=== alu_decode_stage ===
Figure 1. Track usage over the die (alu_decode_stage).
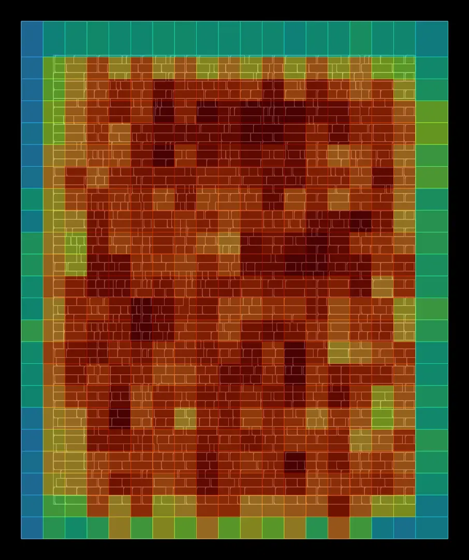

File: src/rtl/riscv_pkg.sv
// Shared RV32I decode types: opcodes, ALU operation codes, operand selects and the ID/EX payload.
package riscv_pkg;

  localparam logic [6:0] OPC_OP     = 7'b0110011;
  localparam logic [6:0] OPC_OP_IMM = 7'b0010011;
  localparam logic [6:0] OPC_LOAD   = 7'b0000011;
  localparam logic [6:0] OPC_STORE  = 7'b0100011;
  localparam logic [6:0] OPC_BRANCH = 7'b1100011;
  localparam logic [6:0] OPC_LUI    = 7'b0110111;
  localparam logic [6:0] OPC_AUIPC  = 7'b0010111;
  localparam logic [6:0] OPC_JAL    = 7'b1101111;
  localparam logic [6:0] OPC_JALR   = 7'b1100111;

  typedef enum logic [3:0] {
    ALU_ADD    = 4'd0,
    ALU_SUB    = 4'd1,
    ALU_AND    = 4'd2,
    ALU_OR     = 4'd3,
    ALU_XOR    = 4'd4,
    ALU_SLL    = 4'd5,
    ALU_SRL    = 4'd6,
    ALU_SLT    = 4'd7,
    ALU_SLTU   = 4'd8,
    ALU_SRA    = 4'd9,
    ALU_PASS_B = 4'd15
  } alu_op_e;

  typedef enum logic [2:0] {
    IMM_NONE, IMM_I, IMM_S, IMM_U, IMM_SHAMT
  } imm_type_e;

  typedef enum logic [1:0] { A_ZERO, A_RS1, A_PC } a_sel_e;
  typedef enum logic [1:0] { B_ZERO, B_RS2, B_IMM, B_FOUR } b_sel_e;

  typedef struct packed {
    alu_op_e   op;
    a_sel_e    a_sel;
    b_sel_e    b_sel;
    imm_type_e imm;
    logic      reg_write;
    logic      mem_read;
    logic      mem_write;
    logic      branch;
    logic      jump;
    logic      illegal;
  } dec_ctrl_t;

  typedef struct packed {
    logic        valid;
    logic [31:0] pc;
    logic [31:0] operand_a;
    logic [31:0] operand_b;
    alu_op_e     op;
    logic [31:0] store_data;
    logic [4:0]  rd;
    logic [4:0]  rs1;
    logic [4:0]  rs2;
    logic [2:0]  funct3;
    logic        reg_write;
    logic        mem_read;
    logic        mem_write;
    logic        branch;
    logic        jump;
    logic        illegal;
  } idex_t;

  // alt only matters for funct3 000 (SUB) and 101 (SRA); callers gate it for I-type.
  function automatic alu_op_e funct3_to_op(input logic [2:0] f3, input logic alt);
    case (f3)
      3'b000:  return alt ? ALU_SUB : ALU_ADD;
      3'b001:  return ALU_SLL;
      3'b010:  return ALU_SLT;
      3'b011:  return ALU_SLTU;
      3'b100:  return ALU_XOR;
      3'b101:  return alt ? ALU_SRA : ALU_SRL;
      3'b110:  return ALU_OR;
      default: return ALU_AND;
    endcase
  endfunction

endpackage

File: src/rtl/alu_op_decode.sv
// Combinational decode of opcode/funct3/funct7[5] into ALU code, operand selects and control flags.
module alu_op_decode
  import riscv_pkg::*;
(
  input  logic [6:0] opcode_i,
  input  logic [2:0] funct3_i,
  input  logic       funct7b5_i,
  output dec_ctrl_t  ctrl_o
);

  always_comb begin
    ctrl_o       = '0;
    ctrl_o.op    = ALU_ADD;
    ctrl_o.a_sel = A_ZERO;
    ctrl_o.b_sel = B_ZERO;
    ctrl_o.imm   = IMM_NONE;
    case (opcode_i)
      OPC_OP: begin
        ctrl_o.op        = funct3_to_op(funct3_i, funct7b5_i);
        ctrl_o.a_sel     = A_RS1;
        ctrl_o.b_sel     = B_RS2;
        ctrl_o.reg_write = 1'b1;
      end
      OPC_OP_IMM: begin
        // bit 30 is part of the immediate for ADDI; only SRAI/SRLI treat it as an op selector
        ctrl_o.op        = funct3_to_op(funct3_i, funct7b5_i && (funct3_i == 3'b101));
        ctrl_o.a_sel     = A_RS1;
        ctrl_o.b_sel     = B_IMM;
        ctrl_o.imm       = (funct3_i[1:0] == 2'b01) ? IMM_SHAMT : IMM_I;
        ctrl_o.reg_write = 1'b1;
      end
      OPC_LOAD: begin
        ctrl_o.a_sel     = A_RS1;
        ctrl_o.b_sel     = B_IMM;
        ctrl_o.imm       = IMM_I;
        ctrl_o.mem_read  = 1'b1;
        ctrl_o.reg_write = 1'b1;
      end
      OPC_STORE: begin
        ctrl_o.a_sel     = A_RS1;
        ctrl_o.b_sel     = B_IMM;
        ctrl_o.imm       = IMM_S;
        ctrl_o.mem_write = 1'b1;
      end
      OPC_BRANCH: begin
        ctrl_o.op     = ALU_SUB;
        ctrl_o.a_sel  = A_RS1;
        ctrl_o.b_sel  = B_RS2;
        ctrl_o.branch = 1'b1;
      end
      OPC_LUI: begin
        ctrl_o.op        = ALU_PASS_B;
        ctrl_o.b_sel     = B_IMM;
        ctrl_o.imm       = IMM_U;
        ctrl_o.reg_write = 1'b1;
      end
      OPC_AUIPC: begin
        ctrl_o.a_sel     = A_PC;
        ctrl_o.b_sel     = B_IMM;
        ctrl_o.imm       = IMM_U;
        ctrl_o.reg_write = 1'b1;
      end
      OPC_JAL, OPC_JALR: begin
        ctrl_o.a_sel     = A_PC;
        ctrl_o.b_sel     = B_FOUR;
        ctrl_o.jump      = 1'b1;
        ctrl_o.reg_write = 1'b1;
      end
      default: ctrl_o.illegal = 1'b1;
    endcase
  end

endmodule

File: src/rtl/alu_decode_stage.sv
// RV32I decode stage: immediate generation, operand muxing and the ID/EX register feeding the ALU.
module alu_decode_stage
  import riscv_pkg::*;
(
  input  logic        clk,
  input  logic        rst_n,
  input  logic        if_valid,
  input  logic [31:0] if_instr,
  input  logic [31:0] if_pc,
  input  logic        stall,
  input  logic        flush,
  output logic [4:0]  rs1_addr,
  output logic [4:0]  rs2_addr,
  input  logic [31:0] rs1_data,
  input  logic [31:0] rs2_data,
  output logic        ex_valid,
  output logic [31:0] ex_pc,
  output logic [31:0] ex_operand_a,
  output logic [31:0] ex_operand_b,
  output logic [3:0]  ex_alu_controller,
  output logic [31:0] ex_store_data,
  output logic [4:0]  ex_rd,
  output logic [4:0]  ex_rs1,
  output logic [4:0]  ex_rs2,
  output logic [2:0]  ex_funct3,
  output logic        ex_reg_write,
  output logic        ex_mem_read,
  output logic        ex_mem_write,
  output logic        ex_branch,
  output logic        ex_jump,
  output logic        ex_illegal
);

  dec_ctrl_t   ctrl;
  logic [31:0] imm, op_a, op_b;
  idex_t       idex_d, idex_q;

  assign rs1_addr = if_instr[19:15];
  assign rs2_addr = if_instr[24:20];

  alu_op_decode u_dec (
    .opcode_i   (if_instr[6:0]),
    .funct3_i   (if_instr[14:12]),
    .funct7b5_i (if_instr[30]),
    .ctrl_o     (ctrl)
  );

  always_comb begin
    case (ctrl.imm)
      IMM_I:     imm = {{20{if_instr[31]}}, if_instr[31:20]};
      IMM_S:     imm = {{20{if_instr[31]}}, if_instr[31:25], if_instr[11:7]};
      IMM_U:     imm = {if_instr[31:12], 12'b0};
      IMM_SHAMT: imm = {27'b0, if_instr[24:20]};
      default:   imm = '0;
    endcase
  end

  always_comb begin
    case (ctrl.a_sel)
      A_RS1:   op_a = rs1_data;
      A_PC:    op_a = if_pc;
      default: op_a = '0;
    endcase
    case (ctrl.b_sel)
      B_RS2:   op_b = rs2_data;
      B_IMM:   op_b = imm;
      B_FOUR:  op_b = 32'd4;
      default: op_b = '0;
    endcase
  end

  // flush beats stall: a squashed slot must not be held into EX
  always_comb begin
    idex_d = idex_q;
    if (flush) begin
      idex_d = '0;
    end else if (!stall) begin
      if (!if_valid) begin
        idex_d = '0;
      end else begin
        idex_d.valid      = 1'b1;
        idex_d.pc         = if_pc;
        idex_d.operand_a  = op_a;
        idex_d.operand_b  = op_b;
        idex_d.op         = ctrl.op;
        idex_d.store_data = rs2_data;
        idex_d.rd         = if_instr[11:7];
        idex_d.rs1        = if_instr[19:15];
        idex_d.rs2        = if_instr[24:20];
        idex_d.funct3     = if_instr[14:12];
        idex_d.reg_write  = ctrl.reg_write && (if_instr[11:7] != 5'd0);
        idex_d.mem_read   = ctrl.mem_read;
        idex_d.mem_write  = ctrl.mem_write;
        idex_d.branch     = ctrl.branch;
        idex_d.jump       = ctrl.jump;
        idex_d.illegal    = ctrl.illegal;
      end
    end
  end

  always_ff @(posedge clk or negedge rst_n) begin
    if (!rst_n) idex_q <= '0;
    else        idex_q <= idex_d;
  end

  assign ex_valid          = idex_q.valid;
  assign ex_pc             = idex_q.pc;
  assign ex_operand_a      = idex_q.operand_a;
  assign ex_operand_b      = idex_q.operand_b;
  assign ex_alu_controller = idex_q.op;
  assign ex_store_data     = idex_q.store_data;
  assign ex_rd             = idex_q.rd;
  assign ex_rs1            = idex_q.rs1;
  assign ex_rs2            = idex_q.rs2;
  assign ex_funct3         = idex_q.funct3;
  assign ex_reg_write      = idex_q.reg_write;
  assign ex_mem_read       = idex_q.mem_read;
  assign ex_mem_write      = idex_q.mem_write;
  assign ex_branch         = idex_q.branch;
  assign ex_jump           = idex_q.jump;
  assign ex_illegal        = idex_q.illegal;

endmodule
File: config.mk
export PLATFORM = sky130hd
export DESIGN_NAME = alu_decode_stage
export DESIGN_NICKNAME = d
export VERILOG_FILES = /design/src/rtl/riscv_pkg.sv /design/src/rtl/alu_op_decode.sv /design/src/rtl/alu_decode_stage.sv
export SDC_FILE = /design/constraint.sdc
export NUM_CORES = 1
export LEC_CHECK = 0
export CORE_ASPECT_RATIO = 1.25
export CORE_MARGIN = 10
export CORE_UTILIZATION = 42
export CTS_CLUSTER_SIZE = 12
export DETAILED_ROUTE_END_ITERATION = 10
export PLACE_DENSITY = 0.79
export SYNTH_ARGS = -nofsm -noshare
export SYNTH_HDL_FRONTEND = slang
export SYNTH_HIERARCHICAL = 1
export SYNTH_SLANG_ARGS = --single-unit
File: constraint.sdc
create_clock -name clk -period 1 [get_ports clk]
set_input_delay 0.15 -clock clk [delete_from_list [all_inputs] [get_ports clk]]
set_output_delay 0.15 -clock clk [all_outputs]
set_load 0.1 [all_outputs]
=== id_decode_pipe_flat ===
## src/rtl/id_decode_pipe_if.sv

```systemverilog
// Bundle between the IF/ID side, the writeback/hazard sources and the decode stage.
// The decode stage connects through the slave modport.
interface id_decode_pipe_if #(
    parameter int DATA_W = 32,
    parameter int REG_AW = 4
);
    logic              freeze;
    logic              flush;
    logic [DATA_W-1:0] pc_in;
    logic [31:0]       instr_in;
    logic [3:0]        status_in;
    logic              wb_en;
    logic [REG_AW-1:0] wb_dest;
    logic [DATA_W-1:0] wb_value;
    logic              exe_wb_en;
    logic              exe_mem_r;
    logic [REG_AW-1:0] exe_dest;
    logic              mem_wb_en;
    logic [REG_AW-1:0] mem_dest;

    logic              hazard;
    logic [DATA_W-1:0] ex_pc;
    logic [3:0]        ex_cmd;
    logic              ex_mem_r;
    logic              ex_mem_w;
    logic              ex_wb_en;
    logic              ex_b;
    logic              ex_s;
    logic              ex_imm;
    logic [DATA_W-1:0] ex_val_rn;
    logic [DATA_W-1:0] ex_val_rm;
    logic [11:0]       ex_shift_op;
    logic [23:0]       ex_imm24;
    logic [REG_AW-1:0] ex_dest;
    logic [REG_AW-1:0] ex_src1;
    logic [REG_AW-1:0] ex_src2;

    modport master (
        output freeze, flush, pc_in, instr_in, status_in,
        output wb_en, wb_dest, wb_value,
        output exe_wb_en, exe_mem_r, exe_dest, mem_wb_en, mem_dest,
        input  hazard, ex_pc, ex_cmd, ex_mem_r, ex_mem_w, ex_wb_en, ex_b, ex_s, ex_imm,
        input  ex_val_rn, ex_val_rm, ex_shift_op, ex_imm24, ex_dest, ex_src1, ex_src2
    );

    modport slave (
        input  freeze, flush, pc_in, instr_in, status_in,
        input  wb_en, wb_dest, wb_value,
        input  exe_wb_en, exe_mem_r, exe_dest, mem_wb_en, mem_dest,
        output hazard, ex_pc, ex_cmd, ex_mem_r, ex_mem_w, ex_wb_en, ex_b, ex_s, ex_imm,
        output ex_val_rn, ex_val_rm, ex_shift_op, ex_imm24, ex_dest, ex_src1, ex_src2
    );
endinterface

```

## src/rtl/id_decode_pipe.sv

```systemverilog
// ARM decode stage: register file with write-through, control decode, condition check,
// load-use hazard detection and the ID/EX pipeline register (held on freeze).
module id_decode_pipe #(
    parameter int DATA_W = 32,
    parameter int REG_AW = 4,
    parameter bit FWD_EN = 1'b1
) (
    input  logic             clk,
    input  logic             rst,
    id_decode_pipe_if.slave  dec_if
);
    localparam int REG_CNT = 2 ** REG_AW;

    localparam logic [3:0] OP_MOV = 4'b1101;
    localparam logic [3:0] OP_MVN = 4'b1111;
    localparam logic [3:0] OP_ADD = 4'b0100;
    localparam logic [3:0] OP_ADC = 4'b0101;
    localparam logic [3:0] OP_SUB = 4'b0010;
    localparam logic [3:0] OP_SBC = 4'b0110;
    localparam logic [3:0] OP_AND = 4'b0000;
    localparam logic [3:0] OP_ORR = 4'b1100;
    localparam logic [3:0] OP_EOR = 4'b0001;
    localparam logic [3:0] OP_CMP = 4'b1010;
    localparam logic [3:0] OP_TST = 4'b1000;

    typedef struct packed {
        logic [DATA_W-1:0] pc;
        logic [3:0]        cmd;
        logic              mem_r;
        logic              mem_w;
        logic              wb_en;
        logic              b;
        logic              s;
        logic              imm;
        logic [DATA_W-1:0] val_rn;
        logic [DATA_W-1:0] val_rm;
        logic [11:0]       shift_op;
        logic [23:0]       imm24;
        logic [REG_AW-1:0] dest;
        logic [REG_AW-1:0] src1;
        logic [REG_AW-1:0] src2;
    } idex_t;

    // NZCV = status[3:0]; cond 1111 is treated as never.
    function automatic logic cond_pass(input logic [3:0] cond, input logic [3:0] nzcv);
        logic n, z, c, v;
        n = nzcv[3];
        z = nzcv[2];
        c = nzcv[1];
        v = nzcv[0];
        case (cond)
            4'b0000: cond_pass = z;
            4'b0001: cond_pass = !z;
            4'b0010: cond_pass = c;
            4'b0011: cond_pass = !c;
            4'b0100: cond_pass = n;
            4'b0101: cond_pass = !n;
            4'b0110: cond_pass = v;
            4'b0111: cond_pass = !v;
            4'b1000: cond_pass = c && !z;
            4'b1001: cond_pass = !c || z;
            4'b1010: cond_pass = (n == v);
            4'b1011: cond_pass = (n != v);
            4'b1100: cond_pass = !z && (n == v);
            4'b1101: cond_pass = z || (n != v);
            4'b1110: cond_pass = 1'b1;
            default: cond_pass = 1'b0;
        endcase
    endfunction

    logic [DATA_W-1:0] rf_q [REG_CNT];

    logic [3:0]        cond;
    logic [1:0]        mode;
    logic              imm_bit;
    logic [3:0]        opcode;
    logic              s_bit;
    logic [REG_AW-1:0] rn;
    logic [REG_AW-1:0] rd;
    logic [REG_AW-1:0] rm;
    logic              is_store;
    logic [REG_AW-1:0] src2;
    logic [DATA_W-1:0] rn_val;
    logic [DATA_W-1:0] src2_val;

    assign cond     = dec_if.instr_in[31:28];
    assign mode     = dec_if.instr_in[27:26];
    assign imm_bit  = dec_if.instr_in[25];
    assign opcode   = dec_if.instr_in[24:21];
    assign s_bit    = dec_if.instr_in[20];
    assign rn       = REG_AW'(dec_if.instr_in[19:16]);
    assign rd       = REG_AW'(dec_if.instr_in[15:12]);
    assign rm       = REG_AW'(dec_if.instr_in[3:0]);
    assign is_store = (mode == 2'b01) && !s_bit;
    assign src2     = is_store ? rd : rm;

    always_ff @(posedge clk or negedge rst) begin
        if (!rst) begin
            for (int i = 0; i < REG_CNT; i++) begin
                rf_q[i] <= '0;
            end
        end else if (dec_if.wb_en) begin
            rf_q[dec_if.wb_dest] <= dec_if.wb_value;
        end
    end

    // Same-cycle writeback is bypassed so WB and ID can overlap without a stall.
    assign rn_val   = (dec_if.wb_en && dec_if.wb_dest == rn)   ? dec_if.wb_value : rf_q[rn];
    assign src2_val = (dec_if.wb_en && dec_if.wb_dest == src2) ? dec_if.wb_value : rf_q[src2];

    logic [3:0] cmd_c;
    logic       wb_c;
    logic       mem_r_c;
    logic       mem_w_c;
    logic       b_c;
    logic       s_c;
    logic       valid_c;

    always_comb begin
        cmd_c   = 4'b0000;
        wb_c    = 1'b0;
        mem_r_c = 1'b0;
        mem_w_c = 1'b0;
        b_c     = 1'b0;
        s_c     = 1'b0;
        valid_c = 1'b0;
        case (mode)
            2'b00: begin
                valid_c = 1'b1;
                wb_c    = 1'b1;
                s_c     = s_bit;
                case (opcode)
                    OP_MOV: cmd_c = 4'b0001;
                    OP_MVN: cmd_c = 4'b1001;
                    OP_ADD: cmd_c = 4'b0010;
                    OP_ADC: cmd_c = 4'b0011;
                    OP_SUB: cmd_c = 4'b0100;
                    OP_SBC: cmd_c = 4'b0101;
                    OP_AND: cmd_c = 4'b0110;
                    OP_ORR: cmd_c = 4'b0111;
                    OP_EOR: cmd_c = 4'b1000;
                    OP_CMP: begin
                        cmd_c = 4'b0100;
                        wb_c  = 1'b0;
                        s_c   = 1'b1;
                    end
                    OP_TST: begin
                        cmd_c = 4'b0110;
                        wb_c  = 1'b0;
                        s_c   = 1'b1;
                    end
                    default: begin
                        valid_c = 1'b0;
                        wb_c    = 1'b0;
                        s_c     = 1'b0;
                    end
                endcase
            end
            2'b01: begin
                valid_c = 1'b1;
                cmd_c   = 4'b0010;
                if (s_bit) begin
                    mem_r_c = 1'b1;
                    wb_c    = 1'b1;
                end else begin
                    mem_w_c = 1'b1;
                end
            end
            2'b10: begin
                valid_c = 1'b1;
                b_c     = 1'b1;
            end
            default: valid_c = 1'b0;
        endcase
    end

    logic ctrl_en;
    logic uses_rn;
    logic uses_rm;
    logic exe_hit;
    logic mem_hit;
    logic raw_hit;
    logic hazard_c;

    assign ctrl_en = valid_c && cond_pass(cond, dec_if.status_in);
    assign uses_rn = !((mode == 2'b00) && (opcode == OP_MOV || opcode == OP_MVN))
                     && (mode != 2'b10);
    assign uses_rm = ((mode == 2'b00) && !imm_bit) || is_store;

    assign exe_hit = (uses_rn && dec_if.exe_dest == rn) || (uses_rm && dec_if.exe_dest == src2);
    assign mem_hit = (uses_rn && dec_if.mem_dest == rn) || (uses_rm && dec_if.mem_dest == src2);

    // With forwarding only a load in EXE cannot be bypassed in time.
    assign raw_hit = FWD_EN ? (dec_if.exe_wb_en && dec_if.exe_mem_r && exe_hit)
                            : ((dec_if.exe_wb_en && exe_hit) || (dec_if.mem_wb_en && mem_hit));
    assign hazard_c = ctrl_en && raw_hit;

    assign dec_if.hazard = hazard_c && rst;

    idex_t dec_c;

    always_comb begin
        dec_c          = '0;
        dec_c.pc       = dec_if.pc_in;
        dec_c.cmd      = ctrl_en ? cmd_c : 4'b0000;
        dec_c.mem_r    = ctrl_en && mem_r_c;
        dec_c.mem_w    = ctrl_en && mem_w_c;
        dec_c.wb_en    = ctrl_en && wb_c;
        dec_c.b        = ctrl_en && b_c;
        dec_c.s        = ctrl_en && s_c;
        dec_c.imm      = ctrl_en && imm_bit && !mode[1];
        dec_c.val_rn   = rn_val;
        dec_c.val_rm   = src2_val;
        dec_c.shift_op = dec_if.instr_in[11:0];
        dec_c.imm24    = dec_if.instr_in[23:0];
        dec_c.dest     = rd;
        dec_c.src1     = rn;
        dec_c.src2     = src2;
    end

    // ID/EX boundary: freeze holds, then flush/hazard insert a bubble.
    idex_t idex_q;
    idex_t idex_d;

    always_comb begin
        idex_d = idex_q;
        if (!dec_if.freeze) begin
            if (dec_if.flush || hazard_c) begin
                idex_d = '0;
            end else begin
                idex_d = dec_c;
            end
        end
    end

    always_ff @(posedge clk or negedge rst) begin
        if (!rst) begin
            idex_q <= '0;
        end else begin
            idex_q <= idex_d;
        end
    end

    assign dec_if.ex_pc       = idex_q.pc;
    assign dec_if.ex_cmd      = idex_q.cmd;
    assign dec_if.ex_mem_r    = idex_q.mem_r;
    assign dec_if.ex_mem_w    = idex_q.mem_w;
    assign dec_if.ex_wb_en    = idex_q.wb_en;
    assign dec_if.ex_b        = idex_q.b;
    assign dec_if.ex_s        = idex_q.s;
    assign dec_if.ex_imm      = idex_q.imm;
    assign dec_if.ex_val_rn   = idex_q.val_rn;
    assign dec_if.ex_val_rm   = idex_q.val_rm;
    assign dec_if.ex_shift_op = idex_q.shift_op;
    assign dec_if.ex_imm24    = idex_q.imm24;
    assign dec_if.ex_dest     = idex_q.dest;
    assign dec_if.ex_src1     = idex_q.src1;
    assign dec_if.ex_src2     = idex_q.src2;
endmodule

```

## src/flat_wrapper.sv

```systemverilog
// flat-port wrapper written by rule: the top's interface ports become plain ports
module id_decode_pipe_flat 
#(
    parameter int DATA_W = 32,
    parameter int REG_AW = 4,
    parameter bit FWD_EN = 1'b1
)
  (clk, rst, dec_if_freeze, dec_if_flush, dec_if_pc_in, dec_if_instr_in, dec_if_status_in, dec_if_wb_en, dec_if_wb_dest, dec_if_wb_value, dec_if_exe_wb_en, dec_if_exe_mem_r, dec_if_exe_dest, dec_if_mem_wb_en, dec_if_mem_dest, dec_if_hazard, dec_if_ex_pc, dec_if_ex_cmd, dec_if_ex_mem_r, dec_if_ex_mem_w, dec_if_ex_wb_en, dec_if_ex_b, dec_if_ex_s, dec_if_ex_imm, dec_if_ex_val_rn, dec_if_ex_val_rm, dec_if_ex_shift_op, dec_if_ex_imm24, dec_if_ex_dest, dec_if_ex_src1, dec_if_ex_src2);
  id_decode_pipe_if #(.DATA_W(DATA_W), .REG_AW(REG_AW)) dec_if_i ();
  input  logic clk;
  input  logic rst;
  input wire logic [$bits(dec_if_i.freeze)-1:0] dec_if_freeze;
  input wire logic [$bits(dec_if_i.flush)-1:0] dec_if_flush;
  input wire logic [$bits(dec_if_i.pc_in)-1:0] dec_if_pc_in;
  input wire logic [$bits(dec_if_i.instr_in)-1:0] dec_if_instr_in;
  input wire logic [$bits(dec_if_i.status_in)-1:0] dec_if_status_in;
  input wire logic [$bits(dec_if_i.wb_en)-1:0] dec_if_wb_en;
  input wire logic [$bits(dec_if_i.wb_dest)-1:0] dec_if_wb_dest;
  input wire logic [$bits(dec_if_i.wb_value)-1:0] dec_if_wb_value;
  input wire logic [$bits(dec_if_i.exe_wb_en)-1:0] dec_if_exe_wb_en;
  input wire logic [$bits(dec_if_i.exe_mem_r)-1:0] dec_if_exe_mem_r;
  input wire logic [$bits(dec_if_i.exe_dest)-1:0] dec_if_exe_dest;
  input wire logic [$bits(dec_if_i.mem_wb_en)-1:0] dec_if_mem_wb_en;
  input wire logic [$bits(dec_if_i.mem_dest)-1:0] dec_if_mem_dest;
  output wire logic [$bits(dec_if_i.hazard)-1:0] dec_if_hazard;
  output wire logic [$bits(dec_if_i.ex_pc)-1:0] dec_if_ex_pc;
  output wire logic [$bits(dec_if_i.ex_cmd)-1:0] dec_if_ex_cmd;
  output wire logic [$bits(dec_if_i.ex_mem_r)-1:0] dec_if_ex_mem_r;
  output wire logic [$bits(dec_if_i.ex_mem_w)-1:0] dec_if_ex_mem_w;
  output wire logic [$bits(dec_if_i.ex_wb_en)-1:0] dec_if_ex_wb_en;
  output wire logic [$bits(dec_if_i.ex_b)-1:0] dec_if_ex_b;
  output wire logic [$bits(dec_if_i.ex_s)-1:0] dec_if_ex_s;
  output wire logic [$bits(dec_if_i.ex_imm)-1:0] dec_if_ex_imm;
  output wire logic [$bits(dec_if_i.ex_val_rn)-1:0] dec_if_ex_val_rn;
  output wire logic [$bits(dec_if_i.ex_val_rm)-1:0] dec_if_ex_val_rm;
  output wire logic [$bits(dec_if_i.ex_shift_op)-1:0] dec_if_ex_shift_op;
  output wire logic [$bits(dec_if_i.ex_imm24)-1:0] dec_if_ex_imm24;
  output wire logic [$bits(dec_if_i.ex_dest)-1:0] dec_if_ex_dest;
  output wire logic [$bits(dec_if_i.ex_src1)-1:0] dec_if_ex_src1;
  output wire logic [$bits(dec_if_i.ex_src2)-1:0] dec_if_ex_src2;
  assign dec_if_i.freeze = dec_if_freeze;
  assign dec_if_i.flush = dec_if_flush;
  assign dec_if_i.pc_in = dec_if_pc_in;
  assign dec_if_i.instr_in = dec_if_instr_in;
  assign dec_if_i.status_in = dec_if_status_in;
  assign dec_if_i.wb_en = dec_if_wb_en;
  assign dec_if_i.wb_dest = dec_if_wb_dest;
  assign dec_if_i.wb_value = dec_if_wb_value;
  assign dec_if_i.exe_wb_en = dec_if_exe_wb_en;
  assign dec_if_i.exe_mem_r = dec_if_exe_mem_r;
  assign dec_if_i.exe_dest = dec_if_exe_dest;
  assign dec_if_i.mem_wb_en = dec_if_mem_wb_en;
  assign dec_if_i.mem_dest = dec_if_mem_dest;
  assign dec_if_hazard = dec_if_i.hazard;
  assign dec_if_ex_pc = dec_if_i.ex_pc;
  assign dec_if_ex_cmd = dec_if_i.ex_cmd;
  assign dec_if_ex_mem_r = dec_if_i.ex_mem_r;
  assign dec_if_ex_mem_w = dec_if_i.ex_mem_w;
  assign dec_if_ex_wb_en = dec_if_i.ex_wb_en;
  assign dec_if_ex_b = dec_if_i.ex_b;
  assign dec_if_ex_s = dec_if_i.ex_s;
  assign dec_if_ex_imm = dec_if_i.ex_imm;
  assign dec_if_ex_val_rn = dec_if_i.ex_val_rn;
  assign dec_if_ex_val_rm = dec_if_i.ex_val_rm;
  assign dec_if_ex_shift_op = dec_if_i.ex_shift_op;
  assign dec_if_ex_imm24 = dec_if_i.ex_imm24;
  assign dec_if_ex_dest = dec_if_i.ex_dest;
  assign dec_if_ex_src1 = dec_if_i.ex_src1;
  assign dec_if_ex_src2 = dec_if_i.ex_src2;
  id_decode_pipe #(.DATA_W(DATA_W), .REG_AW(REG_AW), .FWD_EN(FWD_EN)) u_core (.clk(clk), .rst(rst), .dec_if(dec_if_i));
endmodule
```

## config.mk

```make
export PLATFORM = sky130hd
export DESIGN_NAME = id_decode_pipe_flat
export DESIGN_NICKNAME = d
export VERILOG_FILES = /design/src/rtl/id_decode_pipe_if.sv /design/src/rtl/id_decode_pipe.sv /design/src/flat_wrapper.sv
export SDC_FILE = /design/constraint.sdc
export NUM_CORES = 1
export LEC_CHECK = 0
export CORE_MARGIN = 5
export CORE_UTILIZATION = 45
export DETAILED_ROUTE_END_ITERATION = 8
export GPL_ROUTABILITY_DRIVEN = 0
export GPL_TIMING_DRIVEN = 0
export PLACE_DENSITY_LB_ADDON = 0.15
export SYNTH_ARGS = -nofsm -noshare
export SYNTH_HDL_FRONTEND = slang
export SYNTH_SLANG_ARGS = --single-unit
```

## constraint.sdc

```tcl
create_clock -name clk -period 4.36 [get_ports clk]
set_clock_uncertainty 0.15 [all_clocks]
set_input_delay 0.436 -clock clk [delete_from_list [all_inputs] [get_ports clk]]
set_output_delay 0.436 -clock clk [all_outputs]
set_load 0.01 [all_outputs]
```

=== sample_recorder ===
## config.mk

```make
export PLATFORM = sky130hd
export DESIGN_NAME = sample_recorder
export DESIGN_NICKNAME = d
export VERILOG_FILES = /design/src/rtl/sample_recorder_pkg.sv /design/src/rtl/sample_recorder_sync_fifo.sv /design/src/rtl/sample_recorder.sv
export SDC_FILE = /design/constraint.sdc
export NUM_CORES = 1
export LEC_CHECK = 0
export ABC_AREA = 0
export CAP_MARGIN = 20
export CORE_ASPECT_RATIO = 0.8
export CORE_MARGIN = 2
export CORE_UTILIZATION = 53
export DETAILED_ROUTE_END_ITERATION = 6
export PLACE_DENSITY = 0.83
export SYNTH_ARGS = -nofsm -noshare
export SYNTH_HDL_FRONTEND = slang
export SYNTH_SLANG_ARGS = --single-unit
```

## constraint.sdc

```tcl
create_clock -name clk -period 4.5 [get_ports clk]
set_clock_uncertainty 0.05 [all_clocks]
set_input_delay 0.9 -clock clk [delete_from_list [all_inputs] [get_ports clk]]
set_output_delay 0.9 -clock clk [all_outputs]
set_load 0.1 [all_outputs]
```

## src/rtl/sample_recorder_pkg.sv

```systemverilog
// Shared types and helpers for the sample_recorder capture path.
package sample_recorder_pkg;

    typedef enum logic [1:0] {
        IDLE  = 2'd0,
        RUN   = 2'd1,
        FLUSH = 2'd2,
        DONE  = 2'd3
    } state_t;

    localparam int unsigned CHECKSUM_WIDTH = 32;

    function automatic int unsigned calc_div(input int unsigned clk_freq,
                                             input int unsigned sample_freq);
        return clk_freq / sample_freq;
    endfunction

endpackage

```

## src/rtl/sample_recorder_sync_fifo.sv

```systemverilog
// First-word-fall-through FIFO; a push into a full FIFO is accepted when a pop
// happens in the same cycle.
module sync_fifo #(
    parameter int unsigned DATA_WIDTH = 16,
    parameter int unsigned DEPTH      = 16
) (
    input  logic                       clk,
    input  logic                       reset,
    input  logic                       push,
    input  logic                       pop,
    input  logic [DATA_WIDTH-1:0]      wdata,
    output logic [DATA_WIDTH-1:0]      rdata,
    output logic                       full,
    output logic                       empty,
    output logic [$clog2(DEPTH):0]     level
);

    localparam int unsigned AW = $clog2(DEPTH);

    logic [DATA_WIDTH-1:0] mem [DEPTH];
    logic [AW:0]           wr_ptr;
    logic [AW:0]           rd_ptr;
    logic                  wr_en;
    logic                  rd_en;

    assign level = wr_ptr - rd_ptr;
    assign full  = (level == (AW+1)'(DEPTH));
    assign empty = (level == '0);
    assign rd_en = pop && !empty;
    assign wr_en = push && (!full || rd_en);
    assign rdata = mem[rd_ptr[AW-1:0]];

    always_ff @(posedge clk or posedge reset) begin
        if (reset) begin
            wr_ptr <= '0;
            rd_ptr <= '0;
        end else begin
            if (wr_en) wr_ptr <= wr_ptr + 1'b1;
            if (rd_en) rd_ptr <= rd_ptr + 1'b1;
        end
    end

    always_ff @(posedge clk) begin
        if (wr_en) mem[wr_ptr[AW-1:0]] <= wdata;
    end

endmodule

```

## src/rtl/sample_recorder.sv

```systemverilog
// Samples in_data on an internal tick, buffers it and streams it out.
// Optional running checksum of popped data: define SAMPLE_RECORDER_CHECKSUM_EN.
module sample_recorder
    import sample_recorder_pkg::*;
#(
    parameter int unsigned DATA_WIDTH   = 16,
    parameter int unsigned DEPTH        = 16,
    parameter int unsigned DUT_CLK_FREQ = 100_000_000,
    parameter int unsigned SAMPLE_FREQ  = 1_000_000,
    parameter int unsigned CNT_WIDTH    = 32
) (
    input  logic                   clk,
    input  logic                   reset,
    input  logic                   enable,
    input  logic                   finish,
    input  logic                   in_valid,
    input  logic [DATA_WIDTH-1:0]  in_data,
    output logic                   tick,
    output logic                   out_valid,
    input  logic                   out_ready,
    output logic [DATA_WIDTH-1:0]  out_data,
    output logic                   out_last,
    output logic [$clog2(DEPTH):0] level,
    output logic [CNT_WIDTH-1:0]   sample_count,
    output logic [CNT_WIDTH-1:0]   drop_count,
    output logic                   overflow,
    output logic                   done
`ifdef SAMPLE_RECORDER_CHECKSUM_EN
    ,
    output logic [CHECKSUM_WIDTH-1:0] checksum
`endif
);

    localparam int unsigned DIV = calc_div(DUT_CLK_FREQ, SAMPLE_FREQ);
    localparam int unsigned TW  = $clog2(DIV);

    state_t                state_q;
    state_t                state_d;
    logic [TW-1:0]         tick_cnt;
    logic                  start;
    logic                  push;
    logic                  pop;
    logic                  accepted;
    logic                  dropped;
    logic                  full;
    logic                  empty;
    logic [DATA_WIDTH-1:0] rdata;

    sync_fifo #(
        .DATA_WIDTH (DATA_WIDTH),
        .DEPTH      (DEPTH)
    ) u_fifo (
        .clk   (clk),
        .reset (reset),
        .push  (push),
        .pop   (pop),
        .wdata (in_data),
        .rdata (rdata),
        .full  (full),
        .empty (empty),
        .level (level)
    );

    assign tick      = (state_q == RUN) && (tick_cnt == TW'(DIV - 1));
    assign push      = tick && in_valid;
    assign out_valid = !empty;
    assign pop       = out_valid && out_ready;
    assign accepted  = push && (!full || pop);
    assign dropped   = push && full && !pop;
    assign out_data  = out_valid ? rdata : '0;
    assign out_last  = out_valid && (level == 1) && (state_q == FLUSH);
    assign done      = (state_q == DONE);
    assign start     = (state_q == IDLE) && (state_d == RUN);

    always_comb begin
        state_d = state_q;
        case (state_q)
            IDLE:  if (enable) state_d = RUN;
            RUN:   if (finish || !enable) state_d = FLUSH;
            // Leave as soon as the last word is leaving, so done follows the final pop.
            FLUSH: if (empty || (pop && level == 1)) state_d = DONE;
            DONE:  if (!enable) state_d = IDLE;
            default: state_d = IDLE;
        endcase
    end

    always_ff @(posedge clk or posedge reset) begin
        if (reset) state_q <= IDLE;
        else       state_q <= state_d;
    end

    always_ff @(posedge clk or posedge reset) begin
        if (reset) begin
            tick_cnt <= '0;
        end else if (state_q == RUN && state_d == RUN) begin
            tick_cnt <= (tick_cnt == TW'(DIV - 1)) ? '0 : tick_cnt + 1'b1;
        end else begin
            tick_cnt <= '0;
        end
    end

    always_ff @(posedge clk or posedge reset) begin
        if (reset) begin
            sample_count <= '0;
            drop_count   <= '0;
            overflow     <= 1'b0;
        end else if (start) begin
            sample_count <= '0;
            drop_count   <= '0;
            overflow     <= 1'b0;
        end else begin
            if (accepted && sample_count != '1) sample_count <= sample_count + 1'b1;
            if (dropped && drop_count != '1)    drop_count   <= drop_count + 1'b1;
            if (dropped)                        overflow     <= 1'b1;
        end
    end

`ifdef SAMPLE_RECORDER_CHECKSUM_EN
    always_ff @(posedge clk or posedge reset) begin
        if (reset)                          checksum <= '0;
        else if (start)                     checksum <= '0;
        else if (pop && state_q != DONE)    checksum <= checksum + CHECKSUM_WIDTH'(rdata);
    end
`endif

endmodule
```

Figure 2. Logic cells by family (id_decode_pipe_flat).
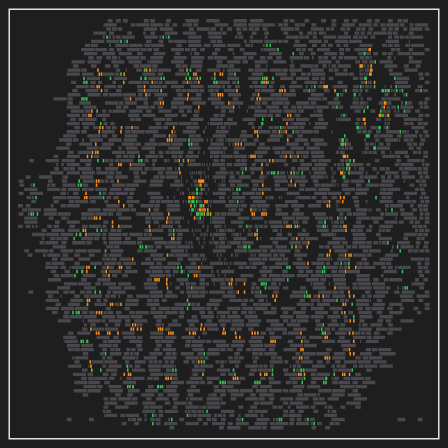
legend:
  nor cells:
    color: orange
    cells: 324
  nand cells:
    color: green
    cells: 248
    where: spread over the die
most frequent standard cell in the layout excluding fill and tap cells: sky130_fd_sc_hd__dfrtp_1
final instance count without filler cells: 4063
logic share of the area: 0.405

==> results.cfg, id_decode_pipe_flat <==
; implementation run metrics
[critical_path]
critPathMostFrequentCell = sky130_fd_sc_hd__buf_4
cp_max_fo = 10
rr_startpoint = u_core.rf_q[319]$_DFFE_PN0P_
worstRegToRegCells = 4
number_of_cells_on_the_critical_path = 13
cp_cell_sequence = clkdlybuf4s50_1 -> inv_1 -> ha_1 -> nand2b_1 -> buf_4 -> buf_4 -> buf_4 -> nor2_1 -> a31oi_1 -> clkbuf_1 -> o221ai_1 -> o211ai_1 -> a32o_1
endpoint_kind = register

[timing]
slew_viol_final = 0
finalCritPeriodShare = 1.00
layout_min_cycle_time_ns = 4.36
final_hold_viol_count = 0

[die]
dieWidth_um = 283

[power]
netSwitchingPower_mw = 5.61
power_frac_seq = 0.433

[synth]
largest_area_cell = sky130_fd_sc_hd__dfrtp_1
netlist-cell-type-count = 55
top_cell = sky130_fd_sc_hd__dfrtp_1
synth.ff_latch_count = 646
synth.comb.largest_family = multiplexers

[clock_tree]
post-cts-setup-buffer-count = 0
cts_made_buffers = 74
ctsLongestPathBuffers = 3

[routing]
drt_drc_violations_left = 0
drt-met1-wl_mm = 49.9
dr_total_vias = 26100
dr.max_layer_used = met5
route.detailed.wl_per_inst_um = 31.3

[cells_and_area]
seq_cell_count = 646
antenna_cells_inserted = 2

[status]
outcome = completed
id_decode_pipe_flat: registers in the layout, indices dropped and copies added, names as in the netlist, 4 cells and up:
signal / count
u_core.dec_if.ex_cmd: 4
u_core.dec_if.ex_imm24: 18
u_core.dec_if.ex_pc: 32
u_core.dec_if.ex_src2: 4
u_core.dec_if.ex_val_rm: 32
u_core.dec_if.ex_val_rn: 32
u_core.rf_q: 512
id_decode_pipe_flat: repair_timing:
action | 4_1_cts | 5_1_grt
endpoints found under the setup margin | 0 | 5
hold buffers | 1 | 0
endpoints found under the hold margin | 51 | 0
resized | 0 | 3
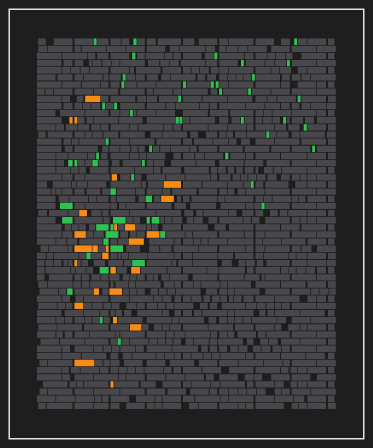
Figure 3: alu_decode_stage, logic cells by family.
legend:
  nand cells:
    color: green
    cells: 57
  nor cells:
    color: orange
    cells: 26
most frequent standard cell in the layout excluding fill and tap cells: sky130_fd_sc_hd__buf_12
logic share of the area: 0.230

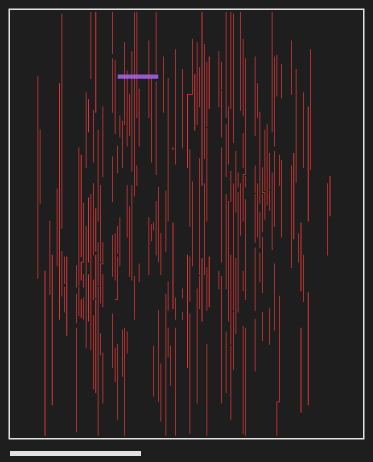
Figure 4: alu_decode_stage, metal layers overlaid.
The bar under the picture is 50 um long. Two of the layers only.
legend:
  metal 5:
    color: purple
    wire_length: 13.8 um
  metal 4:
    color: red
    wire_length: 5410 um
All-Layer GR Usage: 0.345
final wirelength: 50.3 mm
via total after detailed routing: 9143
routed length per instance: 39.2 um

## Picture notes: Figure 1
met2 demand-to-capacity share in global routing: 0.598
routing usage on met1: 0.362
post-layout util: 0.952
Top Usage Layer GRT: met2

==> results.cfg, alu_decode_stage <==
; implementation run metrics
[critical_path]
critical_path.endpoint = ex_operand_b[2]$_DFFE_PN0P_
path_class = primary input to register
startpoint = if_instr[1]
endpoint_kind = register

[clock_tree]
clk_root_buffer_cell = sky130_fd_sc_hd__clkbuf_16
clk_latency_ns = 0.44
cts_tree = built
post-cts-setup-buffer-count = 55

[timing]
setup_viol = 263
layout_setup_ws_ns = -0.803
fin_hold_ws_ns = 0.158
worst_slew_pin_slew_ns = 0.468
layout_min_cycle_time_ns = 1.80

[synth]
synth_nets = 735
post_synth_and_or_nand_nor_area_fraction = 0.0763
largest_area_cell = sky130_fd_sc_hd__dfrtp_1
area_fraction_in_xor_and_xnor_cells = 0.00255

[placement]
io_buffer_count = 299
gpl.final_weighted_congestion = 0.916

[status]
failing_checks = setup timing
outcome = complete, but fails checks

[min_path]
timing.hold.worst.class = primary input to async pin

[grt]
first_pass_grt_wire_length_mm = 57.1

[power]
powerDensity_nw_per_um2 = 1180

[flow_run]
warning_count = 30
-- alu_decode_stage: cell type report --
class	instances	area share
diodes	8	0.00130
clock buffers	21	0.0287
clock inverters	11	0.0109
inverters	6	0.00187
multi-input cells	369	0.230
flip-flops and latches	157	0.268
well taps	216	0.0176
repair buffers	496	0.442
-- alu_decode_stage: where the power goes --
part,internal [mW],switching (mW)
combinational,1.73,2.56
clock,4.18,2.98
sequential,6.51,0.181
total,12.4,5.72
-- alu_decode_stage: per-layer routing --
metal / GRT usage / wire (um)
met1: 0.362 / 15600
met2: 0.598 / 23500
met3: 0.0845 / 5760
met4: 0.239 / 5410
met5: 0 / 13
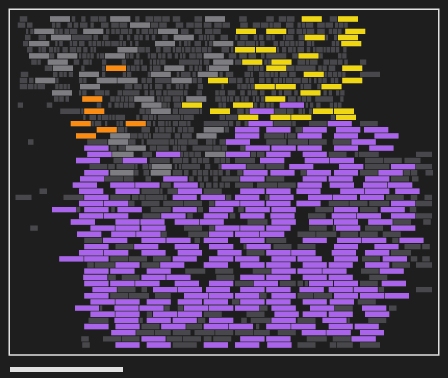
Figure 5: sample_recorder, register map, names as in the netlist.
The bar under the picture is 50 um long.
legend:
  `drop_count`:
    color: yellow
    sequential_cells: 32
  `tick_cnt`:
    color: orange
    sequential_cells: 7
  `u_fifo.mem`:
    color: purple
    sequential_cells: 256

==> results.cfg, sample_recorder <==
; implementation run metrics
[status]
outcome = complete, but fails checks
failing_checks = DRC

[synth]
area_fraction_in_xor_and_xnor_cells = 0.0119
compound_area_frac = 0.0493
synth_nets = 955
synth_cells = 920
ys_top_cells_by_area = sky130_fd_sc_hd__edfxtp_1 (53%), sky130_fd_sc_hd__dfrtp_1 (14%), sky130_fd_sc_hd__mux4_2 (12%)

[routing]
drt_drc_violations_left = 1
drt-initial-drc-count = 1050

[power]
power.sequential.total_mw = 3.46
power.switching_fraction = 0.363
pwr.group.combinational_mw = 4.34
powerDensity_nw_per_um2 = 603

[timing]
layout_min_cycle_time_ns = 4.34
finalSetupTns_ns = 0

[critical_path]
cp_max_fo = 11
endpoint_kind = primary output
reg2reg_setup_slack_ns = 0.91
required_ns = 3.55

[grt]
grt_util_met3 = 0.0415
initial_antenna_violation_count = 1

[cells_and_area]
finalCoreUtilization = 0.646
leading_cell_category_by_total_area = flip-flops and latches

[min_path]
min_delay_path_depth = 1
==> sample_recorder: cells in the final DEF (no fill, tap or decap), drive strengths merged, types with 6 or more instances in the layout <==
cell,Yosys,routed
dfrtp,84,84
nor2,29,29
edfxtp,256,256
and3,29,29
nand2,49,49
nor2b,6,6
clkbuf,22,40
and2,26,26
inv,16,16
clkdlybuf4s50,0,88
nand2b,9,9
a21oi,48,48
xor2,10,10
xnor2,9,9
nand4,22,22
nor3,11,11
buf,19,55
o21ai,45,45
or4,17,17
o211ai,6,6
o31ai,14,14
mux4,80,80
or3,35,35
clkinv,0,14
ha,12,12
and4,10,10
nand3,28,28

=== md_issue_ctrl ===
$ cat config.mk
export PLATFORM = sky130hd
export DESIGN_NAME = md_issue_ctrl
export DESIGN_NICKNAME = d
export VERILOG_FILES = /design/src/rtl/md_issue_ctrl_pkg.sv /design/src/rtl/md_result_cache.sv /design/src/rtl/md_issue_ctrl.sv
export SDC_FILE = /design/constraint.sdc
export NUM_CORES = 1
export LEC_CHECK = 0
export CELL_PAD_IN_SITES_DETAIL_PLACEMENT = 2
export CELL_PAD_IN_SITES_GLOBAL_PLACEMENT = 2
export CORE_ASPECT_RATIO = 1.1
export CORE_MARGIN = 1
export CORE_UTILIZATION = 37
export CTS_BUF_LIST = sky130_fd_sc_hd__clkbuf_16
export DETAILED_ROUTE_END_ITERATION = 8
export GPL_ROUTABILITY_DRIVEN = 0
export HOLD_SLACK_MARGIN = 0.1
export PLACE_DENSITY_LB_ADDON = 0.15
export SKIP_LAST_GASP = 1
export SYNTH_ARGS = -nofsm -noshare
export SYNTH_HDL_FRONTEND = slang
export SYNTH_SLANG_ARGS = --single-unit
$ cat constraint.sdc
create_clock -name clk -period 13.5 [get_ports clk]
set_input_delay 2.025 -clock clk [delete_from_list [all_inputs] [get_ports clk]]
set_output_delay 2.025 -clock clk [all_outputs]
set_load 0.01 [all_outputs]
$ cat src/rtl/md_issue_ctrl_pkg.sv
// ---------------------------------------------------------------------------
// md_issue_ctrl_pkg
// Shared M-extension definitions for the divide issue controller:
//   - divide-class op encodings (ex_op[2] set marks a divide-class op)
//   - issue FSM state encoding (also exported on the debug state port)
// ---------------------------------------------------------------------------
package md_issue_ctrl_pkg;

  localparam logic [2:0] OP_DIV  = 3'b100;
  localparam logic [2:0] OP_DIVU = 3'b101;
  localparam logic [2:0] OP_REM  = 3'b110;
  localparam logic [2:0] OP_REMU = 3'b111;

  typedef enum logic [2:0] {
    ST_IDLE  = 3'd0,
    ST_ISSUE = 3'd1,
    ST_WAIT  = 3'd2,
    ST_DRAIN = 3'd3,
    ST_RESP  = 3'd4
  } md_state_e;

  // Divide-class ops all have bit 2 set; anything else is not ours.
  function automatic logic is_div_class(input logic [2:0] op);
    return op[2];
  endfunction

endpackage

$ cat src/rtl/md_result_cache.sv
// ---------------------------------------------------------------------------
// md_result_cache
// Single-entry last-result cache: remembers {op, rs1, rs2, result} of the
// most recently completed divide and flags a hit when a new request carries
// identical op and operands.
// Ports:
//   clk, reset                      clock, async active-high reset
//   i_lk_op/i_lk_rs1/i_lk_rs2       lookup key (incoming request)
//   o_hit, o_result                 hit flag and cached result
//   i_wr_en                         write the entry (divider completion)
//   i_wr_op/i_wr_rs1/i_wr_rs2       key of the completed operation
//   i_wr_result                     result of the completed operation
// ---------------------------------------------------------------------------
module md_result_cache #(
  parameter int CACHE_EN = 1
) (
  input  logic        clk,
  input  logic        reset,
  input  logic [2:0]  i_lk_op,
  input  logic [31:0] i_lk_rs1,
  input  logic [31:0] i_lk_rs2,
  output logic        o_hit,
  output logic [31:0] o_result,
  input  logic        i_wr_en,
  input  logic [2:0]  i_wr_op,
  input  logic [31:0] i_wr_rs1,
  input  logic [31:0] i_wr_rs2,
  input  logic [31:0] i_wr_result
);

  logic        r_valid;
  logic [2:0]  r_op;
  logic [31:0] r_rs1;
  logic [31:0] r_rs2;
  logic [31:0] r_result;
  logic        w_match;

  always_ff @(posedge clk or posedge reset) begin
    if (reset) begin
      r_valid  <= 1'b0;
      r_op     <= 3'd0;
      r_rs1    <= 32'd0;
      r_rs2    <= 32'd0;
      r_result <= 32'd0;
    end else if (i_wr_en) begin
      r_valid  <= 1'b1;
      r_op     <= i_wr_op;
      r_rs1    <= i_wr_rs1;
      r_rs2    <= i_wr_rs2;
      r_result <= i_wr_result;
    end
  end

  assign w_match  = (r_op == i_lk_op) && (r_rs1 == i_lk_rs1) && (r_rs2 == i_lk_rs2);
  assign o_hit    = (CACHE_EN != 0) && r_valid && w_match;
  assign o_result = r_result;

endmodule

$ cat src/rtl/md_issue_ctrl.sv
// ---------------------------------------------------------------------------
// md_issue_ctrl
// Issue controller between the EX stage and a multi-cycle divider. Accepts
// one divide-class instruction at a time, either answers it from the
// last-result cache or launches the divider, and holds the result for
// writeback. Supports flush of the in-flight instruction.
//
// Handshakes:
//   EX request : accepted on a rising edge where ex_valid && ex_ready.
//                ex_ready is high only in IDLE with flush low.
//   Divider    : md_type is a one-cycle start strobe; md_alu_done is a
//                one-cycle completion pulse with md_result valid alongside.
//   Writeback  : wb_valid/wb_rd/wb_data stay stable until consumed on an
//                edge where wb_valid && wb_ready (or dropped by flush).
//
// Ports:
//   clk, reset                        clock, async active-high reset
//   ex_valid/ex_op/ex_rs1/ex_rs2/ex_rd request from EX
//   ex_ready, pipe_stall              request accept / pipeline stall
//   md_type, md_operation             divider start strobe and op
//   alu_in1, alu_in2                  divider operands
//   md_result, md_alu_stall, md_alu_done  divider result/busy/done
//   wb_valid, wb_rd, wb_data, wb_ready writeback handshake
//   flush                             kill in-flight instruction
//   dbg_state                         current FSM state (debug)
// ---------------------------------------------------------------------------
module md_issue_ctrl
  import md_issue_ctrl_pkg::*;
#(
  parameter int CACHE_EN = 1
) (
  input  logic        clk,
  input  logic        reset,
  input  logic        ex_valid,
  input  logic [2:0]  ex_op,
  input  logic [31:0] ex_rs1,
  input  logic [31:0] ex_rs2,
  input  logic [4:0]  ex_rd,
  output logic        ex_ready,
  output logic        pipe_stall,
  output logic        md_type,
  output logic [2:0]  md_operation,
  output logic [31:0] alu_in1,
  output logic [31:0] alu_in2,
  input  logic [31:0] md_result,
  input  logic        md_alu_stall,
  input  logic        md_alu_done,
  output logic        wb_valid,
  output logic [4:0]  wb_rd,
  output logic [31:0] wb_data,
  input  logic        wb_ready,
  input  logic        flush,
  output logic [2:0]  dbg_state
);

  md_state_e   r_state;
  logic        r_md_type;
  logic [2:0]  r_op;
  logic [31:0] r_rs1;
  logic [31:0] r_rs2;
  logic [4:0]  r_rd;
  logic        r_wb_valid;
  logic [4:0]  r_wb_rd;
  logic [31:0] r_wb_data;

  logic        w_idle;
  logic        w_accept;
  logic        w_hit;
  logic [31:0] w_hit_result;
  logic        w_cache_wr;

  assign w_idle   = (r_state == ST_IDLE);
  // Non-divide ops see ex_ready high but are never taken.
  assign w_accept = w_idle && !flush && ex_valid && is_div_class(ex_op);
  // Flushed (DRAIN) results still refresh the cache.
  assign w_cache_wr = md_alu_done && ((r_state == ST_WAIT) || (r_state == ST_DRAIN));

  md_result_cache #(.CACHE_EN(CACHE_EN)) u_cache (
    .clk         (clk),
    .reset       (reset),
    .i_lk_op     (ex_op),
    .i_lk_rs1    (ex_rs1),
    .i_lk_rs2    (ex_rs2),
    .o_hit       (w_hit),
    .o_result    (w_hit_result),
    .i_wr_en     (w_cache_wr),
    .i_wr_op     (r_op),
    .i_wr_rs1    (r_rs1),
    .i_wr_rs2    (r_rs2),
    .i_wr_result (md_result)
  );

  always_ff @(posedge clk or posedge reset) begin
    if (reset) begin
      r_state    <= ST_IDLE;
      r_md_type  <= 1'b0;
      r_op       <= 3'd0;
      r_rs1      <= 32'd0;
      r_rs2      <= 32'd0;
      r_rd       <= 5'd0;
      r_wb_valid <= 1'b0;
      r_wb_rd    <= 5'd0;
      r_wb_data  <= 32'd0;
    end else begin
      case (r_state)
        ST_IDLE: begin
          if (w_accept) begin
            if (w_hit) begin
              r_wb_data  <= w_hit_result;
              r_wb_rd    <= ex_rd;
              r_wb_valid <= 1'b1;
              r_state    <= ST_RESP;
            end else begin
              r_op      <= ex_op;
              r_rs1     <= ex_rs1;
              r_rs2     <= ex_rs2;
              r_rd      <= ex_rd;
              r_md_type <= 1'b1;
              r_state   <= ST_ISSUE;
            end
          end
        end
        ST_ISSUE: begin
          // The strobe is already out this cycle even under flush, so the
          // divider always sees a complete start and is drained afterwards.
          r_md_type <= 1'b0;
          r_state   <= flush ? ST_DRAIN : ST_WAIT;
        end
        ST_WAIT: begin
          if (md_alu_done) begin
            if (flush) begin
              r_state <= ST_IDLE;
            end else begin
              r_wb_data  <= md_result;
              r_wb_rd    <= r_rd;
              r_wb_valid <= 1'b1;
              r_state    <= ST_RESP;
            end
          end else if (flush) begin
            r_state <= ST_DRAIN;
          end
        end
        ST_DRAIN: begin
          if (md_alu_done) r_state <= ST_IDLE;
        end
        ST_RESP: begin
          if (flush || wb_ready) begin
            r_wb_valid <= 1'b0;
            r_state    <= ST_IDLE;
          end
        end
        default: r_state <= ST_IDLE;
      endcase
    end
  end

  assign ex_ready     = w_idle && !flush;
  assign pipe_stall   = ex_valid && !ex_ready;
  assign md_type      = r_md_type;
  assign md_operation = r_op;
  assign alu_in1      = r_rs1;
  assign alu_in2      = r_rs2;
  assign wb_valid     = r_wb_valid;
  assign wb_rd        = r_wb_rd;
  assign wb_data      = r_wb_data;
  assign dbg_state    = r_state;

  a_no_start_done: assert property (@(posedge clk) disable iff (reset)
    !(md_type && md_alu_done));
  a_no_start_busy: assert property (@(posedge clk) disable iff (reset)
    md_type |-> !md_alu_stall);

endmodule

=== bytecode_sequencer_flat ===
## src/rtl/bytecode_pkg.sv

```systemverilog
// Shared opcodes, FSM states and scratch-memory slots for the bytecode CPU.
// Imported by the sequencer and its decoder.
package bytecode_pkg;

   localparam logic [7:0] OP_ALU2   = 8'h02;
   localparam logic [7:0] OP_ALU1   = 8'h01;
   localparam logic [7:0] OP_STI    = 8'hC2;
   localparam logic [7:0] OP_MOV    = 8'hE2;
   localparam logic [7:0] OP_OUT    = 8'h81;
   localparam logic [7:0] OP_CALL   = 8'hAA;
   localparam logic [7:0] OP_CALLIF = 8'hDA;
   localparam logic [7:0] OP_RET    = 8'h55;
   localparam logic [7:0] OP_HALT   = 8'hFF;

   localparam int SCR_A   = 0;
   localparam int SCR_B   = 1;
   localparam int SCR_RES = 2;
   localparam int SCR_OP  = 3;

   typedef enum logic [2:0] {
      S_IDLE,
      S_ADDR,
      S_CAP,
      S_EXEC,
      S_HALT
   } seq_state_t;

   typedef enum logic [3:0] {
      C_NOP,
      C_ALU,
      C_STI,
      C_MOV,
      C_OUT,
      C_CALL,
      C_CALLIF,
      C_RET,
      C_HALT
   } ins_class_t;

endpackage

```

## src/rtl/bytecode_sequencer_if.sv

```systemverilog
// Control, ROM, ALU and print signals of the bytecode sequencer.
// master is the sequencer side, slave the surrounding system.
interface bytecode_sequencer_if #(
   parameter int ADDR_W = 10
);
   logic              start;
   logic              enable;
   logic [ADDR_W-1:0] imem_addr;
   logic [7:0]        imem_data;
   logic [7:0]        alu_op;
   logic [7:0]        alu_a;
   logic [7:0]        alu_b;
   logic [7:0]        alu_result;
   logic [7:0]        result;
   logic              out_valid;
   logic [7:0]        out_data;
   logic              busy;
   logic              done;
   logic              err;

   modport master (
      input  start, enable, imem_data, alu_result,
      output imem_addr, alu_op, alu_a, alu_b,
      output result, out_valid, out_data,
      output busy, done, err
   );

   modport slave (
      output start, enable, imem_data, alu_result,
      input  imem_addr, alu_op, alu_a, alu_b,
      input  result, out_valid, out_data,
      input  busy, done, err
   );
endinterface

```

## src/rtl/bytecode_decoder.sv

```systemverilog
// Opcode decode: operand count, instruction class, illegal flag.
module bytecode_decoder
   import bytecode_pkg::*;
(
   input  logic [7:0] opcode,
   output logic [1:0] n_ops,
   output ins_class_t cls,
   output logic       illegal
);

   always_comb begin
      n_ops   = 2'd0;
      cls     = C_NOP;
      illegal = 1'b0;
      unique case (1'b1)
         opcode == OP_ALU2:   begin n_ops = 2'd3; cls = C_ALU;    end
         opcode == OP_ALU1:   begin n_ops = 2'd2; cls = C_ALU;    end
         opcode == OP_STI:    begin n_ops = 2'd2; cls = C_STI;    end
         opcode == OP_MOV:    begin n_ops = 2'd2; cls = C_MOV;    end
         opcode == OP_OUT:    begin n_ops = 2'd1; cls = C_OUT;    end
         opcode == OP_CALL:   begin n_ops = 2'd1; cls = C_CALL;   end
         opcode == OP_CALLIF: begin n_ops = 2'd1; cls = C_CALLIF; end
         opcode == OP_RET:    cls = C_RET;
         opcode == OP_HALT:   cls = C_HALT;
         default:             illegal = 1'b1;
      endcase
   end

endmodule

```

## src/rtl/bytecode_sequencer.sv

```systemverilog
// Fetch/decode/execute FSM of the bytecode CPU: byte fetch via ADDR/CAP,
// inline scratch memory, single-level call/return and print strobes.
module bytecode_sequencer
   import bytecode_pkg::*;
#(
   parameter int                ADDR_W     = 10,
   parameter int                DMEM_DEPTH = 16,
   parameter logic [ADDR_W-1:0] START_ADDR = '0
) (
   input logic                  clk,
   input logic                  rst,
   bytecode_sequencer_if.master bus
);

   localparam int                MW     = $clog2(DMEM_DEPTH);
   localparam logic [ADDR_W-1:0] PC_MAX = '1;

   seq_state_t        state_q, state_d;
   logic [ADDR_W-1:0] pc_q, pc_d, link_q, link_d, iaddr_q, iaddr_d;
   logic              link_vld_q, link_vld_d, flag_q, flag_d;
   logic [7:0]        opc_q, opc_d, op0_q, op0_d, op1_q, op1_d;
   logic [1:0]        cnt_q, cnt_d;
   logic [7:0]        mem_q [DMEM_DEPTH];
   logic [7:0]        mem_d [DMEM_DEPTH];
   logic [7:0]        aop_q, aop_d, aa_q, aa_d, ab_q, ab_d;
   logic [7:0]        res_q, res_d, odata_q, odata_d;
   logic              oval_q, oval_d, busy_q, busy_d;
   logic              done_q, done_d, err_q, err_d;

   logic [7:0] dec_in;
   logic [1:0] n_ops;
   ins_class_t cls;
   logic       illegal;

   // The opcode byte is decoded live in its CAP cycle, later from opc_q.
   assign dec_in = (state_q == S_CAP && cnt_q == 2'd0) ?
                   bus.imem_data : opc_q;

   bytecode_decoder u_dec (
      .opcode  (dec_in),
      .n_ops   (n_ops),
      .cls     (cls),
      .illegal (illegal)
   );

   always_comb begin
      state_d    = state_q;
      pc_d       = pc_q;
      link_d     = link_q;
      link_vld_d = link_vld_q;
      flag_d     = flag_q;
      iaddr_d    = iaddr_q;
      opc_d      = opc_q;
      op0_d      = op0_q;
      op1_d      = op1_q;
      cnt_d      = cnt_q;
      mem_d      = mem_q;
      aop_d      = aop_q;
      aa_d       = aa_q;
      ab_d       = ab_q;
      res_d      = res_q;
      odata_d    = odata_q;
      oval_d     = 1'b0;
      err_d      = err_q;
      if (bus.enable) begin
         unique case (state_q)
            S_IDLE, S_HALT: if (bus.start) begin
               state_d = S_ADDR;
               pc_d    = START_ADDR;
               err_d   = 1'b0;
               cnt_d   = 2'd0;
            end
            S_ADDR: begin
               iaddr_d = pc_q;
               state_d = S_CAP;
            end
            S_CAP: begin
               if (pc_q == PC_MAX) begin
                  err_d   = 1'b1;
                  state_d = S_HALT;
               end else begin
                  pc_d  = pc_q + ADDR_W'(1);
                  cnt_d = cnt_q + 2'd1;
                  if (cnt_q == 2'd0) begin
                     opc_d = bus.imem_data;
                     if (illegal) err_d = 1'b1;
                     if (cls == C_HALT) state_d = S_HALT;
                     else if (n_ops == 2'd0) state_d = S_EXEC;
                     else state_d = S_ADDR;
                  end else begin
                     if (cnt_q == 2'd1) op0_d = bus.imem_data;
                     else op1_d = bus.imem_data;
                     if (cls == C_ALU) begin
                        unique case (cnt_q)
                           2'd1: begin
                              aop_d         = bus.imem_data;
                              mem_d[SCR_OP] = bus.imem_data;
                           end
                           2'd2: begin
                              aa_d         = bus.imem_data;
                              mem_d[SCR_A] = bus.imem_data;
                           end
                           default: begin
                              ab_d         = bus.imem_data;
                              mem_d[SCR_B] = bus.imem_data;
                           end
                        endcase
                     end
                     state_d = (cnt_q == n_ops) ? S_EXEC : S_ADDR;
                  end
               end
            end
            S_EXEC: begin
               state_d = S_ADDR;
               cnt_d   = 2'd0;
               unique case (cls)
                  C_ALU: begin
                     mem_d[SCR_RES] = bus.alu_result;
                     res_d          = bus.alu_result;
                     flag_d         = (bus.alu_result == 8'd1);
                  end
                  C_STI: begin
                     mem_d[op0_q[MW-1:0]] = op1_q;
                     res_d                = op1_q;
                  end
                  C_MOV: begin
                     mem_d[op0_q[MW-1:0]] = mem_q[op1_q[MW-1:0]];
                     res_d                = mem_q[op1_q[MW-1:0]];
                  end
                  C_OUT: begin
                     oval_d  = 1'b1;
                     odata_d = (op0_q == 8'd2) ? bus.alu_result :
                               mem_q[op0_q[MW-1:0]];
                  end
                  C_CALL, C_CALLIF: if (cls == C_CALL || flag_q) begin
                     link_d     = pc_q;
                     link_vld_d = 1'b1;
                     pc_d       = ADDR_W'(op0_q);
                  end
                  C_RET: if (link_vld_q) begin
                     pc_d       = link_q;
                     link_vld_d = 1'b0;
                  end
                  default: ;
               endcase
            end
            default: state_d = S_IDLE;
         endcase
      end
      busy_d = (state_d != S_IDLE) && (state_d != S_HALT);
      done_d = (state_d == S_HALT);
   end

   always_ff @(posedge clk or posedge rst) begin
      if (rst) begin
         state_q    <= S_IDLE;
         pc_q       <= START_ADDR;
         link_q     <= '0;
         link_vld_q <= 1'b0;
         flag_q     <= 1'b0;
         iaddr_q    <= '0;
         opc_q      <= '0;
         op0_q      <= '0;
         op1_q      <= '0;
         cnt_q      <= '0;
         mem_q      <= '{default: '0};
         aop_q      <= '0;
         aa_q       <= '0;
         ab_q       <= '0;
         res_q      <= '0;
         odata_q    <= '0;
         oval_q     <= 1'b0;
         busy_q     <= 1'b0;
         done_q     <= 1'b0;
         err_q      <= 1'b0;
      end else begin
         state_q    <= state_d;
         pc_q       <= pc_d;
         link_q     <= link_d;
         link_vld_q <= link_vld_d;
         flag_q     <= flag_d;
         iaddr_q    <= iaddr_d;
         opc_q      <= opc_d;
         op0_q      <= op0_d;
         op1_q      <= op1_d;
         cnt_q      <= cnt_d;
         mem_q      <= mem_d;
         aop_q      <= aop_d;
         aa_q       <= aa_d;
         ab_q       <= ab_d;
         res_q      <= res_d;
         odata_q    <= odata_d;
         oval_q     <= oval_d;
         busy_q     <= busy_d;
         done_q     <= done_d;
         err_q      <= err_d;
      end
   end

   assign bus.imem_addr = iaddr_q;
   assign bus.alu_op    = aop_q;
   assign bus.alu_a     = aa_q;
   assign bus.alu_b     = ab_q;
   assign bus.result    = res_q;
   assign bus.out_valid = oval_q;
   assign bus.out_data  = odata_q;
   assign bus.busy      = busy_q;
   assign bus.done      = done_q;
   assign bus.err       = err_q;

endmodule

```

## src/flat_wrapper.sv

```systemverilog
// flat-port wrapper written by rule: the top's interface ports become plain ports
module bytecode_sequencer_flat import bytecode_pkg::*;
#(
   parameter int                ADDR_W     = 10,
   parameter int                DMEM_DEPTH = 16,
   parameter logic [ADDR_W-1:0] START_ADDR = '0
)
  (clk, rst, bus_start, bus_enable, bus_imem_data, bus_alu_result, bus_imem_addr, bus_alu_op, bus_alu_a, bus_alu_b, bus_result, bus_out_valid, bus_out_data, bus_busy, bus_done, bus_err);
  bytecode_sequencer_if #(.ADDR_W(ADDR_W)) bus_i ();
  input logic clk;
  input logic rst;
  input wire logic [$bits(bus_i.start)-1:0] bus_start;
  input wire logic [$bits(bus_i.enable)-1:0] bus_enable;
  input wire logic [$bits(bus_i.imem_data)-1:0] bus_imem_data;
  input wire logic [$bits(bus_i.alu_result)-1:0] bus_alu_result;
  output wire logic [$bits(bus_i.imem_addr)-1:0] bus_imem_addr;
  output wire logic [$bits(bus_i.alu_op)-1:0] bus_alu_op;
  output wire logic [$bits(bus_i.alu_a)-1:0] bus_alu_a;
  output wire logic [$bits(bus_i.alu_b)-1:0] bus_alu_b;
  output wire logic [$bits(bus_i.result)-1:0] bus_result;
  output wire logic [$bits(bus_i.out_valid)-1:0] bus_out_valid;
  output wire logic [$bits(bus_i.out_data)-1:0] bus_out_data;
  output wire logic [$bits(bus_i.busy)-1:0] bus_busy;
  output wire logic [$bits(bus_i.done)-1:0] bus_done;
  output wire logic [$bits(bus_i.err)-1:0] bus_err;
  assign bus_i.start = bus_start;
  assign bus_i.enable = bus_enable;
  assign bus_i.imem_data = bus_imem_data;
  assign bus_i.alu_result = bus_alu_result;
  assign bus_imem_addr = bus_i.imem_addr;
  assign bus_alu_op = bus_i.alu_op;
  assign bus_alu_a = bus_i.alu_a;
  assign bus_alu_b = bus_i.alu_b;
  assign bus_result = bus_i.result;
  assign bus_out_valid = bus_i.out_valid;
  assign bus_out_data = bus_i.out_data;
  assign bus_busy = bus_i.busy;
  assign bus_done = bus_i.done;
  assign bus_err = bus_i.err;
  bytecode_sequencer #(.ADDR_W(ADDR_W), .DMEM_DEPTH(DMEM_DEPTH), .START_ADDR(START_ADDR)) u_core (.clk(clk), .rst(rst), .bus(bus_i));
endmodule
```

## config.mk

```make
export PLATFORM = sky130hd
export DESIGN_NAME = bytecode_sequencer_flat
export DESIGN_NICKNAME = d
export VERILOG_FILES = /design/src/rtl/bytecode_pkg.sv /design/src/rtl/bytecode_sequencer_if.sv /design/src/rtl/bytecode_decoder.sv /design/src/rtl/bytecode_sequencer.sv /design/src/flat_wrapper.sv
export SDC_FILE = /design/constraint.sdc
export NUM_CORES = 1
export LEC_CHECK = 0
export ABC_AREA = 1
export CORE_AREA = 2 2 148 150
export CTS_BUF_LIST = sky130_fd_sc_hd__clkbuf_16
export CTS_CLUSTER_SIZE = 16
export DETAILED_ROUTE_END_ITERATION = 7
export DIE_AREA = 0 0 150 152
export PLACE_DENSITY = 0.86
export SYNTH_ARGS = -nofsm -noshare
export SYNTH_HDL_FRONTEND = slang
export SYNTH_SLANG_ARGS = --single-unit
```

## constraint.sdc

```tcl
create_clock -name clk -period 10.1 [get_ports clk]
set_input_delay 2.02 -clock clk [delete_from_list [all_inputs] [get_ports clk]]
set_output_delay 2.02 -clock clk [all_outputs]
set_load 0.05 [all_outputs]
```

=== posit_round_pipe ===
--- config.mk ---
export PLATFORM = sky130hd
export DESIGN_NAME = posit_round_pipe
export DESIGN_NICKNAME = d
export VERILOG_FILES = /design/src/rtl/posit_round_pipe.sv
export SDC_FILE = /design/constraint.sdc
export NUM_CORES = 1
export LEC_CHECK = 0
export ABC_AREA = 1
export CAP_MARGIN = 20
export CORE_MARGIN = 2
export CORE_UTILIZATION = 40
export DETAILED_ROUTE_END_ITERATION = 12
export PLACE_DENSITY = 0.71
export SKIP_CTS_REPAIR_TIMING = 1
export SYNTH_ARGS = -nofsm -noshare
export SYNTH_HDL_FRONTEND = slang
export SYNTH_SLANG_ARGS = --single-unit
--- constraint.sdc ---
create_clock -name clk -period 2.53 [get_ports clk]
set_input_delay 0.506 -clock clk [delete_from_list [all_inputs] [get_ports clk]]
set_output_delay 0.506 -clock clk [all_outputs]
set_load 0.02 [all_outputs]
--- src/rtl/posit_round_pipe.sv ---
// Multi-lane posit rounding stage: derives round/sticky per lane and applies RNE/RTZ(/stochastic) with posit saturation.
// Latency 2 cycles accept->out_valid (S1 round/sticky register, S2 rounded-body register); 1 beat/cycle sustained.
// Backpressure: valid/ready; each stage holds while the next is full and not draining; in_ready = !s1 | !s2 | out_ready.
//
// Ports: clk/rst (async, active-high); in_valid/in_ready/in_mode plus per-lane packed fields
// in_body, in_frac_full, in_frac_len, in_frac_diff, in_k, in_exp, in_frac_trunc (lane l at [l*W +: W]);
// out_valid/out_ready, out_body (rounded body per lane), out_inexact (round|sticky per lane).
// Optional feature macro: STOCHASTIC_ROUND_EN (adds a 16-bit LFSR; mode 2 becomes stochastic rounding).
module posit_round_pipe #(
    parameter int N      = 16,
    parameter int ES     = 1,
    parameter int FRAC_W = 44,
    parameter int LANES  = 1,
    localparam int K_W   = $clog2(N) + 1,
    localparam int D_W   = $clog2(FRAC_W) + 1
) (
    input  logic                     clk,
    input  logic                     rst,
    input  logic                     in_valid,
    output logic                     in_ready,
    input  logic [1:0]               in_mode,
    input  logic [LANES*(N-1)-1:0]   in_body,
    input  logic [LANES*FRAC_W-1:0]  in_frac_full,
    input  logic [LANES*K_W-1:0]     in_frac_len,
    input  logic [LANES*D_W-1:0]     in_frac_diff,
    input  logic [LANES*K_W-1:0]     in_k,
    input  logic [LANES*ES-1:0]      in_exp,
    input  logic [LANES-1:0]         in_frac_trunc,
    output logic                     out_valid,
    input  logic                     out_ready,
    output logic [LANES*(N-1)-1:0]   out_body,
    output logic [LANES-1:0]         out_inexact
);

    localparam int B_W = N - 1;
    // Regime extremes: largest k still carrying exponent bits, and the most negative regime.
    localparam logic signed [K_W-1:0] K_MAX = K_W'(N - 2 - ES);
    localparam logic signed [K_W-1:0] K_MIN = K_W'(2 - N);

    // Returns {round, sticky} for one lane.
    function automatic logic [1:0] round_sticky(
        input logic        [FRAC_W-1:0] frac,
        input logic        [D_W-1:0]    diff,
        input logic signed [K_W-1:0]    flen,
        input logic signed [K_W-1:0]    k,
        input logic        [ES-1:0]     ex,
        input logic                     trunc
    );
        logic rnd;
        logic stk;
        rnd = 1'b0;
        stk = trunc;
        if (flen < 0) begin
            // No fraction bits fit: rounding is decided by the regime/exponent alone.
            stk = 1'b0;
            if (k == K_MAX)
                rnd = (ex != '0) && (frac != '0);
            else if (k == K_MIN)
                rnd = (ex != '0);
        end else if (diff != '0) begin
            for (int i = 0; i < FRAC_W; i++) begin
                if (i == int'(diff) - 1)
                    rnd = frac[i];
                else if (i < int'(diff) - 1)
                    stk = stk | frac[i];
            end
        end
        return {rnd, stk};
    endfunction

    // Increment with saturation: all-ones (maxpos) never wraps, zero is forced to minpos.
    function automatic logic [B_W-1:0] sat_round(input logic [B_W-1:0] b, input logic up);
        if (b == '1)
            return b;
        else if (b == '0)
            return B_W'(1);
        else
            return b + B_W'(up);
    endfunction

    logic                  s1_valid;
    logic                  s2_valid;
    logic                  s1_en;
    logic                  s2_en;
    logic [LANES*B_W-1:0]  s1_body;
    logic [LANES-1:0]      s1_round;
    logic [LANES-1:0]      s1_sticky;
    logic [1:0]            s1_mode;
    logic [LANES-1:0]      rnd_d;
    logic [LANES-1:0]      stk_d;
    logic [LANES-1:0]      up;
    logic [LANES*B_W-1:0]  body_d;

    assign s2_en     = !s2_valid || out_ready;
    assign s1_en     = !s1_valid || s2_en;
    assign in_ready  = s1_en;
    assign out_valid = s2_valid;

`ifdef STOCHASTIC_ROUND_EN
    logic [15:0]          lfsr;
    logic [2*LANES-1:0]   s1_rnd;

    // Fibonacci LFSR x^16+x^14+x^13+x^11, stepped once per accepted beat.
    always_ff @(posedge clk or posedge rst) begin
        if (rst) begin
            lfsr   <= 16'hACE1;
            s1_rnd <= '0;
        end else if (in_valid && s1_en) begin
            lfsr   <= {lfsr[14:0], lfsr[15] ^ lfsr[13] ^ lfsr[12] ^ lfsr[10]};
            s1_rnd <= lfsr[2*LANES-1:0];
        end
    end
`endif

    always_comb begin
        rnd_d = '0;
        stk_d = '0;
        for (int l = 0; l < LANES; l++) begin
            {rnd_d[l], stk_d[l]} = round_sticky(in_frac_full[l*FRAC_W +: FRAC_W],
                                                in_frac_diff[l*D_W +: D_W],
                                                in_frac_len[l*K_W +: K_W],
                                                in_k[l*K_W +: K_W],
                                                in_exp[l*ES +: ES],
                                                in_frac_trunc[l]);
        end
    end

    always_comb begin
        up     = '0;
        body_d = '0;
        for (int l = 0; l < LANES; l++) begin
            case (s1_mode)
                2'd1: up[l] = 1'b0;
`ifdef STOCHASTIC_ROUND_EN
                2'd2: up[l] = s1_round[l] ? (s1_sticky[l] | s1_rnd[2*l])
                                          : (s1_sticky[l] & s1_rnd[2*l+1] & s1_rnd[2*l]);
`endif
                // RNE; reserved mode 3 (and mode 2 without the LFSR) fall here.
                default: up[l] = s1_round[l] & (s1_sticky[l] | s1_body[l*B_W]);
            endcase
            body_d[l*B_W +: B_W] = sat_round(s1_body[l*B_W +: B_W], up[l]);
        end
    end

    always_ff @(posedge clk or posedge rst) begin
        if (rst) begin
            s1_valid    <= 1'b0;
            s2_valid    <= 1'b0;
            s1_body     <= '0;
            s1_round    <= '0;
            s1_sticky   <= '0;
            s1_mode     <= 2'd0;
            out_body    <= '0;
            out_inexact <= '0;
        end else begin
            if (s1_en) begin
                s1_valid <= in_valid;
                if (in_valid) begin
                    s1_body   <= in_body;
                    s1_round  <= rnd_d;
                    s1_sticky <= stk_d;
                    s1_mode   <= in_mode;
                end
            end
            if (s2_en) begin
                s2_valid <= s1_valid;
                if (s1_valid) begin
                    out_body    <= body_d;
                    out_inexact <= s1_round | s1_sticky;
                end
            end
        end
    end

endmodule
=== led_trail_pwm ===
## src/rtl/led_trail_pwm.sv

```systemverilog
// Eight-channel LED trail driver: pattern bits load full brightness and
// cleared bits either fade one level per prescaler tick or switch off at once.
module led_trail_pwm #(
   parameter int PWM_BITS  = 4,
   parameter int DECAY_DIV = 1024
) (
   input  logic       clk,
   input  logic       reset,
   input  logic [7:0] pattern,
   input  logic       en,
   input  logic       trail_en,
   output logic [7:0] led,
   output logic       busy
);

   localparam logic [PWM_BITS-1:0] MAX      = '1;
   localparam logic [15:0]         PRE_LAST = 16'(DECAY_DIV - 1);

   logic [PWM_BITS-1:0] pwm_cnt;
   logic [15:0]         prescaler;
   logic                tick;
   logic [PWM_BITS-1:0] level [8];
   logic [7:0]          level_nz;

   always_comb begin
      tick = (prescaler == PRE_LAST);
      level_nz = '0;
      for (int unsigned i = 0; i < 8; i++) begin
         level_nz[i] = (level[i] != '0);
      end
   end

   always_ff @(posedge clk) begin
      if (!reset) begin
         pwm_cnt   <= '0;
         prescaler <= '0;
         led       <= '0;
         busy      <= 1'b0;
         for (int unsigned i = 0; i < 8; i++) begin
            level[i] <= '0;
         end
      end else begin
         // led and busy are computed from the levels as they stood before this edge
         busy <= |level_nz;
         for (int unsigned i = 0; i < 8; i++) begin
            led[i] <= en & ((level[i] == MAX) | (level[i] > pwm_cnt));
         end
         if (en) begin
            pwm_cnt   <= pwm_cnt + 1'b1;
            prescaler <= tick ? '0 : prescaler + 16'd1;
            for (int unsigned i = 0; i < 8; i++) begin
               if (pattern[i]) begin
                  level[i] <= MAX;
               end else if (!trail_en) begin
                  level[i] <= '0;
               end else if (tick && level_nz[i]) begin
                  level[i] <= level[i] - 1'b1;
               end
            end
         end
      end
   end

endmodule

```

## config.mk

```make
export PLATFORM = sky130hd
export DESIGN_NAME = led_trail_pwm
export DESIGN_NICKNAME = d
export VERILOG_FILES = /design/src/rtl/led_trail_pwm.sv
export SDC_FILE = /design/constraint.sdc
export NUM_CORES = 1
export LEC_CHECK = 0
export CAP_MARGIN = 20
export CELL_PAD_IN_SITES_DETAIL_PLACEMENT = 1
export CELL_PAD_IN_SITES_GLOBAL_PLACEMENT = 2
export CORE_MARGIN = 8
export CORE_UTILIZATION = 42
export CTS_BUF_LIST = sky130_fd_sc_hd__clkbuf_4 sky130_fd_sc_hd__clkbuf_8 sky130_fd_sc_hd__clkbuf_16
export CTS_CLUSTER_DIAMETER = 150
export DETAILED_ROUTE_END_ITERATION = 16
export PLACE_DENSITY_LB_ADDON = 0.25
export SLEW_MARGIN = 10
export SYNTH_ARGS = -nofsm -noshare
export SYNTH_HDL_FRONTEND = slang
export SYNTH_SLANG_ARGS = --single-unit
```

## constraint.sdc

```tcl
create_clock -name clk -period 6.3 [get_ports clk]
set_clock_uncertainty 0.15 [all_clocks]
set_input_delay 0.63 -clock clk [delete_from_list [all_inputs] [get_ports clk]]
set_output_delay 0.63 -clock clk [all_outputs]
set_load 0.01 [all_outputs]
```


==> gallery <==
Logic cells by family.
shot_01.png
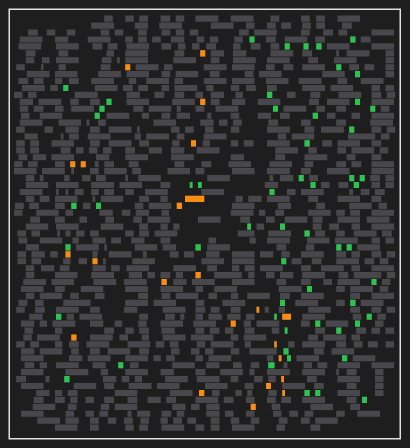
shot_02.png
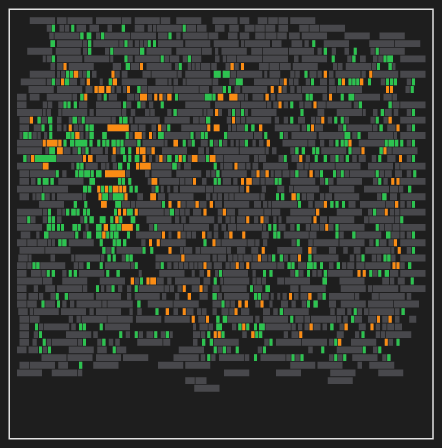
shot_03.png
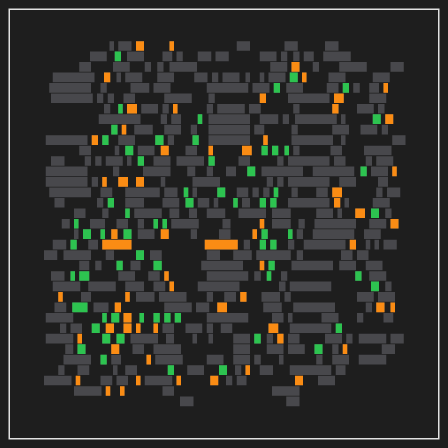
shot_04.png
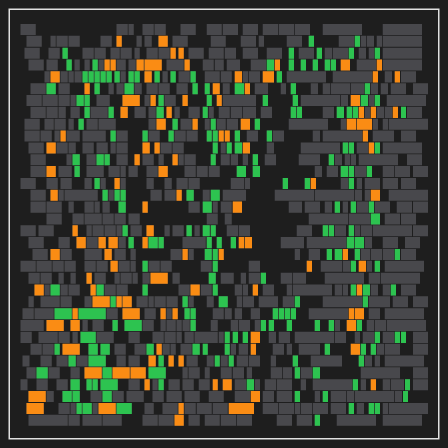
For md_issue_ctrl, see shot_01.png.
For led_trail_pwm, see shot_03.png.
For posit_round_pipe, see shot_04.png.
For bytecode_sequencer_flat, see shot_02.png.

Key to shot_04.png:
legend:
  nor cells:
    color: orange
    cells: 113
    where: spread over the die
  nand cells:
    color: green
    cells: 203
    where: spread over the die

Figure 6. Register map, names as in the netlist (led_trail_pwm).
The bar under the picture is 20 um long.
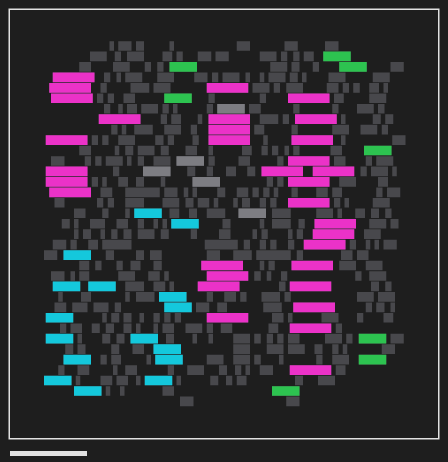
legend:
  `led`:
    color: green
    sequential_cells: 8
  `level`:
    color: magenta
    sequential_cells: 32
  `prescaler`:
    color: cyan
    sequential_cells: 16
not colored: 5

==> results.cfg, led_trail_pwm <==
; implementation run metrics
[synth]
synth.comb.largest_family = simple AND/OR/NAND/NOR gates
muxShareOfSynthArea = 0.00786

[critical_path]
number_of_cells_on_the_critical_path = 5
path_class = primary input to register
required_ns = 6.18
reg2reg_setup_slack_ns = 3.58
crit_slowest_cell = sky130_fd_sc_hd__clkdlybuf4s50_1
cp-start-kind = primary input

[routing]
drt_pass_1_iters = 4
drt-met1-wl_mm = 4.36
dr_total_vias = 3009
vias_per_cell = 5.61

[timing]
finalSetupTns_ns = 0
worst_slew_pin_slew_ns = 0.921
setup_viol = 0
final_hold_viol_count = 0

[flow_run]
max-cap-violations = 0
warning_count = 34

[power]
max-vdd-ir-drop_uv = 119
totalPowerFinal_mw = 1.04

[cells_and_area]
antenna_cells_inserted = 0
reg.largest.list = level x32, prescaler x16, led x8

[status]
outcome = completed

[die]
io_pins = 21
design.die.area_um2 = 12400
-- led_trail_pwm: layout make-up --
type,count,area [um2],area share
multi-input cells,307,2170,0.498
well taps,111,139,0.0318
repair buffers,20,200,0.0459
clock buffers,15,223,0.0510
flip-flops and latches,61,1540,0.353
clock inverters,1,7.51,0.00172
inverters,21,78.8,0.0181
-- led_trail_pwm: power breakdown --
part           internal (mW)  switching, mW  total (mW)
logic                 0.0854         0.0919       0.177
registers              0.449         0.0331       0.482
clock network          0.228          0.154       0.382
total                  0.762          0.279        1.04
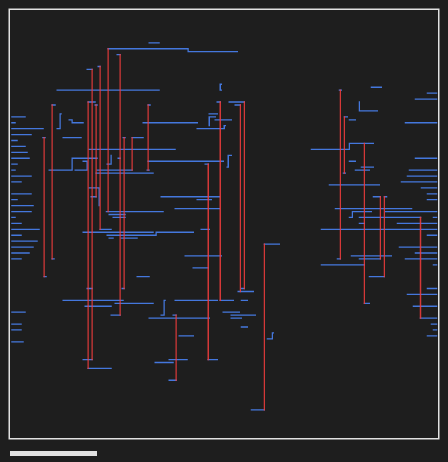
Figure 7: posit_round_pipe, metal layers overlaid.
The bar under the picture is 20 um long. Two of the layers only.
legend:
  metal 3:
    color: blue
    wire_length: 767 um
  metal 4:
    color: red
    wire_length: 781 um

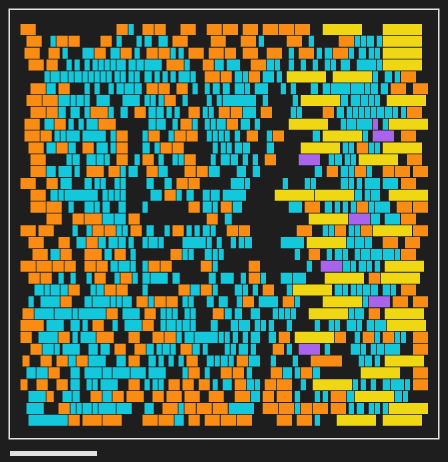
Figure 8: posit_round_pipe, placed cells, one color a class.
The bar under the picture is 20 um long.
legend:
  remaining buffers and delay cells:
    color: orange
    cells: 260
    share_of_their_area: 37%
  combinational and other logic:
    color: cyan
    cells: 548
    share_of_their_area: 47%
  sequential cells:
    color: yellow
    cells: 37
    share_of_their_area: 15%
  clock drivers and dummy loads:
    color: purple
    cells: 7
    share_of_their_area: 1.4%

==> results.cfg, posit_round_pipe <==
; implementation run metrics
[routing]
drt-met1-wl_mm = 5.70

[timing]
setup_viol = 2
finalSetupTns_ns = -2.07
achievable-frequency_ghz = 0.245
fin_hold_ws_ns = 0.487
layout_setup_ws_ns = -1.55

[status]
outcome = complete, but fails checks
failing_checks = setup timing

[grt]
first_pass_grt_wire_length_mm = 23.5
globalRouteOverflowTotal = 0

[power]
max-vdd-ir-drop_uv = 224
pwr.group.combinational_mw = 1.21

[cells_and_area]
area_of_all_sequential_standard_cells_um2 = 926

[synth]
synth-area-yosys_um2 = 3560
synth_stat.cells = 591
==> posit_round_pipe: Yosys cell counts (all sizes together) <==
library cell    n
o21ai          42
xor2            2
o21bai          2
or2             2
a21oi          27
a32o            5
o311ai          1
nand4          12
o22ai           6
o31ai           6
a221oi          1
nor4           14
o211ai          5
a31oi           7
ha              7
nand3          28
inv           107
a211oi          1
clkbuf          6
dfrtp          37
nand2         162
o221ai          1
nand3b          1
a41oi           1
a22oi           2
o32ai           1
nor2           80
nor3b           1
o2111ai         3
a21boi          2
a22o            1
nor3           18
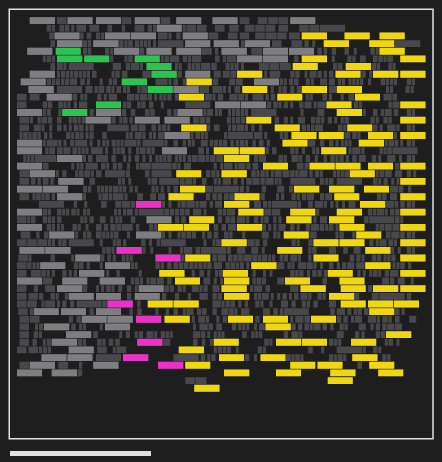
Figure 9: bytecode_sequencer_flat, register map, names as in the netlist.
The bar under the picture is 50 um long.
legend:
  `u_core.mem_q`:
    color: yellow
    sequential_cells: 128
  `u_core.op1_q`:
    color: magenta
    sequential_cells: 8
  `u_core.pc_q`:
    color: green
    sequential_cells: 10
    where: upper left
not colored: 87

==> results.cfg, bytecode_sequencer_flat <==
; implementation run metrics
[placement]
gpl.final_weighted_congestion = 0.974

[flow_run]
warning_count = 30

[timing]
finalClockSkew_ns = 0.0170
finalSetupTns_ns = 0
fin_hold_ws_ns = 0.478

[status]
outcome = completed

[synth]
common_cells = sky130_fd_sc_hd__nand2_1 (333), sky130_fd_sc_hd__dfrtp_1 (233), sky130_fd_sc_hd__o21ai_0 (192)
synth_stat.cells = 1518
async_set_reset_flop_share_out_of_synthesis = 1.00

[critical_path]
worstRegToRegCells = 14

[clock_tree]
clk_root_buffer_cell = sky130_fd_sc_hd__clkbuf_16

[power]
totalPowerFinal_mw = 3.46
p_int_mw = 1.93

[cells_and_area]
signal_buffers = 85
leading_cell_category_by_total_area = flip-flops and latches

[grt]
initial_antenna_violation_count = 0
## bytecode_sequencer_flat: registers in the layout (all words and copies together), names as in the netlist, 2 cells and up
signal and cells:
u_core.bus.alu_b 8, u_core.bus.alu_a 8, u_core.bus.out_data 8, u_core.pc_q 10, u_core.cnt_q 2, u_core.bus.imem_addr 10, u_core.bus.alu_op 8, u_core.bus.result 8
u_core.op0_q 8, u_core.link_q 10, u_core.state_q 3, u_core.mem_q 128, u_core.opc_q 8, u_core.op1_q 8
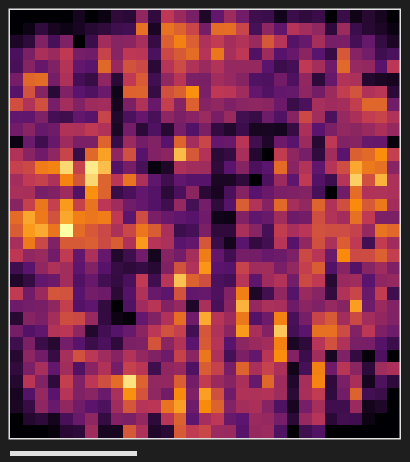
Figure 10: md_issue_ctrl, wiring heat map.
The bar under the picture is 50 um long. 31 x 34 tiles, from black (low) to pale yellow (high), scaled to the fullest tile. Values are wire area over tile area, all layers added.
fullest tile: 0.43
tiles over half the peak: 22%
mean over tiles: 0.16

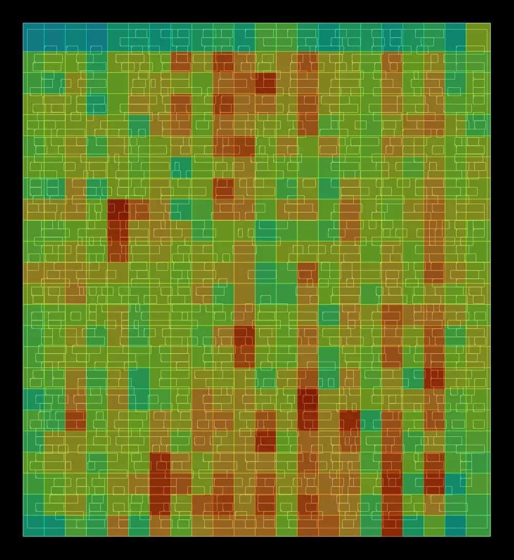
Figure 11: md_issue_ctrl, track usage over the die.
post-layout util: 0.513
routing usage on met1: 0.239
Top Usage Layer GRT: met2
routed length per instance: 21.6 um

==> results.cfg, md_issue_ctrl <==
; implementation run metrics
[status]
outcome = completed

[die]
core_util_floorplan = 0.377

[min_path]
min_delay_path_depth = 1
whs_endpoint = u_cache.r_valid$_DFFE_PP0P_

[cells_and_area]
antenna_cells_inserted = 1
seq_cell_count = 214

[routing]
vias_per_cell = 5.08
dr.max_layer_used = met4

[synth]
sequential_fraction_of_the_synthesis_area = 0.578
area_fraction_in_xor_and_xnor_cells = 0.0520
muxShareOfSynthArea = 0.230

[power]
powerDensity_nw_per_um2 = 239

[critical_path]
critPathMostFrequentCell = sky130_fd_sc_hd__clkdlybuf4s50_1

[clock_tree]
clk_latency_ns = 0.51
post-cts-setup-buffer-count = 0
md_issue_ctrl: per-layer routing:
metal,global-route usage,vias to the layer above
met4,0.0584,0
met1,0.239,3078
met5,0,-
li1,-,2674
met2,0.362,165
met3,0.0525,42
md_issue_ctrl: power groups by stage:
stage          combinational, mW  clock, mW  sequential [mW]
4_1_cts                     1.14      0.723             1.20
5_1_grt                     1.20      0.744             1.24
3_3_place_gp                1.09          0             1.16
6_report                    1.12      0.700             1.19
3_5_place_dp                1.13          0             1.20
2_1_floorplan              0.554          0             1.22


==> gallery <==
Register map, names as in the netlist.
(a)
The bar under the picture is 100 um long.
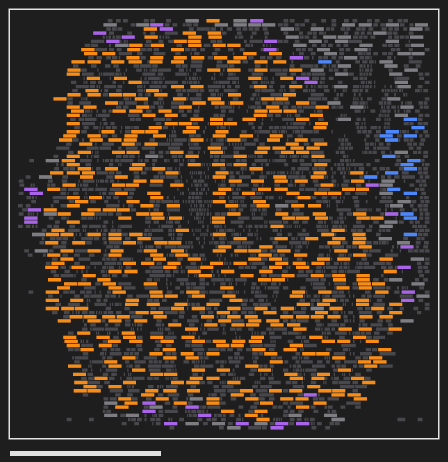
(b)
The bar under the picture is 20 um long.
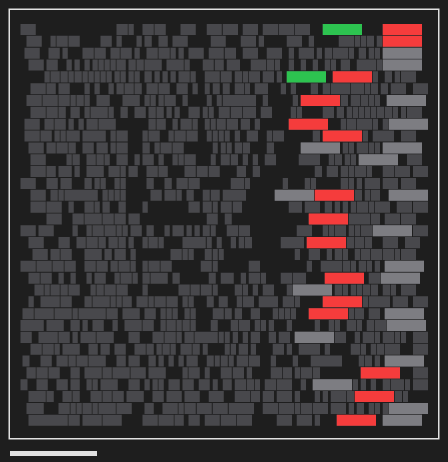
(c)
The bar under the picture is 50 um long.
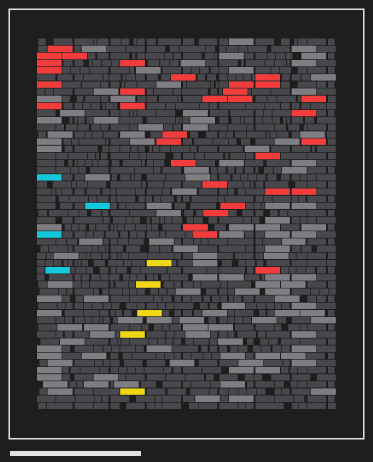
Of these, most sequential cells: (a)
Of these, smallest die: (b)
| from | picture |
|---|---|
| id_decode_pipe_flat | (a) |
| alu_decode_stage | (c) |
| posit_round_pipe | (b) |

Key to (a):
legend:
  `u_core.dec_if.ex_val_rn`:
    color: purple
    sequential_cells: 32
    where: spread over the die
  `u_core.dec_if.ex_imm24`:
    color: blue
    sequential_cells: 18
  `u_core.rf_q`:
    color: orange
    sequential_cells: 512
    where: spread over the die
not colored: 84


==> notes/layouts.md <==
Pictures saved along the way, in no particular order.

Track usage over the die.
Plate I
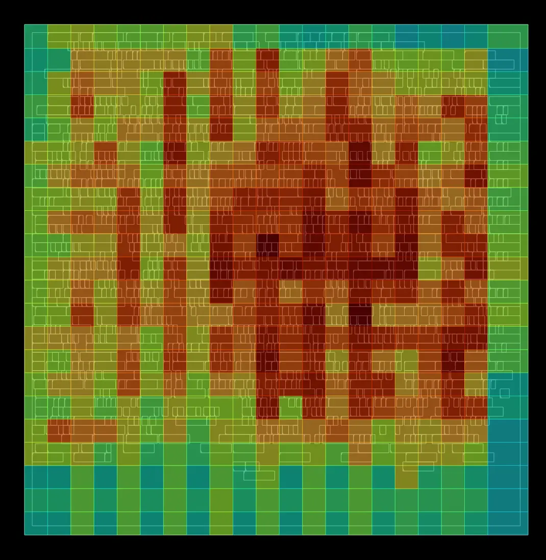
Plate II
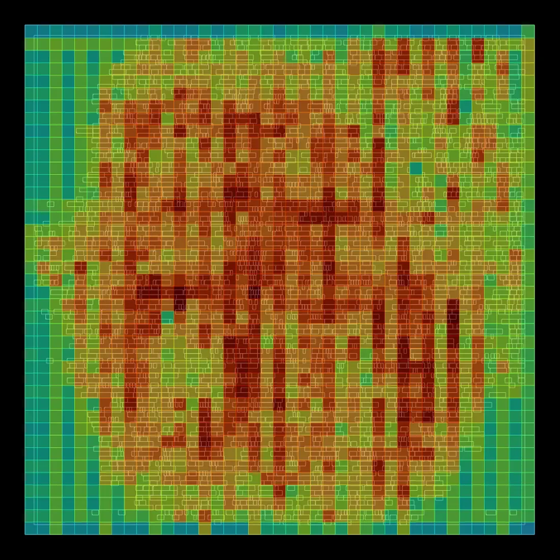
Plate III
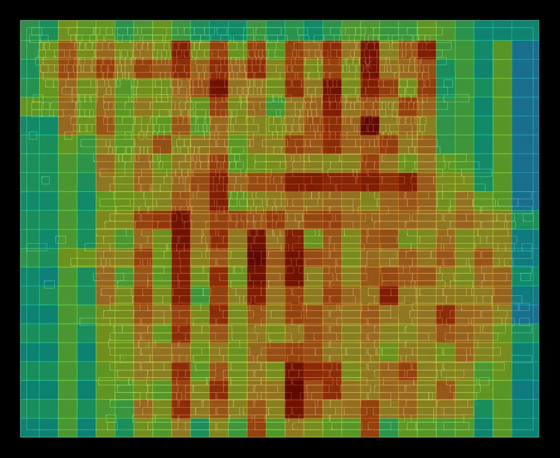
Plate IV
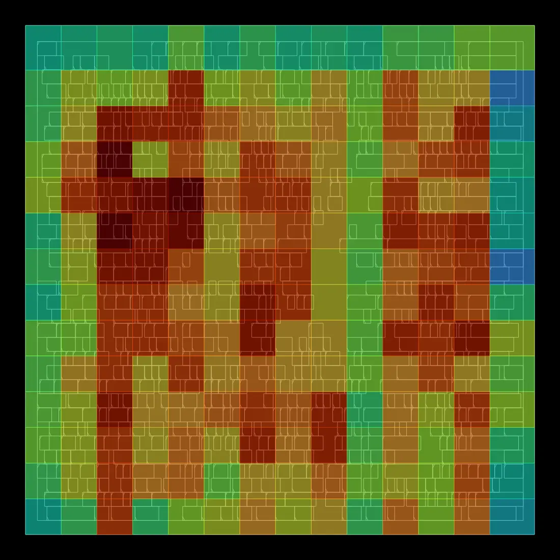
Plate V
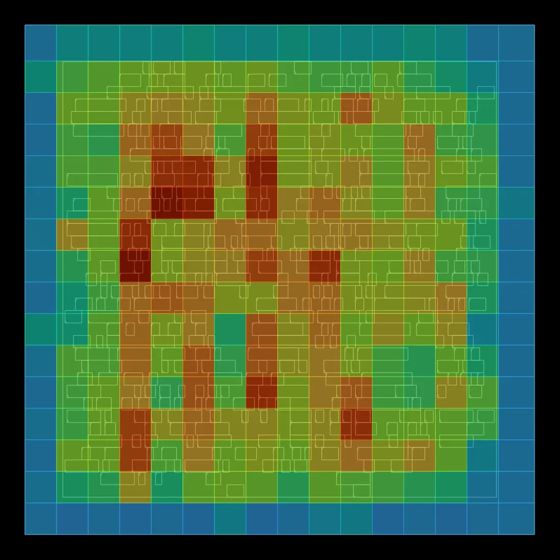
Plate II is id_decode_pipe_flat.
Plate V is led_trail_pwm.
Plate III is sample_recorder.
Plate IV is posit_round_pipe.
Plate I is bytecode_sequencer_flat.
- lowest track usage: Plate V
- most wire per cell: Plate II

Power figures rest on the tool's default switching activity, not on a simulated workload.
